# block 1

==> block_1/final_placement.png <==
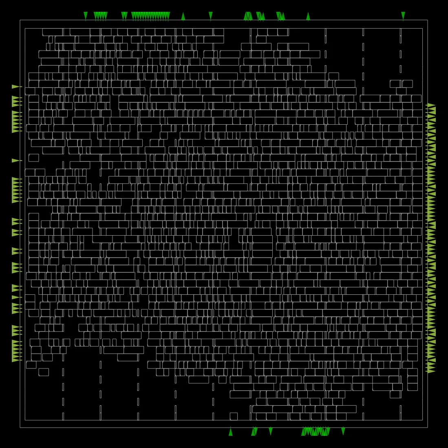

===== config.mk =====
export PLATFORM = sky130hd
export DESIGN_NAME = mult_unit
export DESIGN_NICKNAME = d
export VERILOG_FILES = /design/src/rtl/mult_unit.sv
export SDC_FILE = /design/constraint.sdc
export NUM_CORES = 1
export LEC_CHECK = 0
export CORE_MARGIN = 1.5
export CORE_UTILIZATION = 55
export DETAILED_ROUTE_END_ITERATION = 12
export PLACE_DENSITY = 0.91
export SLEW_MARGIN = 20
export SYNTH_ARGS = -nofsm -noshare
export SYNTH_HDL_FRONTEND = slang
export SYNTH_SLANG_ARGS = --single-unit

===== constraint.sdc =====
create_clock -name clk -period 3.4 [get_ports clk]
set_input_delay 0.34 -clock clk [delete_from_list [all_inputs] [get_ports clk]]
set_output_delay 0.34 -clock clk [all_outputs]
set_load 0.02 [all_outputs]

===== src/rtl/mult_unit.sv =====
// Iterative radix-2 shift-add multiplier for MULT/MULTU with architectural HI/LO.
// mult_done is low for WIDTH+1 cycles per multiply; MTHI/MTLO write HI/LO directly in IDLE.
module mult_unit #(
  parameter int WIDTH = 32
) (
  input  logic             clk,
  input  logic             reset,
  input  logic             start_e,
  input  logic             signed_e,
  input  logic [WIDTH-1:0] srca_e,
  input  logic [WIDTH-1:0] srcb_e,
  input  logic             hi_we,
  input  logic             lo_we,
  input  logic [WIDTH-1:0] wd,
  output logic [WIDTH-1:0] hi,
  output logic [WIDTH-1:0] lo,
  output logic             mult_done
);

  localparam int CW = (WIDTH > 1) ? $clog2(WIDTH) : 1;

  typedef enum logic [1:0] {S_IDLE, S_CALC, S_FIXUP} state_t;

  state_t               r_state;
  logic [WIDTH-1:0]     r_mcand;
  logic [WIDTH-1:0]     r_mplier;
  logic [2*WIDTH-1:0]   r_acc;
  logic [CW-1:0]        r_count;
  logic                 r_neg;
  logic [WIDTH-1:0]     r_hi;
  logic [WIDTH-1:0]     r_lo;

  logic [WIDTH:0]       w_sum;
  logic [2*WIDTH-1:0]   w_res;

  // Magnitude of a two's-complement value; -2^(WIDTH-1) maps to 2^(WIDTH-1) unsigned.
  function automatic logic [WIDTH-1:0] magnitude(input logic [WIDTH-1:0] v, input logic sgn);
    return (sgn && v[WIDTH-1]) ? -v : v;
  endfunction

  // Carry-out lands in bit WIDTH of the sum and becomes the new acc MSB after the shift.
  assign w_sum = {1'b0, r_acc[2*WIDTH-1:WIDTH]} + (r_mplier[0] ? {1'b0, r_mcand} : '0);
  assign w_res = r_neg ? -r_acc : r_acc;

  always_ff @(posedge clk) begin
    if (reset) begin
      r_state  <= S_IDLE;
      r_mcand  <= '0;
      r_mplier <= '0;
      r_acc    <= '0;
      r_count  <= '0;
      r_neg    <= 1'b0;
      r_hi     <= '0;
      r_lo     <= '0;
    end else begin
      case (r_state)
        S_IDLE: begin
          if (start_e) begin
            r_mcand  <= magnitude(srca_e, signed_e);
            r_mplier <= magnitude(srcb_e, signed_e);
            r_neg    <= signed_e & (srca_e[WIDTH-1] ^ srcb_e[WIDTH-1]);
            r_acc    <= '0;
            r_count  <= '0;
            r_state  <= S_CALC;
          end else begin
            if (hi_we) r_hi <= wd;
            if (lo_we) r_lo <= wd;
          end
        end
        S_CALC: begin
          r_acc    <= {w_sum, r_acc[WIDTH-1:1]};
          r_mplier <= r_mplier >> 1;
          r_count  <= r_count + CW'(1);
          if (r_count == CW'(WIDTH-1)) r_state <= S_FIXUP;
        end
        S_FIXUP: begin
          r_hi    <= w_res[2*WIDTH-1:WIDTH];
          r_lo    <= w_res[WIDTH-1:0];
          r_state <= S_IDLE;
        end
        default: r_state <= S_IDLE;
      endcase
    end
  end

  assign hi        = r_hi;
  assign lo        = r_lo;
  assign mult_done = (r_state == S_IDLE);

endmodule


# block 2

==> config.mk <==
export PLATFORM = sky130hd
export DESIGN_NAME = writeback_arbiter
export DESIGN_NICKNAME = d
export VERILOG_FILES = /design/src/rtl/writeback_arbiter_pkg.sv /design/src/rtl/writeback_arbiter_rr_arbiter.sv /design/src/rtl/writeback_arbiter.sv
export SDC_FILE = /design/constraint.sdc
export NUM_CORES = 1
export LEC_CHECK = 0
export ABC_AREA = 1
export CAP_MARGIN = 25
export CORE_AREA = 2 2 149 151
export CTS_BUF_LIST = sky130_fd_sc_hd__clkbuf_4 sky130_fd_sc_hd__clkbuf_8
export CTS_CLUSTER_SIZE = 28
export DETAILED_ROUTE_END_ITERATION = 10
export DIE_AREA = 0 0 151 153
export GPL_TIMING_DRIVEN = 0
export PLACE_DENSITY_LB_ADDON = 0.05
export SLEW_MARGIN = 0
export SYNTH_ARGS = -nofsm -noshare
export SYNTH_HDL_FRONTEND = slang
export SYNTH_SLANG_ARGS = --single-unit
==> constraint.sdc <==
create_clock -name clk -period 3.2 [get_ports clk]
set_clock_uncertainty 0.15 [all_clocks]
set_input_delay 0.64 -clock clk [delete_from_list [all_inputs] [get_ports clk]]
set_output_delay 0.64 -clock clk [all_outputs]
set_load 0.01 [all_outputs]
==> src/rtl/writeback_arbiter_pkg.sv <==
// Shared scoreboard parameters for the writeback path and register file.
// Holds width/count defaults plus the round-robin wrap helper.
package writeback_arbiter_pkg;
   localparam int WB_DATA_WIDTH = 32;
   localparam int WB_REG_BITS   = 5;
   localparam int WB_NUM_FU     = 4;
   localparam int WB_FU_BITS    = 2;

   localparam int RF_DEPTH      = 1 << WB_REG_BITS;
   localparam int RF_READ_PORTS = 2;

   // Modulo for a value known to be below 2*n.
   function automatic int rr_wrap(input int v, input int n);
      return (v >= n) ? (v - n) : v;
   endfunction
endpackage

==> src/rtl/writeback_arbiter_rr_arbiter.sv <==
// Combinational round-robin picker: first set req bit at or after ptr, wrapping.
// Zero latency; no flow control of its own.
module rr_arbiter
   import writeback_arbiter_pkg::*;
#(
   parameter int N        = 4,
   parameter int IDX_BITS = 2
) (
   input  logic [N-1:0]        req,
   input  logic [IDX_BITS-1:0] ptr,
   output logic                grant_valid,
   output logic [IDX_BITS-1:0] grant_idx
);

   int idx;

   // Scan from farthest to nearest so the closest requester to ptr wins last.
   always_comb begin
      grant_valid = 1'b0;
      grant_idx   = '0;
      idx         = 0;
      for (int k = N - 1; k >= 0; k--) begin
         idx = rr_wrap(int'(ptr) + k, N);
         if (req[idx]) begin
            grant_valid = 1'b1;
            grant_idx   = IDX_BITS'(idx);
         end
      end
   end

endmodule

==> src/rtl/writeback_arbiter.sv <==
// Per-FU one-entry result slots arbitrated round-robin onto one register-file write port.
// Accept edge plus one edge to write; fu_ready is ~pending, so a slot refills the cycle after its grant.
module writeback_arbiter
   import writeback_arbiter_pkg::*;
#(
   parameter int DATA_WIDTH = WB_DATA_WIDTH,
   parameter int REG_BITS   = WB_REG_BITS,
   parameter int NUM_FU     = WB_NUM_FU,
   parameter int FU_BITS    = WB_FU_BITS
) (
   input  logic                         clk,
   input  logic                         rst_n,
   input  logic [NUM_FU-1:0]            fu_valid,
   output logic [NUM_FU-1:0]            fu_ready,
   input  logic [NUM_FU*REG_BITS-1:0]   fu_dest,
   input  logic [NUM_FU*DATA_WIDTH-1:0] fu_data,
   input  logic [NUM_FU-1:0]            wb_block,
   output logic                         write_en,
   output logic [REG_BITS-1:0]          write_addr,
   output logic [DATA_WIDTH-1:0]        write_data,
   output logic                         wb_done,
   output logic [FU_BITS-1:0]           wb_fu_id
);

   logic [NUM_FU-1:0]     pending;
   logic [REG_BITS-1:0]   slot_dest [NUM_FU];
   logic [DATA_WIDTH-1:0] slot_data [NUM_FU];
   logic [FU_BITS-1:0]    rr_ptr;
   logic                  grant_valid;
   logic [FU_BITS-1:0]    grant_idx;

   assign fu_ready = ~pending;

   rr_arbiter #(
      .N        (NUM_FU),
      .IDX_BITS (FU_BITS)
   ) u_rr (
      .req         (pending & ~wb_block),
      .ptr         (rr_ptr),
      .grant_valid (grant_valid),
      .grant_idx   (grant_idx)
   );

   // Grant and capture never hit the same slot: grant needs pending, capture needs ~pending.
   always_ff @(posedge clk or negedge rst_n) begin
      if (!rst_n) begin
         pending <= '0;
         for (int i = 0; i < NUM_FU; i++) begin
            slot_dest[i] <= '0;
            slot_data[i] <= '0;
         end
      end else begin
         for (int i = 0; i < NUM_FU; i++) begin
            if (grant_valid && (grant_idx == FU_BITS'(i))) begin
               pending[i] <= 1'b0;
            end else if (fu_valid[i] && !pending[i]) begin
               pending[i]   <= 1'b1;
               slot_dest[i] <= fu_dest[i*REG_BITS +: REG_BITS];
               slot_data[i] <= fu_data[i*DATA_WIDTH +: DATA_WIDTH];
            end
         end
      end
   end

   always_ff @(posedge clk or negedge rst_n) begin
      if (!rst_n) begin
         rr_ptr     <= '0;
         write_en   <= 1'b0;
         wb_done    <= 1'b0;
         write_addr <= '0;
         write_data <= '0;
         wb_fu_id   <= '0;
      end else if (grant_valid) begin
         rr_ptr     <= FU_BITS'(rr_wrap(int'(grant_idx) + 1, NUM_FU));
         wb_done    <= 1'b1;
         wb_fu_id   <= grant_idx;
         write_addr <= slot_dest[grant_idx];
         write_data <= slot_data[grant_idx];
         // r0 is hardwired zero: the grant still retires, but nothing is written.
         write_en   <= (slot_dest[grant_idx] != '0);
      end else begin
         write_en   <= 1'b0;
         wb_done    <= 1'b0;
      end
   end

endmodule

# block 3

`src/rtl/urv_fetch.sv`:
```
// uRV instruction fetch stage: sequential instruction-memory reads, in-flight tracking,
// a small {ir, pc} buffer towards decode, and redirect handling that drops stale responses.
module urv_fetch #(
    parameter logic [31:0] RESET_VECTOR = 32'h0000_0000,
    parameter int          FIFO_DEPTH   = 2
) (
    input  logic        clk_i,
    input  logic        rst_i,
    output logic [31:0] im_addr_o,
    output logic        im_rd_o,
    input  logic [31:0] im_data_i,
    input  logic        im_valid_i,
    input  logic        f_stall_i,
    input  logic        x_branch_take_i,
    input  logic [31:0] x_branch_target_i,
    output logic        f_valid_o,
    output logic [31:0] f_ir_o,
    output logic [31:0] f_pc_o
);

    localparam int CW = $clog2(FIFO_DEPTH + 1);
    localparam int PW = $clog2(FIFO_DEPTH);
    localparam logic [CW:0] DEPTH_L = (CW + 1)'(FIFO_DEPTH);

    logic [31:0]   pc_r;
    logic [31:0]   resp_pc_r;
    logic [CW-1:0] outstanding_r;
    logic [CW-1:0] drop_r;
    logic [CW-1:0] count_r;
    logic [PW-1:0] wr_ptr_r;
    logic [PW-1:0] rd_ptr_r;
    logic [31:0]   ir_mem_r [FIFO_DEPTH];
    logic [31:0]   pc_mem_r [FIFO_DEPTH];

    logic          valid_s;
    logic          pop_s;
    logic          resp_s;
    logic          push_s;
    logic          issue_s;
    logic [CW:0]   inflight_s;

    // Handshake decode: pop, response acceptance, push and issue decisions for this cycle.
    always_comb begin
        valid_s    = 1'b0;
        pop_s      = 1'b0;
        resp_s     = 1'b0;
        push_s     = 1'b0;
        issue_s    = 1'b0;
        inflight_s = {(CW + 1){1'b0}};
        if (rst_i) begin
            valid_s = 1'b0;
        end else begin
            valid_s = (count_r != {CW{1'b0}});
        end
        pop_s  = valid_s && !f_stall_i && !x_branch_take_i;
        resp_s = im_valid_i && (outstanding_r != {CW{1'b0}});
        push_s = resp_s && (drop_r == {CW{1'b0}}) && !x_branch_take_i;
        // A slot freed by this cycle's pop may be refilled by this cycle's issue.
        inflight_s = {1'b0, outstanding_r} + {1'b0, count_r} - {{CW{1'b0}}, pop_s};
        issue_s    = !rst_i && !x_branch_take_i && (inflight_s < DEPTH_L);
    end

    assign im_rd_o   = issue_s;
    assign im_addr_o = pc_r;
    assign f_valid_o = valid_s;
    assign f_ir_o    = ir_mem_r[rd_ptr_r];
    assign f_pc_o    = pc_mem_r[rd_ptr_r];

    // Fetch state: PCs, in-flight and drop counters, buffer pointers and occupancy.
    always_ff @(posedge clk_i) begin
        if (rst_i) begin
            pc_r          <= RESET_VECTOR;
            resp_pc_r     <= RESET_VECTOR;
            outstanding_r <= {CW{1'b0}};
            drop_r        <= {CW{1'b0}};
            count_r       <= {CW{1'b0}};
            wr_ptr_r      <= {PW{1'b0}};
            rd_ptr_r      <= {PW{1'b0}};
        end else if (x_branch_take_i) begin
            pc_r          <= x_branch_target_i;
            resp_pc_r     <= x_branch_target_i;
            outstanding_r <= outstanding_r - CW'(resp_s);
            drop_r        <= outstanding_r - CW'(resp_s);
            count_r       <= {CW{1'b0}};
            wr_ptr_r      <= {PW{1'b0}};
            rd_ptr_r      <= {PW{1'b0}};
        end else begin
            if (issue_s) begin
                pc_r <= pc_r + 32'd4;
            end
            outstanding_r <= outstanding_r + CW'(issue_s) - CW'(resp_s);
            if (resp_s && (drop_r != {CW{1'b0}})) begin
                drop_r <= drop_r - CW'(1'b1);
            end
            if (push_s) begin
                wr_ptr_r  <= wr_ptr_r + PW'(1'b1);
                resp_pc_r <= resp_pc_r + 32'd4;
            end
            if (pop_s) begin
                rd_ptr_r <= rd_ptr_r + PW'(1'b1);
            end
            count_r <= count_r + CW'(push_s) - CW'(pop_s);
        end
    end

    // Buffer storage; contents are don't-care until written, so no reset.
    always_ff @(posedge clk_i) begin
        if (push_s && !rst_i) begin
            ir_mem_r[wr_ptr_r] <= im_data_i;
            pc_mem_r[wr_ptr_r] <= resp_pc_r;
        end
    end

endmodule

```
`config.mk`:
```
export PLATFORM = sky130hd
export DESIGN_NAME = urv_fetch
export DESIGN_NICKNAME = d
export VERILOG_FILES = /design/src/rtl/urv_fetch.sv
export SDC_FILE = /design/constraint.sdc
export NUM_CORES = 1
export LEC_CHECK = 0
export CORE_ASPECT_RATIO = 0.8
export CORE_UTILIZATION = 30
export DETAILED_ROUTE_END_ITERATION = 16
export PLACE_DENSITY_LB_ADDON = 0.08
export SETUP_SLACK_MARGIN = 0.15
export SLEW_MARGIN = 20
export SYNTH_ARGS = -nofsm -noshare
export SYNTH_HDL_FRONTEND = slang
export SYNTH_SLANG_ARGS = --single-unit
export TNS_END_PERCENT = 5
```
`constraint.sdc`:
```
create_clock -name clk_i -period 21.5 [get_ports clk_i]
set_input_delay 4.3 -clock clk_i [delete_from_list [all_inputs] [get_ports clk_i]]
set_output_delay 4.3 -clock clk_i [all_outputs]
set_load 0.01 [all_outputs]
```

==> gallery <==
Signal metal coverage by tile.
Plate I
Scale: 2 px per um. 38 x 31 tiles, from dark purple (low) to yellow (high), scaled to the fullest tile. Values are wire area over tile area, all layers added.
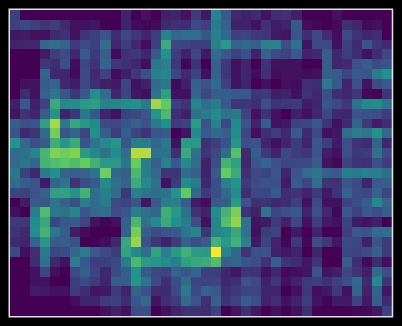
Plate II
Scale: 2 px per um. 30 x 31 tiles, from dark purple (low) to yellow (high), scaled to the fullest tile. Values are wire area over tile area, all layers added.
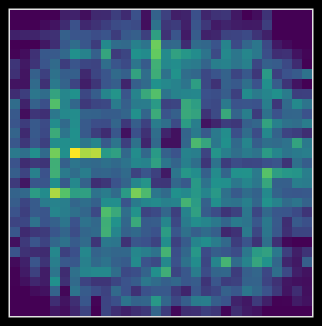
Plate III
Scale: 2 px per um. 30 x 30 tiles, from dark purple (low) to yellow (high), scaled to the fullest tile. Values are wire area over tile area, all layers added.
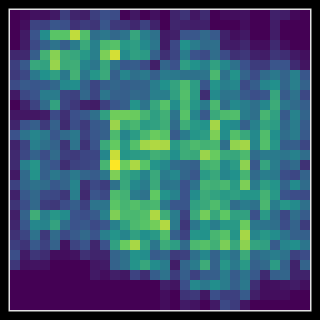
- largest die: Plate I
- block 2 = Plate II
- block 3 = Plate I
- block 1 = Plate III

Key to Plate I:
nearly empty tiles: 8.7%
fullest tile: 0.54
emptiest ninth of the die: south-east

==> block_2/drive_strength.png <==
Scale: 2 px per um.
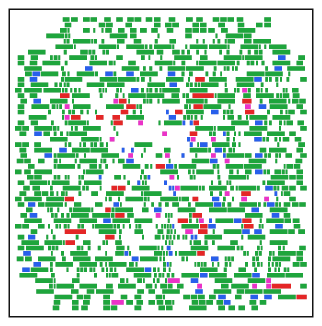
legend:
  magenta:
    size: drive 3 to 4
    cells: 28
    share: 2.6%
    most_used: buf_4
  green:
    size: drive 1 or less
    cells: 940
    share: 86%
    most_used: clkdlybuf4s50_1
  blue:
    size: drive 2
    cells: 84
    share: 7.7%
    most_used: mux2_2
  red:
    size: drive 6 and up
    cells: 36
    share: 3.3%
    most_used: clkbuf_8
bufs w/o clock: 266
area grow syn2layout: 34.8%
Final Cell Area: 11500 sq um
final worst slack: 0.217 ns

==> Slide: Implementation Results, block 2 <==
Synthesis and Place & Route Summary

Synth
  – Synth area leaders: dfrtp_1, a21oi_1, mux2_2, nor2_1, mux2_1
  – Fa+ha+maj area frac: 0.589%
  – Ys flop type: dfrtp_1
  – #FFs+latches synth: 195

Clock network
  – Clock latency (worst-skew pair): 0.47 ns
  – Post-CTS Hold Fix Bufs: 0
  – Inserted Clock Buffers: 17

Place
  – Post-detail-place hpwl: 17.4 mm

Finish
  – Non-Filler Instances: 1368
  – Comb area: 3060 sq um

Setup path
  – FF-to-FF End: slot_data[127]

Pwr
  – Sw Ratio: 43.2%
  – Pwr dens: 1170 nW/um^2
  – Final Total Pwr: 13.4 mW

Timing
  – Setup Viol. Count Final: 0
  – Setup TNS: 0 ns

Run status
  – Status: finished clean
block 2: power by group through the flow:
| stage | Clock [mW] | Sequential (mW) | Combinational [mW] |
|---|---|---|---|
| floorplan | 0 | 4.33 | 4.68 |
| global placement | 0 | 4.34 | 7.20 |
| detailed placement | 0 | 4.36 | 7.30 |
| CTS | 1.72 | 4.31 | 7.33 |
| global route | 1.83 | 4.44 | 8.33 |
| finish | 1.69 | 4.31 | 7.44 |
block 2: cell families after synthesis:
group	count (synthesis)
simple gates	189
xor+xnor	2
buf+inv	134
flops	195
compound gates	235
fa+ha+maj	4
mux	84
block 2: worst min path at each step:
stage | endpoint | cells after the start
2_1_floorplan | pending[0] | 0
3_3_place_gp | slot_data[118] | 1
3_5_place_dp | slot_data[118] | 1
4_1_cts | write_en | 1
5_1_grt | write_addr[0] | 1
6_report | write_addr[0] | 1
block 2: sequential cells by signal, summed over array words and instances (netlist names):
signal      count
slot_data     128
write_data     32
slot_dest      20
write_addr      5
pending         4
rr_ptr          2
wb_fu_id        2
wb_done         1
write_en        1
block 2: repair_timing:
item / 4_1_cts / 5_1_grt
buffers inserted: 0 / 11
pin swaps: 0 / 2
setup endpoints to repair: 130 / 125
gates cloned: 0 / 1
gates resized: 7 / 20
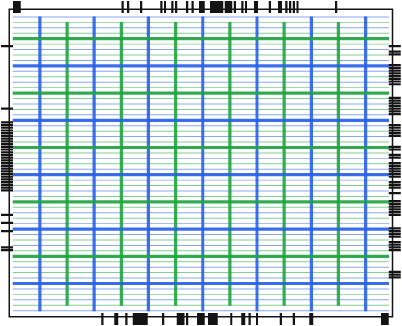
(block_3/pdn.png)
Scale: 2 px per um. Pins as bars on the die edge.
legend:
  green:
    net: VDD
  blue:
    net: VSS
met5 straps: 10
met4 straps: 13
met1 rails: 55
Worst IR Drop VDD: 50.9 uV
die span in y: 153 um
Die Wd: 191 um
core area: 27600 sq um

==> Slide: Implementation Results, block 3 <==
Synthesis and Place & Route Summary

Finish
  – Fin util: 41.3%

Setup path
  – WP data arrival: 8.69 ns
  – Slowest stage delay, CP: 0.69 ns
  – Crit path launch: x_branch_take_i
  – Crit path cell chain: clkdlybuf4s50_1, buf_4, or2_2, nor3_1, ha_1, nand2b_1, fa_1, xnor2_1, nor2_1, nand2_1, inv_2, clkdlybuf4s50_1
  – Crit-path max FO: 36
  – Kind of start point of the critical path: input port

Pwr
  – Sequential cell fraction of total power: 44.8%
  – Pleak: 3.92 nW

Hold path
  – Hold Crit Depth: 0

Synth
  – Ys flop type: edfxtp_1
  – Yosys Chip Area: 8560 sq um
  – Distinct lib cells used: 50
  – Yosys top cell by area: edfxtp_1
  – Post-synth top cells: edfxtp_1, dfxtp_1, mux2_2

Routing
  – Vias/cell: 4.84
  – Post-route ant nets: 0
  – Via count: 5959

Clock network
  – Inserted Clock Buffers: 24

Run status
  – Status: finished clean

Timing
  – Fin crit share: 60.4%

Place
  – PortBufs: 166
[block 3: registers in the layout (all words and copies together), names as in the netlist, named ones only]
register and cells:
count_r 2, wr_ptr_r 1, outstanding_r 2, rd_ptr_r 1, pc_mem_r 64, im_addr_o 32, resp_pc_r 32, drop_r 2
ir_mem_r 64
[block 3: final cells by class]
class	count	share of cell area [%]
Sequential cell	201	46.5
Multi-Input combinational cell	414	26.3
Timing Repair Buffer	174	15.0
Clock buffer	32	5.89
Tap cell	364	3.99
Inverter	35	1.15
Clock inverter	12	1.11
[block 3: cells in the final DEF (no fill, tap or decap), drive strengths merged, types with 4 or more instances in the layout]
cell             n
nor2            29
xnor2           23
mux2            65
nand2           45
o21ai            4
clkbuf          32
nor4             7
clkdlybuf4s50  165
and3            16
inv             35
edfxtp         128
nand3           19
buf              9
dfxtp           73
a21boi          24
a211oi           7
and4             5
o21bai           5
o22ai            7
ha               9
nand4           24
nor3            10
a31oi            7
clkinv           9
a21oi           42
or4              4
xor2            36
[block 3: per-layer routing]
metal,track usage (%),wire [um]
met5,0,0
met4,3.92,538
met3,3.21,1340
met2,24.7,10400
met1,21.1,10500
==> block_1/pdn.png <==
Scale: 3 px per um. Pins as bars on the die edge.
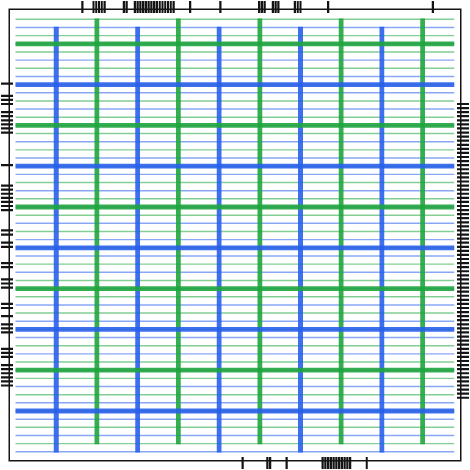
legend:
  blue:
    net: VSS
  green:
    net: VDD
rows: 53
signal pins: 167
Die Wd: 150 um
die span in y: 150 um

==> block_1/zoom.png <==
Region (50, 80) to (100, 130) um. Cells in grey, sequential cells in the stronger grey; small squares are vias.
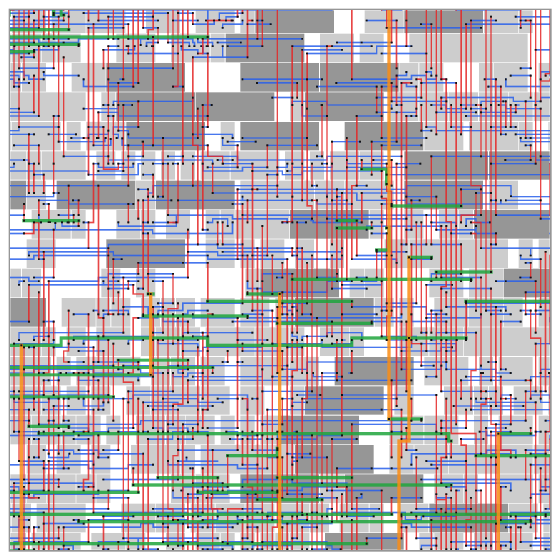
legend:
  red:
    layer: met2
  orange:
    layer: met4
  green:
    layer: met3
  blue:
    layer: met1
netlist names of flops here include: r_acc (15), r_mplier (6), r_count (5)
sequential cells in the window: 31
cells with their middle in the window: 242
most frequent: nor2_1 (37), dfxtp_1 (30), a21oi_1 (20)

Notes on block_1/final_placement.png above:
Non-Filler Instances: 1838
flop count: 200
n_taps: 275

==> Slide: Implementation Results, block 1 <==
Synthesis and Place & Route Summary

Hold path
  – Worst Hold Path EP: r_acc[30]

Timing
  – Final hold violations: 0
  – Setup Viol. Count Final: 0
  – Setup TNS: 0 ns
  – Hold WS: 0.335 ns
  – RSZ-0062 raised after global routing: false

Run status
  – Status: finished clean

Routing
  – Highest routed layer: met4
  – Avg WL per Cell: 17.6 um
  – Vias/cell: 6.26

Synth
  – Synth warnings: 0
  – Ys async rst share: 0%
  – Syn Nets: 1583

Setup path
  – Slowest stage delay, CP: 0.42 ns
  – Type of the worst setup path: flip-flop to flip-flop
  – Crit path required time: 3.73 ns

Pwr
  – Pleak: 5.63 nW
  – Clock network power share: 36.9%

Job
  – Maxcap violations: 0

Clock network
  – Clock latency (worst-skew pair): 0.44 ns
  – Root Buffer: clkbuf_16

Finish
  – # diodes: 0
  – Final Cell Area: 14300 sq um

Global routing
  – Top Usage Layer GRT: met2
  – Vias in the first global route: 10500
[block 1: layout make-up]
cell class	instances	area (sq um)
Multi-Input combinational cell	1120	7430
Fill cell	1654	6760
Sequential cell	200	4010
Timing Repair Buffer	191	1880
Clock buffer	18	429
Tap cell	275	344
Clock inverter	14	156
Inverter	20	75.1
[block 1: worst max path at each step]
stage                            from            to  slack [ns]  depth (start not counted)
after floorplan           r_mplier[0]     r_acc[63]        0.45                         13
final                     r_mplier[0]     r_acc[62]        0.36                         11
after global routing      r_mplier[0]     r_acc[62]        0.13                         11
after global placement      srcb_e[4]  r_mplier[30]        0.43                          9
after detailed placement    srcb_e[4]  r_mplier[30]        0.39                          9
after CTS                 r_mplier[0]     r_acc[62]        0.39                         11
[block 1: kinds of logic after synthesis]
logic type	count (synthesis)	share of synthesized area [%]
AOI/OAI and AO/OA	416	23.9
xor gates and xnor gates	141	10.4
adders and majority gates	38	4.06
buffers and inverters	123	3.98
DFF	200	33.7
muxes	63	5.32
and+or+nand+nor	462	18.6
[block 1: state kept, by name (all words and copies together) (netlist names)]
signal	flops
r_state	2
r_acc	64
r_count	5
lo	32
r_mcand	32
r_neg	1
r_mplier	32
hi	32

# block 4

==> block_4/zoom.png <==
Region (39, 64) to (89, 114) um. Cells in grey, sequential cells in the stronger grey; small squares are vias.
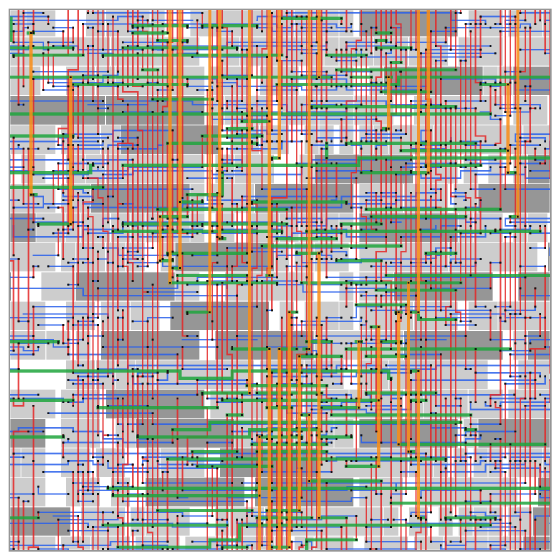

$ cat config.mk
export PLATFORM = sky130hd
export DESIGN_NAME = load_store_unit
export DESIGN_NICKNAME = d
export VERILOG_FILES = /design/src/rtl/load_store_unit.sv
export SDC_FILE = /design/constraint.sdc
export NUM_CORES = 1
export LEC_CHECK = 0
export CAP_MARGIN = 25
export CORE_MARGIN = 1.5
export CORE_UTILIZATION = 55
export CTS_BUF_LIST = sky130_fd_sc_hd__clkbuf_4 sky130_fd_sc_hd__clkbuf_8 sky130_fd_sc_hd__clkbuf_16
export DETAILED_ROUTE_END_ITERATION = 8
export PLACE_DENSITY = 0.95
export SYNTH_ARGS = -nofsm -noshare
export SYNTH_HDL_FRONTEND = slang
export SYNTH_SLANG_ARGS = --single-unit
$ cat constraint.sdc
create_clock -name clk -period 5.6 [get_ports clk]
set_clock_uncertainty 0.1 [all_clocks]
set_input_delay 1.12 -clock clk [delete_from_list [all_inputs] [get_ports clk]]
set_output_delay 1.12 -clock clk [all_outputs]
set_load 0.1 [all_outputs]
$ cat src/rtl/load_store_unit.sv
// load_store_unit: sequences load/store requests onto the data memory port.
// Optional MISALIGN_TRAP_EN: flag misaligned requests instead of splitting them.
module load_store_unit #(
  parameter int unsigned ADDR_W    = 32,
  parameter logic [31:0] RDATA_RST = 32'h0
) (
  input  logic              clk,
  input  logic              reset_n,
  input  logic              req_valid,
  output logic              req_ready,
  input  logic              req_we,
  input  logic [2:0]        req_funct3,
  input  logic [ADDR_W-1:0] req_addr,
  input  logic [31:0]       req_wdata,
  output logic              resp_valid,
  output logic [31:0]       resp_rdata,
`ifdef MISALIGN_TRAP_EN
  output logic              resp_misaligned,
`endif
  output logic              mem_we,
  output logic [1:0]        mem_byteacc,
  output logic [ADDR_W-1:0] mem_addr,
  output logic [31:0]       mem_wdata,
  input  logic [31:0]       mem_rdata
);

  typedef enum logic [1:0] {
    IDLE,
    ACCESS,
    SPLIT,
    DONE
  } state_t;

  state_t state_q, state_d;

  logic              we_q;
  logic [2:0]        f3_q;
  logic [ADDR_W-1:0] addr_q;
  logic [31:0]       wdata_q;
  logic [1:0]        cnt_q, cnt_d;
  logic [31:0]       lo_q, lo_d;
  logic [31:0]       rdata_q, rdata_d;

  logic              sz_b, sz_h;
  logic              mis, last;
  logic [4:0]        sh;
  logic [31:0]       lane, pair_lo;
  logic [7:0]        wbyte;
  logic [ADDR_W-1:0] base;

  function automatic logic misal(
    input logic [2:0] f3,
    input logic [1:0] a
  );
    logic b, h;
    b = (f3[1:0] == 2'b00);
    h = (f3[1:0] == 2'b01);
    return (h && a[0]) || (!b && !h && (a != 2'b00));
  endfunction

  // Memory returns raw lanes; sub-word loads are extended here.
  function automatic logic [31:0] extend(
    input logic [31:0] d,
    input logic [2:0]  f3
  );
    case (f3)
      3'b000:  return {{24{d[7]}}, d[7:0]};
      3'b001:  return {{16{d[15]}}, d[15:0]};
      3'b100:  return {24'h0, d[7:0]};
      3'b101:  return {16'h0, d[15:0]};
      default: return d;
    endcase
  endfunction

  assign sz_b    = (f3_q[1:0] == 2'b00);
  assign sz_h    = (f3_q[1:0] == 2'b01);
  assign mis     = misal(f3_q, addr_q[1:0]);
  assign last    = (cnt_q == (sz_h ? 2'd1 : 2'd3));
  assign sh      = {addr_q[1:0], 3'b000};
  assign lane    = mem_rdata >> sh;
  assign pair_lo = 32'({mem_rdata, lo_q} >> sh);
  assign wbyte   = 8'(wdata_q >> {cnt_q, 3'b000});
  assign base    = {addr_q[ADDR_W-1:2], 2'b00};

  assign resp_rdata = rdata_q;

`ifdef MISALIGN_TRAP_EN
  logic mis_q, mis_d;

  assign resp_misaligned = mis_q;
`endif

  always_comb begin
    state_d     = state_q;
    cnt_d       = cnt_q;
    lo_d        = lo_q;
    rdata_d     = rdata_q;
    req_ready   = 1'b0;
    resp_valid  = 1'b0;
    mem_we      = 1'b0;
    mem_byteacc = 2'b00;
    mem_addr    = base;
    mem_wdata   = '0;
`ifdef MISALIGN_TRAP_EN
    mis_d       = mis_q;
`endif
    unique case (state_q)
      IDLE: begin
        req_ready = 1'b1;
        if (req_valid) begin
          cnt_d   = '0;
          state_d = ACCESS;
`ifdef MISALIGN_TRAP_EN
          mis_d = misal(req_funct3, req_addr[1:0]);
          if (mis_d) begin
            state_d = DONE;
            rdata_d = RDATA_RST;
          end
`endif
        end
      end
      ACCESS: begin
        if (we_q) begin
          mem_we   = 1'b1;
          mem_addr = addr_q;
          if (mis) begin
            mem_byteacc = 2'b01;
            mem_wdata   = {24'h0, wbyte};
            cnt_d       = 2'd1;
            state_d     = SPLIT;
          end else begin
            mem_wdata = wdata_q;
            state_d   = DONE;
            unique case (1'b1)
              sz_b:    mem_byteacc = 2'b01;
              sz_h:    mem_byteacc = 2'b10;
              default: mem_byteacc = 2'b00;
            endcase
          end
        end else if (mis) begin
          lo_d    = mem_rdata;
          state_d = SPLIT;
        end else begin
          rdata_d = extend(lane, f3_q);
          state_d = DONE;
        end
      end
      SPLIT: begin
        if (we_q) begin
          mem_we      = 1'b1;
          mem_byteacc = 2'b01;
          mem_addr    = addr_q + ADDR_W'(cnt_q);
          mem_wdata   = {24'h0, wbyte};
          cnt_d       = cnt_q + 2'd1;
          state_d     = last ? DONE : SPLIT;
        end else begin
          mem_addr = base + ADDR_W'(4);
          rdata_d  = extend(pair_lo, f3_q);
          state_d  = DONE;
        end
      end
      DONE: begin
        resp_valid = 1'b1;
        state_d    = IDLE;
      end
      default: state_d = IDLE;
    endcase
  end

  always_ff @(posedge clk or negedge reset_n) begin
    if (!reset_n) begin
      state_q <= IDLE;
      we_q    <= 1'b0;
      f3_q    <= '0;
      addr_q  <= '0;
      wdata_q <= '0;
      cnt_q   <= '0;
      lo_q    <= '0;
      rdata_q <= RDATA_RST;
    end else begin
      state_q <= state_d;
      cnt_q   <= cnt_d;
      lo_q    <= lo_d;
      rdata_q <= rdata_d;
      if (req_valid && req_ready) begin
        we_q    <= req_we;
        f3_q    <= req_funct3;
        addr_q  <= req_addr;
        wdata_q <= req_wdata;
      end
    end
  end

`ifdef MISALIGN_TRAP_EN
  always_ff @(posedge clk or negedge reset_n) begin
    if (!reset_n) mis_q <= 1'b0;
    else          mis_q <= mis_d;
  end
`endif

endmodule

# block 5

### config.mk
export PLATFORM = sky130hd
export DESIGN_NAME = mul_issue_ctrl
export DESIGN_NICKNAME = d
export VERILOG_FILES = /design/src/rtl/mul_issue_ctrl.sv
export SDC_FILE = /design/constraint.sdc
export NUM_CORES = 1
export LEC_CHECK = 0
export CAP_MARGIN = 10
export CORE_ASPECT_RATIO = 1.2
export CORE_UTILIZATION = 62
export DETAILED_ROUTE_END_ITERATION = 10
export DONT_BUFFER_PORTS = 1
export HOLD_SLACK_MARGIN = 0.1
export PLACE_DENSITY = 0.79
export SLEW_MARGIN = 20
export SYNTH_ARGS = -nofsm -noshare
export SYNTH_HDL_FRONTEND = slang
export SYNTH_SLANG_ARGS = --single-unit
### constraint.sdc
create_clock -name clk_i -period 2.6 [get_ports clk_i]
set_input_delay 0.52 -clock clk_i [delete_from_list [all_inputs] [get_ports clk_i]]
set_output_delay 0.52 -clock clk_i [all_outputs]
set_load 0.01 [all_outputs]
### src/rtl/mul_issue_ctrl.sv
// Issue/sequencing controller between the RV32M execute stage and an iterative multiplier.
// Accepts one request at a time, launches the multiplier, waits (with timeout) and returns a tagged result.
module mul_issue_ctrl #(
  parameter int unsigned TIMEOUT_CYCLES = 16,
  parameter int unsigned TAG_W          = 5
) (
  input  logic             clk_i,
  input  logic             rst_i,
  input  logic             req_valid_i,
  output logic             req_ready_o,
  input  logic [2:0]       req_funct3_i,
  input  logic [31:0]      req_op_a_i,
  input  logic [31:0]      req_op_b_i,
  input  logic [TAG_W-1:0] req_tag_i,
  output logic             rsp_valid_o,
  input  logic             rsp_ready_i,
  output logic [31:0]      rsp_result_o,
  output logic [TAG_W-1:0] rsp_tag_o,
  output logic             rsp_err_o,
  input  logic             flush_i,
  output logic             mul_start_o,
  output logic [31:0]      mul_op_A_o,
  output logic [31:0]      mul_op_B_o,
  output logic             mul_signed_A_o,
  output logic             mul_signed_B_o,
  output logic             mul_upper_o,
  input  logic [31:0]      mul_result_i,
  input  logic             mul_done_i,
  output logic             busy_o
);

  typedef enum logic [1:0] {
    S_IDLE,
    S_ISSUE,
    S_WAIT,
    S_RESP
  } state_e;

  localparam logic [7:0] CNT_LAST = 8'(TIMEOUT_CYCLES - 1);

  state_e           state_q, state_d;
  logic [7:0]       cnt_q, cnt_d;
  logic [31:0]      op_a_q, op_a_d;
  logic [31:0]      op_b_q, op_b_d;
  logic [31:0]      result_q, result_d;
  logic [TAG_W-1:0] tag_q, tag_d;
  logic             signed_a_q, signed_a_d;
  logic             signed_b_q, signed_b_d;
  logic             upper_q, upper_d;
  logic             err_q, err_d;
  logic             rsp_valid_q, rsp_valid_d;
  logic             start_q, start_d;
  logic             accept;

  assign req_ready_o = (state_q == S_IDLE) & ~flush_i & ~rst_i;
  assign accept      = req_valid_i & req_ready_o;

  always_comb begin
    state_d     = state_q;
    cnt_d       = cnt_q;
    op_a_d      = op_a_q;
    op_b_d      = op_b_q;
    result_d    = result_q;
    tag_d       = tag_q;
    signed_a_d  = signed_a_q;
    signed_b_d  = signed_b_q;
    upper_d     = upper_q;
    err_d       = err_q;
    rsp_valid_d = rsp_valid_q;
    start_d     = 1'b0;

    case (state_q)
      S_IDLE: begin
        if (accept) begin
          op_a_d     = req_op_a_i;
          op_b_d     = req_op_b_i;
          tag_d      = req_tag_i;
          // MULH and MULHSU treat rs1 as signed; only MULH treats rs2 as signed.
          signed_a_d = ~req_funct3_i[2] & (req_funct3_i[1:0] == 2'b01 || req_funct3_i[1:0] == 2'b10);
          signed_b_d = ~req_funct3_i[2] & (req_funct3_i[1:0] == 2'b01);
          upper_d    = ~req_funct3_i[2] & (req_funct3_i[1:0] != 2'b00);
          if (req_funct3_i[2]) begin
            result_d    = '0;
            err_d       = 1'b1;
            rsp_valid_d = 1'b1;
            state_d     = S_RESP;
          end else if (req_op_a_i == '0 || req_op_b_i == '0) begin
            result_d    = '0;
            err_d       = 1'b0;
            rsp_valid_d = 1'b1;
            state_d     = S_RESP;
          end else begin
            start_d = 1'b1;
            state_d = S_ISSUE;
          end
        end
      end
      S_ISSUE: begin
        cnt_d   = '0;
        state_d = S_WAIT;
      end
      S_WAIT: begin
        cnt_d = cnt_q + 8'd1;
        if (mul_done_i) begin
          result_d    = mul_result_i;
          err_d       = 1'b0;
          rsp_valid_d = 1'b1;
          state_d     = S_RESP;
        end else if (cnt_q == CNT_LAST) begin
          result_d    = '0;
          err_d       = 1'b1;
          rsp_valid_d = 1'b1;
          state_d     = S_RESP;
        end
      end
      S_RESP: begin
        if (rsp_ready_i) begin
          rsp_valid_d = 1'b0;
          state_d     = S_IDLE;
        end
      end
      default: state_d = S_IDLE;
    endcase

    // Flush outranks everything; the response registers keep their old contents.
    if (flush_i) begin
      state_d     = S_IDLE;
      rsp_valid_d = 1'b0;
      result_d    = result_q;
      err_d       = err_q;
      start_d     = 1'b0;
    end
  end

  always_ff @(posedge clk_i) begin
    if (rst_i) begin
      state_q     <= S_IDLE;
      cnt_q       <= '0;
      op_a_q      <= '0;
      op_b_q      <= '0;
      result_q    <= '0;
      tag_q       <= '0;
      signed_a_q  <= 1'b0;
      signed_b_q  <= 1'b0;
      upper_q     <= 1'b0;
      err_q       <= 1'b0;
      rsp_valid_q <= 1'b0;
      start_q     <= 1'b0;
    end else begin
      state_q     <= state_d;
      cnt_q       <= cnt_d;
      op_a_q      <= op_a_d;
      op_b_q      <= op_b_d;
      result_q    <= result_d;
      tag_q       <= tag_d;
      signed_a_q  <= signed_a_d;
      signed_b_q  <= signed_b_d;
      upper_q     <= upper_d;
      err_q       <= err_d;
      rsp_valid_q <= rsp_valid_d;
      start_q     <= start_d;
    end
  end

  assign rsp_valid_o    = rsp_valid_q;
  assign rsp_result_o   = result_q;
  assign rsp_tag_o      = tag_q;
  assign rsp_err_o      = err_q;
  assign mul_start_o    = start_q;
  assign mul_op_A_o     = op_a_q;
  assign mul_op_B_o     = op_b_q;
  assign mul_signed_A_o = signed_a_q;
  assign mul_signed_B_o = signed_b_q;
  assign mul_upper_o    = upper_q;
  assign busy_o         = (state_q != S_IDLE);

endmodule

# block 6

--- config.mk ---
export PLATFORM = sky130hd
export DESIGN_NAME = seq_divider
export DESIGN_NICKNAME = d
export VERILOG_FILES = /design/src/rtl/seq_divider.sv
export SDC_FILE = /design/constraint.sdc
export NUM_CORES = 1
export LEC_CHECK = 0
export CELL_PAD_IN_SITES_DETAIL_PLACEMENT = 0
export CELL_PAD_IN_SITES_GLOBAL_PLACEMENT = 1
export CORE_ASPECT_RATIO = 1.1
export CORE_MARGIN = 1
export CORE_UTILIZATION = 40
export CTS_CLUSTER_DIAMETER = 80
export DETAILED_ROUTE_END_ITERATION = 6
export PLACE_DENSITY = 0.87
export SYNTH_ARGS = -nofsm -noshare
export SYNTH_HDL_FRONTEND = slang
export SYNTH_SLANG_ARGS = --single-unit
--- constraint.sdc ---
create_clock -name clk -period 7.29 [get_ports clk]
set_input_delay 1.458 -clock clk [delete_from_list [all_inputs] [get_ports clk]]
set_output_delay 1.458 -clock clk [all_outputs]
set_load 0.05 [all_outputs]
--- src/rtl/seq_divider.sv ---
// Multi-cycle restoring divider: one quotient bit per clock, optional two's-complement
// mode, divide-by-zero reporting. Produces quotient (LO) and remainder (HI).
module seq_divider #(
  parameter int WIDTH     = 32,
  parameter bit SIGNED_EN = 1'b1
) (
  input  logic             clk,
  input  logic             Clear,
  input  logic             start,
  input  logic             is_signed,
  input  logic [WIDTH-1:0] dividend,
  input  logic [WIDTH-1:0] divisor,
  output logic             busy,
  output logic             done,
  output logic [WIDTH-1:0] quotient,
  output logic [WIDTH-1:0] remainder,
  output logic             div_by_zero
);

  localparam int CNT_W = $clog2(WIDTH + 1);

  typedef enum logic [1:0] {IDLE, CALC, FIX, DONE} state_t;

  state_t           state;
  logic [WIDTH-1:0] rem_r;
  logic [WIDTH-1:0] quo_r;
  logic [WIDTH-1:0] dvsr_r;
  logic [CNT_W-1:0] cnt_r;
  logic             q_neg_r;
  logic             r_neg_r;
  logic             dz_r;

  logic             sgn_op;
  logic [WIDTH:0]   shifted;
  logic [WIDTH:0]   diff;
  logic             borrow;

  // Magnitude of a possibly-signed operand; MIN maps to itself, which reads
  // correctly as the unsigned magnitude 2^(WIDTH-1).
  function automatic logic [WIDTH-1:0] mag(input logic [WIDTH-1:0] x, input logic sgn);
    logic signed [WIDTH-1:0] xs;
    xs = signed'(x);
    if (sgn && xs < 0) return unsigned'(-xs);
    return x;
  endfunction

  function automatic logic [WIDTH-1:0] neg_if(input logic [WIDTH-1:0] x, input logic neg);
    logic signed [WIDTH-1:0] xs;
    xs = signed'(x);
    return neg ? unsigned'(-xs) : x;
  endfunction

  assign sgn_op  = SIGNED_EN && is_signed;
  assign shifted = {rem_r, quo_r[WIDTH-1]};
  // Top bit of the difference is the borrow: set exactly when shifted < divisor.
  assign diff    = shifted - {1'b0, dvsr_r};
  assign borrow  = diff[WIDTH];

  always_ff @(posedge clk) begin
    if (Clear) begin
      state       <= IDLE;
      busy        <= 1'b0;
      done        <= 1'b0;
      quotient    <= '0;
      remainder   <= '0;
      div_by_zero <= 1'b0;
      rem_r       <= '0;
      quo_r       <= '0;
      dvsr_r      <= '0;
      cnt_r       <= '0;
      q_neg_r     <= 1'b0;
      r_neg_r     <= 1'b0;
      dz_r        <= 1'b0;
    end else begin
      case (state)
        IDLE: begin
          if (start) begin
            busy        <= 1'b1;
            div_by_zero <= 1'b0;
            rem_r       <= '0;
            if (divisor == '0) begin
              // Raw dividend parked in quo_r so FIX can return it untouched.
              dz_r  <= 1'b1;
              quo_r <= dividend;
              state <= FIX;
            end else begin
              dz_r    <= 1'b0;
              quo_r   <= mag(dividend, sgn_op);
              dvsr_r  <= mag(divisor, sgn_op);
              q_neg_r <= sgn_op && (dividend[WIDTH-1] ^ divisor[WIDTH-1]);
              r_neg_r <= sgn_op && dividend[WIDTH-1];
              cnt_r   <= CNT_W'(WIDTH);
              state   <= CALC;
            end
          end
        end
        CALC: begin
          rem_r <= borrow ? shifted[WIDTH-1:0] : diff[WIDTH-1:0];
          quo_r <= {quo_r[WIDTH-2:0], ~borrow};
          cnt_r <= cnt_r - 1'b1;
          if (cnt_r == CNT_W'(1)) state <= FIX;
        end
        FIX: begin
          if (dz_r) begin
            quotient  <= '1;
            remainder <= quo_r;
          end else begin
            quotient  <= neg_if(quo_r, q_neg_r);
            remainder <= neg_if(rem_r, r_neg_r);
          end
          div_by_zero <= dz_r;
          busy        <= 1'b0;
          done        <= 1'b1;
          state       <= DONE;
        end
        DONE: begin
          done  <= 1'b0;
          state <= IDLE;
        end
        default: state <= IDLE;
      endcase
    end
  end

endmodule

# block 7

### config.mk
export PLATFORM = sky130hd
export DESIGN_NAME = bk_add_stage
export DESIGN_NICKNAME = d
export VERILOG_FILES = /design/src/rtl/bk_pkg.sv /design/src/rtl/bk_res_fifo.sv /design/src/rtl/bk_add_stage.sv
export SDC_FILE = /design/constraint.sdc
export NUM_CORES = 1
export LEC_CHECK = 0
export ABC_AREA = 1
export CAP_MARGIN = 20
export CORE_ASPECT_RATIO = 0.6
export CORE_UTILIZATION = 46
export DETAILED_ROUTE_END_ITERATION = 8
export PLACE_DENSITY = 0.77
export SLEW_MARGIN = 20
export SYNTH_ARGS = -nofsm -noshare
export SYNTH_HDL_FRONTEND = slang
export SYNTH_HIERARCHICAL = 1
export SYNTH_SLANG_ARGS = --single-unit
export TNS_END_PERCENT = 1
### constraint.sdc
create_clock -name clk -period 3.8 [get_ports clk]
set_input_delay 0.76 -clock clk [delete_from_list [all_inputs] [get_ports clk]]
set_output_delay 0.76 -clock clk [all_outputs]
set_load 0.01 [all_outputs]
### src/rtl/bk_pkg.sv
// ---------------------------------------------------------------------------
// bk_pkg
//   Shared widths and helpers for the Brent-Kung adder wrapper stage.
//   OP_W  : operand width fed to the 12-bit adder
//   SUM_W : adder result width (bit OP_W is carry-out)
//   BUS_W : width of the bit-interleaved operand bus
//   interleave() : packs A/B so that bus[2i] = A[i], bus[2i+1] = B[i]
// ---------------------------------------------------------------------------
package bk_pkg;

    localparam int OP_W  = 12;
    localparam int SUM_W = 13;
    localparam int BUS_W = 24;

    function automatic logic [BUS_W-1:0] interleave(input logic [OP_W-1:0] a,
                                                    input logic [OP_W-1:0] b);
        logic [BUS_W-1:0] r;
        r = '0;
        for (int unsigned i = 0; i < OP_W; i++) begin
            r[2*i]   = a[i];
            r[2*i+1] = b[i];
        end
        return r;
    endfunction

endpackage

### src/rtl/bk_res_fifo.sv
// ---------------------------------------------------------------------------
// bk_res_fifo
//   Small circular result FIFO. Pointers wrap modulo DEPTH; storage is not
//   reset, only the pointers and occupancy count are.
//   clk, rst_n : clock, async active-low reset
//   push/wdata : write request and data
//   pop/rdata  : read request and head-of-queue data
//   count      : current occupancy (0..DEPTH)
//   full/empty : occupancy flags
// ---------------------------------------------------------------------------
module bk_res_fifo #(
    parameter int DEPTH = 3,
    parameter int SUM_W = 13
) (
    input  logic                         clk,
    input  logic                         rst_n,
    input  logic                         push,
    input  logic [SUM_W-1:0]             wdata,
    input  logic                         pop,
    output logic [SUM_W-1:0]             rdata,
    output logic [$clog2(DEPTH+1)-1:0]   count,
    output logic                         full,
    output logic                         empty
);

    localparam int PTR_W = (DEPTH > 1) ? $clog2(DEPTH) : 1;
    localparam int CNT_W = $clog2(DEPTH + 1);

    logic [SUM_W-1:0] mem [DEPTH];
    logic [PTR_W-1:0] wr_ptr_q, wr_ptr_d;
    logic [PTR_W-1:0] rd_ptr_q, rd_ptr_d;
    logic [CNT_W-1:0] count_q,  count_d;
    logic             wr_en, rd_en;

    function automatic logic [PTR_W-1:0] ptr_inc(input logic [PTR_W-1:0] p);
        return (p == PTR_W'(DEPTH - 1)) ? '0 : p + PTR_W'(1);
    endfunction

    assign full  = (count_q == CNT_W'(DEPTH));
    assign empty = (count_q == '0);
    assign count = count_q;
    assign rdata = mem[rd_ptr_q];

    // A write while full is only accepted if the head leaves on the same edge.
    assign wr_en = push & (~full | pop);
    assign rd_en = pop & ~empty;

    always_comb begin
        wr_ptr_d = wr_ptr_q;
        rd_ptr_d = rd_ptr_q;
        count_d  = count_q;
        if (wr_en) wr_ptr_d = ptr_inc(wr_ptr_q);
        if (rd_en) rd_ptr_d = ptr_inc(rd_ptr_q);
        case ({wr_en, rd_en})
            2'b10:   count_d = count_q + CNT_W'(1);
            2'b01:   count_d = count_q - CNT_W'(1);
            default: count_d = count_q;
        endcase
    end

    always_ff @(posedge clk or negedge rst_n) begin
        if (!rst_n) begin
            wr_ptr_q <= '0;
            rd_ptr_q <= '0;
            count_q  <= '0;
        end else begin
            wr_ptr_q <= wr_ptr_d;
            rd_ptr_q <= rd_ptr_d;
            count_q  <= count_d;
        end
    end

    always_ff @(posedge clk) begin
        if (wr_en) mem[wr_ptr_q] <= wdata;
    end

endmodule

### src/rtl/bk_add_stage.sv
// ---------------------------------------------------------------------------
// bk_add_stage
//   Registers an operand pair, presents it bit-interleaved to an external
//   combinational Brent-Kung adder, and buffers the returned sums in a FIFO.
//   Also keeps a saturating count of results that produced a carry-out.
//   clk, rst_n          : clock, async active-low reset
//   in_valid/in_ready   : operand handshake (in_ready from registered state)
//   in_a, in_b          : 12-bit operands
//   add_inputs          : interleaved operand bus to the adder
//   add_outs            : 13-bit sum back from the adder
//   out_valid/out_ready : result handshake, out_sum is FIFO head
//   cnt_clr             : synchronous clear of carry_cnt (wins over increment)
//   carry_cnt           : saturating carry-out counter
// ---------------------------------------------------------------------------
module bk_add_stage
    import bk_pkg::*;
#(
    parameter int DEPTH = 3,
    parameter int CNT_W = 8
) (
    input  logic              clk,
    input  logic              rst_n,
    input  logic              in_valid,
    output logic              in_ready,
    input  logic [OP_W-1:0]   in_a,
    input  logic [OP_W-1:0]   in_b,
    output logic [BUS_W-1:0]  add_inputs,
    input  logic [SUM_W-1:0]  add_outs,
    output logic              out_valid,
    input  logic              out_ready,
    output logic [SUM_W-1:0]  out_sum,
    input  logic              cnt_clr,
    output logic [CNT_W-1:0]  carry_cnt
);

    localparam int FCNT_W = $clog2(DEPTH + 1);

    logic [OP_W-1:0]   a_q, a_d;
    logic [OP_W-1:0]   b_q, b_d;
    logic              s1_valid_q, s1_valid_d;
    logic              rdy_en_q;
    logic [CNT_W-1:0]  carry_cnt_q, carry_cnt_d;

    logic              accept, push, pop;
    logic [FCNT_W-1:0] fifo_count;
    logic              fifo_full, fifo_empty;
    logic [FCNT_W:0]   occupancy;

    assign accept = in_valid & in_ready;
    assign push   = s1_valid_q;
    assign pop    = out_valid & out_ready;

    // Occupancy counts the result still in the operand stage, so a slot is
    // always reserved for it and the FIFO cannot overflow. rdy_en_q holds
    // in_ready low until the first edge after reset release.
    assign occupancy = {1'b0, fifo_count} + (FCNT_W + 1)'(s1_valid_q);
    assign in_ready  = rdy_en_q & ~fifo_full & (occupancy < (FCNT_W + 1)'(DEPTH));

    assign add_inputs = interleave(a_q, b_q);
    assign out_valid  = ~fifo_empty;
    assign carry_cnt  = carry_cnt_q;

    always_comb begin
        a_d         = a_q;
        b_d         = b_q;
        s1_valid_d  = accept;
        carry_cnt_d = carry_cnt_q;
        if (accept) begin
            a_d = in_a;
            b_d = in_b;
        end
        if (cnt_clr) begin
            carry_cnt_d = '0;
        end else if (push && add_outs[SUM_W-1] && (carry_cnt_q != '1)) begin
            carry_cnt_d = carry_cnt_q + CNT_W'(1);
        end
    end

    always_ff @(posedge clk or negedge rst_n) begin
        if (!rst_n) begin
            s1_valid_q  <= 1'b0;
            rdy_en_q    <= 1'b0;
            carry_cnt_q <= '0;
        end else begin
            s1_valid_q  <= s1_valid_d;
            rdy_en_q    <= 1'b1;
            carry_cnt_q <= carry_cnt_d;
        end
    end

    always_ff @(posedge clk) begin
        a_q <= a_d;
        b_q <= b_d;
    end

    bk_res_fifo #(
        .DEPTH (DEPTH),
        .SUM_W (SUM_W)
    ) u_fifo (
        .clk   (clk),
        .rst_n (rst_n),
        .push  (push),
        .wdata (add_outs),
        .pop   (pop),
        .rdata (out_sum),
        .count (fifo_count),
        .full  (fifo_full),
        .empty (fifo_empty)
    );

endmodule


## Gallery

Sizing map.
picture 1
Scale: 1.5 px per um.
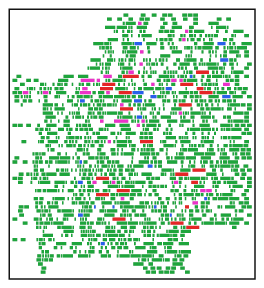
picture 2
Scale: 2 px per um.
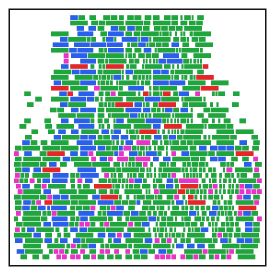
picture 3
Scale: 3 px per um.
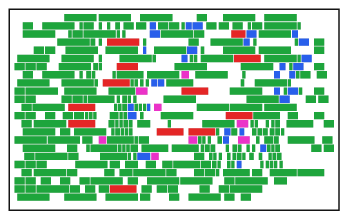
picture 4
Scale: 3 px per um.
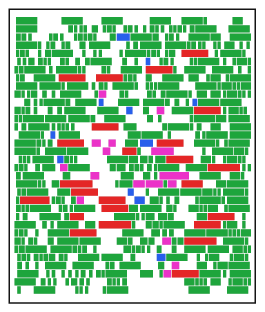
Picture 1 is block 6.
Picture 4 is block 5.
Picture 3 is block 7.
Picture 2 is block 4.

==> block_6/final_placement.png <==
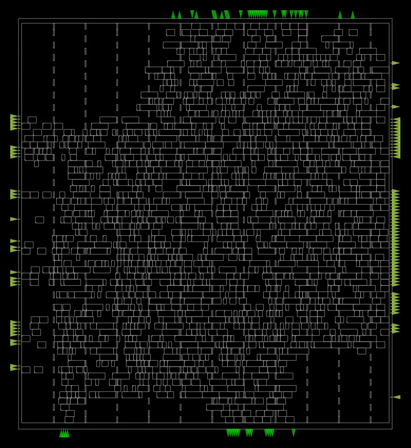
n_taps: 363
flop count: 174

==> block_6/wire_density.png <==
Scale: 2 px per um. 33 x 36 tiles, from dark purple (low) to yellow (high), scaled to the fullest tile. Values are wire area over tile area, all layers added.
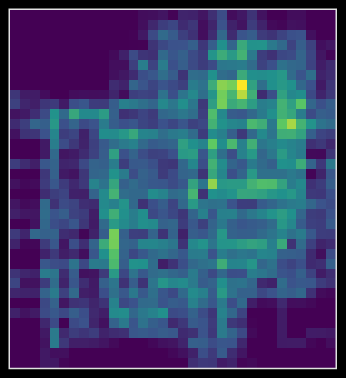
emptiest ninth of the die: north-west
mean over tiles: 0.17
fullest tile: 0.73
nearly empty tiles: 19%
Detailed Route WL: 31.9 mm
via count: 10500
Avg WL per Cell: 16.7 um
GRT Util Overall: 21.8%

==> Slide: Implementation Results, block 6 <==
Synthesis and Place & Route Summary

Run status
  – Status: finished clean

Finish
  – Non-clock buffer share of cell area: 10.5%
  – Final Cell Area: 13400 sq um
  – Layout clock buffers: 19
  – Multi-input gates: 1136
  – Final Net Count: 1646
  – Fin util: 48.2%
  – Inverters: 62
  – Area grow syn2layout: 18.2%
  – Largest cell class by area: combinational gates

Hold path
  – HP Start: dvsr_r[31]
  – HP Class: flip-flop to flip-flop
  – Hold Crit Depth: 2

Place
  – Pre-CTS WS: 2.65 ns
  – Global placer's final weighted congestion: 0.895

Routing
  – Highest routed layer: met4
  – M1 wire length: 15.2 mm
  – Post-route ant nets: 0
  – Met2 wire len: 14.6 mm

Global routing
  – Met1 usage: 29.6%
  – Global route overflow: 0
  – Initial antenna violation count: 0
  – Met3 usage: 3.03%
  – Vias in the first global route: 9654

Setup path
  – WP data arrival: 4.78 ns
  – Crit path required time: 7.57 ns
  – Kind of start point of the critical path: flip-flop
  – Crit-path max FO: 26

Synth
  – Post-synth top cells: dfxtp_1, nor2_1, nand2_1
  – Synth warnings: 0
  – Syn Nets: 1581
  – Flip-flops with a built-in enable: 0
  – Ys flop type: dfxtp_1
  – Synth Cell Area: 11400 sq um
  – Xor/xnor share: 11.5%
  – Complex Gates by Area: 22.8%
  – Post-Synthesis Cells: 1470
  – Sequential area share after synthesis: 30.6%

Timing
  – Final Skew: 0.0109 ns
  – Setup TNS: 0 ns
  – Slew margin rel.: 24.1%

Die
  – Ports: 135
  – Die Wd: 163 um
  – FP Rows: 64

Clock network
  – Inserted Clock Buffers: 17
  – Clock buffer depth: 2
  – Clock sinks: 174
  – Post-CTS Hold Fix Bufs: 0

Job
  – Maxcap violations: 0
==> block 6: cells in the final DEF, fill, tap and decap left out, types with 8 or more instances in the layout <==
cell and count:
o22ai_1 38, nor4_1 12, nand4_1 9, or4_1 13, nand2b_1 18, a21oi_1 77, nor3_1 36, and3_1 8
nand3_1 12, buf_4 11, inv_1 62, or3_1 8, nor2_1 162, mux2i_1 59, o31ai_1 27, clkbuf_16 17
a31oi_1 26, ha_1 41, a211oi_1 36, xnor2_1 77, clkdlybuf4s50_1 133, a21o_1 10, o41ai_1 16, xor2_1 71
nand2_1 161, dfxtp_1 173, o21ai_0 127
==> block 6: worst max-delay path, cell delays in order, from the launching register on <==
cell	delay [ns]
dfxtp_1	0.55
inv_1	0.11
ha_1	0.25
fa_1	0.39
nand2b_1	0.21
a21oi_1	0.24
o21ai_0	0.24
a41oi_1	0.55
a21o_1	0.27
a41oi_1	0.27
xnor2_4	0.47
buf_4	0.46
mux2i_1	0.23
o21ai_0	0.09
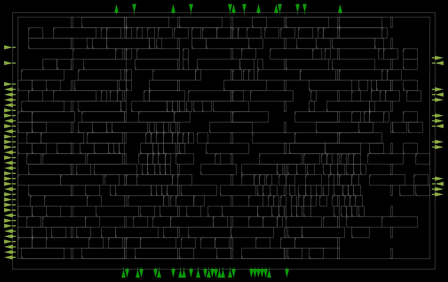
(block_7/final_placement.png)
Seq area share: 51.5%
fin util: 66.6%
fill count: 514
core area: 6680 sq um

==> block_7/registers.png <==
Scale: 4 px per um. Other sequential cells in the stronger grey, the rest of the logic in the fainter grey.
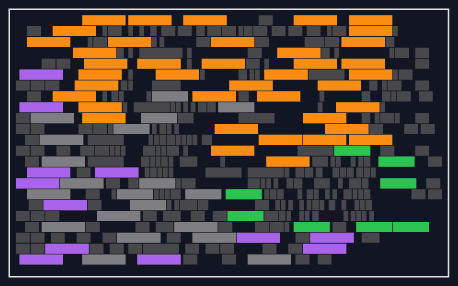
legend:
  purple:
    netlist_name: a_q
    placed_flops: 12
  green:
    netlist_name: carry_cnt
    placed_flops: 8
    where: south-east
  orange:
    netlist_name: u_fifo/mem
    placed_flops: 39
not coloured: 20
FF+latch area: 2290 sq um

==> Slide: Implementation Results, block 7 <==
Synthesis and Place & Route Summary

Synth
  – Flip-flops with a built-in enable: 63
  – Syn Nets: 295
  – Yosys Chip Area: 3190 sq um
  – Ys async rst share: 20.3%
  – Complex Gates by Area: 1.37%
  – Yosys cell count: 249
  – Top non-seq family: simple AND/OR/NAND/NOR gates
  – Post-synthesis simple-gate area fraction: 20.2%
  – Mux share: 0%
  – Ys flop type: edfxtp_1
  – Synth warnings: 6

Global routing
  – Initial antenna violation count: 0
  – GRT Util Overall: 18.9%

Clock network
  – Post-CTS Hold Fix Bufs: 0
  – Clock sinks: 79
  – Clock buffer depth: 2
  – Post-CTS sizing: 0
  – Clock latency (worst-skew pair): 0.32 ns
  – Reg clk slew, reported paths: 0.06 ns

Place
  – Dpl cells: 421

Timing
  – Final worst slack: 0.854 ns
  – Hold WS: 0.524 ns
  – Fin crit share: 77.5%

Setup path
  – Cells on worst reg2reg path: 6
  – Type of the worst setup path: flip-flop to output port

Routing
  – First DRT Iteration DRCs: 77
  – Via count: 2089

Finish
  – Area grow syn2layout: 39.6%
  – # diodes: 0
  – Comb area: 763 sq um

Die
  – Total die area: 7280 sq um
  – Die span in y: 66.5 um

Job
  – Maxcap violations: 0

Hold path
  – HP Start: u_fifo/wr_ptr_q[0]

Run status
  – Status: finished clean
[block 7: placed cells by master, fill, tap and decap left out, drive strengths merged]
master / count
clkdlybuf4s50: 88
nand2: 81
edfxtp: 63
nand3: 25
inv: 22
dfrtp: 16
nor2: 16
clkbuf: 11
o21ai: 6
ha: 4
clkinv: 3
a21oi: 2
nand4: 2
clkinvlp: 2
buf: 2
nand3b: 1
nor3b: 1
xor2: 1
nor3: 1
bufinv: 1
conb: 1
xnor2: 1
[block 7: routing by layer]
layer	share of wire [%]	track usage, %
met5	0	0
met1	47	25.5
met2	44	27.8
met3	8.0	7.14
met4	0.78	7.50
[block 7: final cells by class]
class                      instances  area share (%)
clock buffer                      11            5.46
clock inverter                     5            1.32
inverter                          23            1.97
multi-input combinational        142            17.2
sequential                        79            51.5
tap                               87            2.45
timing repair buffer              90            20.1
[block 7: critical path, cell delays in order, from the launching register on]
cell and delay (ns):
dfrtp_1 0.67, nor2_4 0.44, nand2_1 0.10, nand3_1 0.12, clkdlybuf4s50_1 0.55
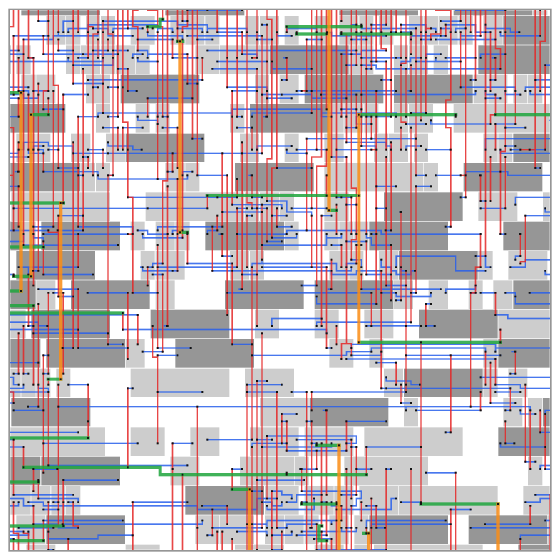
(block_5/zoom.png)
Region (16, 43) to (66, 93) um. Cells in grey, sequential cells in the stronger grey; small squares are vias.
legend:
  blue:
    layer: met1
  green:
    layer: met3
  red:
    layer: met2
  orange:
    layer: met4
cells with their middle in the window: 187
sequential cells in the window: 37
most frequent: nand2_1 (68), dfxtp_1 (37), a21oi_1 (33)
netlist names of flops here include: mul_op_B_o (25), mul_op_A_o (4), rsp_result_o (3)

==> block_5/final_placement.png <==
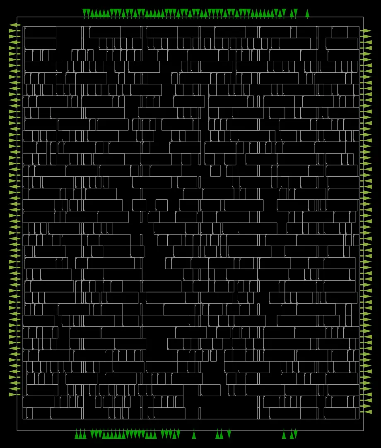
FP Rows: 34
fin util: 72.8%

==> Slide: Implementation Results, block 5 <==
Synthesis and Place & Route Summary

Place
  – Post-detail-place hpwl: 8.07 mm

Setup path
  – R2R Setup Slk: 0.47 ns
  – Critical Path Sink: req_ready_o
  – Crit path launch: state_q[1]
  – Crit path required time: 2.08 ns

Hold path
  – HP Start: req_op_b_i[28]

Die
  – N_taps: 90

Job
  – Maxcap violations: 0

Timing
  – Worst-Margin Slew: 0.606 ns
  – Final Max Slew Viols: 0

Synth
  – Post-Synthesis Cells: 559
  – Flip-flops with a built-in enable: 0

Run status
  – Status: finished clean

Routing
  – Post-route ant nets: 0

Clock network
  – Postcts setup bufs: 0
  – Clock buffer depth: 2

Finish
  – Flop count: 117
## block 5: state kept, by name (all words and copies together), names as in the netlist
signal          flops
mul_upper_o         1
mul_signed_A_o      1
mul_op_B_o         32
mul_op_A_o         32
mul_start_o         1
rsp_err_o           1
rsp_valid_o         1
rsp_tag_o           5
state_q             2
cnt_q               8
rsp_result_o       32
mul_signed_B_o      1
## block 5: cells by family (layout without fill, tap and decap cells)
group | after synthesis | after routing | synth area share [%]
AND-OR/OR-AND | 86 | 86 | 10.1
AND/OR/NAND/NOR | 266 | 266 | 24.5
XOR/XNOR | 4 | 4 | 0.745
buffers and inverters | 44 | 50 | 5.51
adder cells (fa/ha/maj) | 8 | 8 | 2.13
multiplexers | 34 | 34 | 7.23
flip-flops | 117 | 117 | 49.8
## block 5: through the flow
stage | util, % | instance area [sq um] | std cells | setup WS, ns
floorplan | - | 4700 | 559 | 0.515
global placement | 63.8 | 4670 | 621 | 0.317
detailed placement | 63.8 | 4670 | 621 | 0.216
CTS | 72.8 | 5320 | 655 | 0.231
global route | 72.8 | 5320 | 655 | 0.155
finish | 72.8 | 5320 | 655 | 0.250
==> block_4/final_placement.png <==
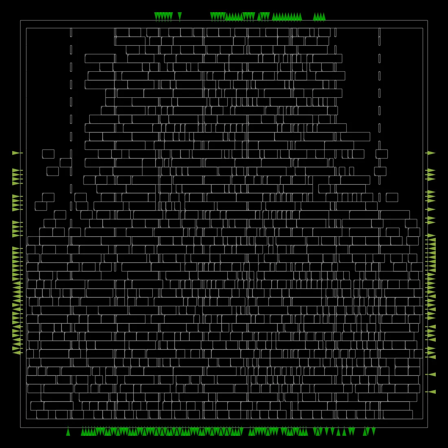
core area: 15200 sq um
fill count: 1009
fin util: 72.4%

Notes on block_4/zoom.png above:
legend:
  green:
    layer: met3
  orange:
    layer: met4
  red:
    layer: met2
  blue:
    layer: met1
netlist names of flops here include: lo_q (13), resp_rdata (12)
most frequent: nand2_1 (35), dfrtp_1 (25), a21oi_1 (21)
sequential cells in the window: 25
cells with their middle in the window: 204

==> Slide: Implementation Results, block 4 <==
Synthesis and Place & Route Summary

Run status
  – Status: finished clean

Timing
  – Setup Viol. Count Final: 0
  – Fmax: 0.194 GHz
  – Final worst slack: 0.446 ns
  – Setup TNS: 0 ns
  – Slew margin rel.: 31.8%
  – Worst-Margin Slew: 1.02 ns

Setup path
  – Crit-path max FO: 11
  – FF-to-FF End: resp_rdata[10]

Synth
  – Xor/xnor share: 0.308%
  – Synth area leaders: dfrtp_1, mux2_2, mux4_2, nand2_1, a21oi_1
  – Distinct lib cells used: 61
  – Flip-flops with a built-in enable: 0
  – Synth top cell by count: dfrtp_1
  – Post-synth top cells: dfrtp_1, mux2_2, nand2_1
  – Mux share: 26.2%

Place
  – Post-detail-place hpwl: 16.8 mm
  – PortBufs: 203
  – Placed Area: 10500 sq um
  – Dpl cells: 1143

Routing
  – Highest routed layer: met4
  – Avg WL per Cell: 21.2 um
  – Met2 wire len: 11.4 mm
  – First DRT Iteration DRCs: 934
  – Drt pass-1 iters: 6
  – Via count: 7685

Global routing
  – GRT Util Overall: 31.1%

Clock network
  – Clock latency (worst-skew pair): 0.43 ns
  – Postcts setup bufs: 0

Finish
  – Most frequent logic cell in the layout: clkdlybuf4s50_1
  – Area grow syn2layout: 29.0%

Die
  – Fp_density: 56.1%
  – FP Rows: 45

Hold path
  – Worst Hold Path EP: lo_q[5]
block 4: cell type report:
type	count	area, sq um
multi-input cells	591	4800
fillers	1009	4200
flip-flops and latches	136	3410
repair buffers	213	1960
clock buffers	18	433
well taps	188	235
clock inverters	14	119
inverters	15	56.3
block 4: state kept, by name (all words and copies together), names as in the netlist:
signal      cells
addr_q         32
we_q            1
cnt_q           2
state_q         2
f3_q            3
lo_q           32
wdata_q        32
resp_rdata     32
block 4: worst max-delay path, stage by stage, from the launching register on:
cell	delay, ns
dfrtp_1	0.55
ha_1	0.30
fa_1	0.41
nand2b_1	0.26
and4_1	0.38
nand3_1	0.12
mux2_2	0.33
a22o_1	0.18
clkdlybuf4s50_1	0.96


==> gallery <==
Signal metal coverage by tile.
panel A
Scale: 3 px per um. 26 x 26 tiles, from dark purple (low) to yellow (high), scaled to the fullest tile. Values are wire area over tile area, all layers added.
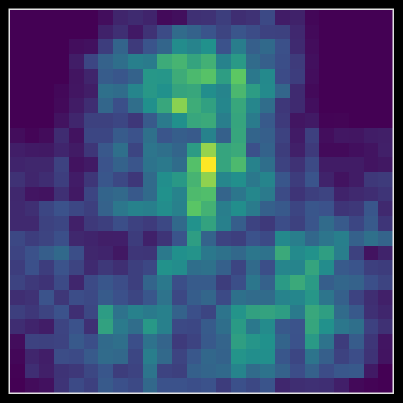
panel B
Scale: 4 px per um. 22 x 13 tiles, from dark purple (low) to yellow (high), scaled to the fullest tile. Values are wire area over tile area, all layers added.
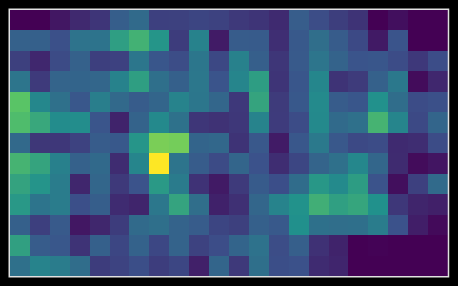
panel C
Scale: 4 px per um. 16 x 19 tiles, from dark purple (low) to yellow (high), scaled to the fullest tile. Values are wire area over tile area, all layers added.
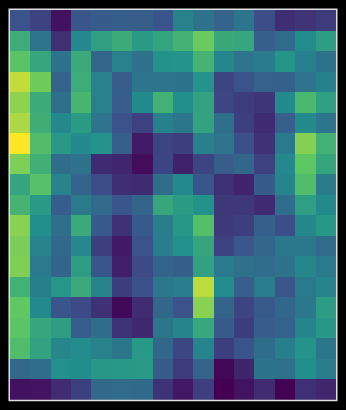
| picture | from |
|---|---|
| panel C | block 5 |
| panel A | block 4 |
| panel B | block 7 |


==> gallery <==
A small window of the routed layout.
shot_01.png
Region (70, 82) to (120, 132) um. Cells in grey, sequential cells in the stronger grey; small squares are vias.
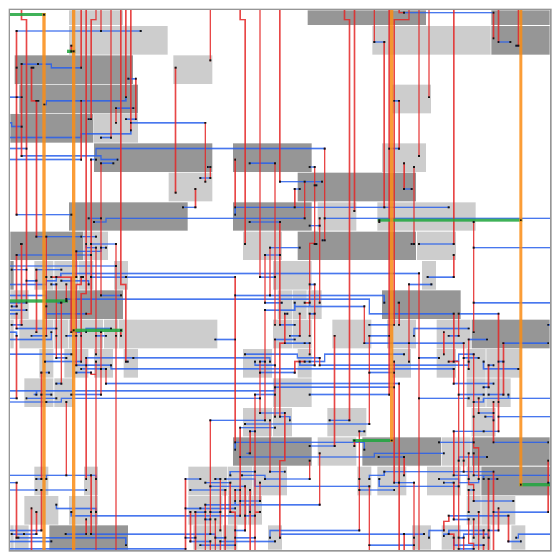
shot_02.png
Region (56, 100) to (106, 150) um. Cells in grey, sequential cells in the stronger grey; small squares are vias.
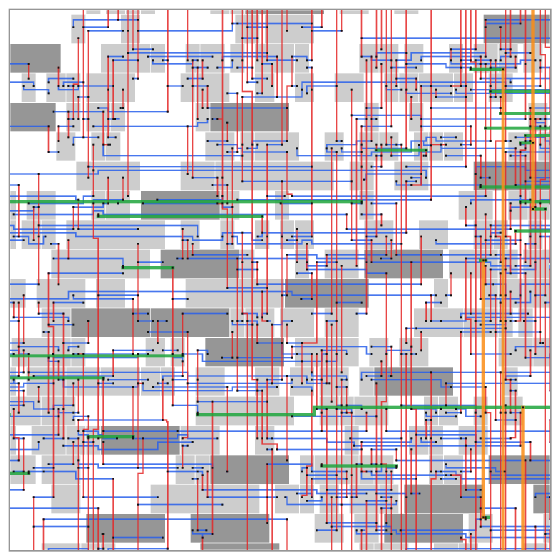
shot_03.png
Region (50, 82) to (100, 132) um. Cells in grey, sequential cells in the stronger grey; small squares are vias.
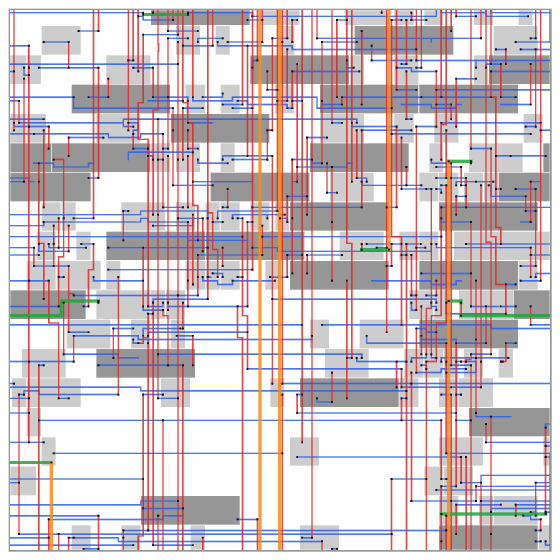
block 2 -> shot_03.png
block 6 -> shot_02.png
block 3 -> shot_01.png

Key to shot_03.png:
legend:
  green:
    layer: met3
  orange:
    layer: met4
  blue:
    layer: met1
  red:
    layer: met2
netlist names of flops here include: slot_data (19), write_data (7)
sequential cells in the window: 26
cells with their middle in the window: 124
most frequent: dfrtp_1 (26), a21oi_1 (18), nor2_1 (12)

Power and IR drop assume default switching activity.
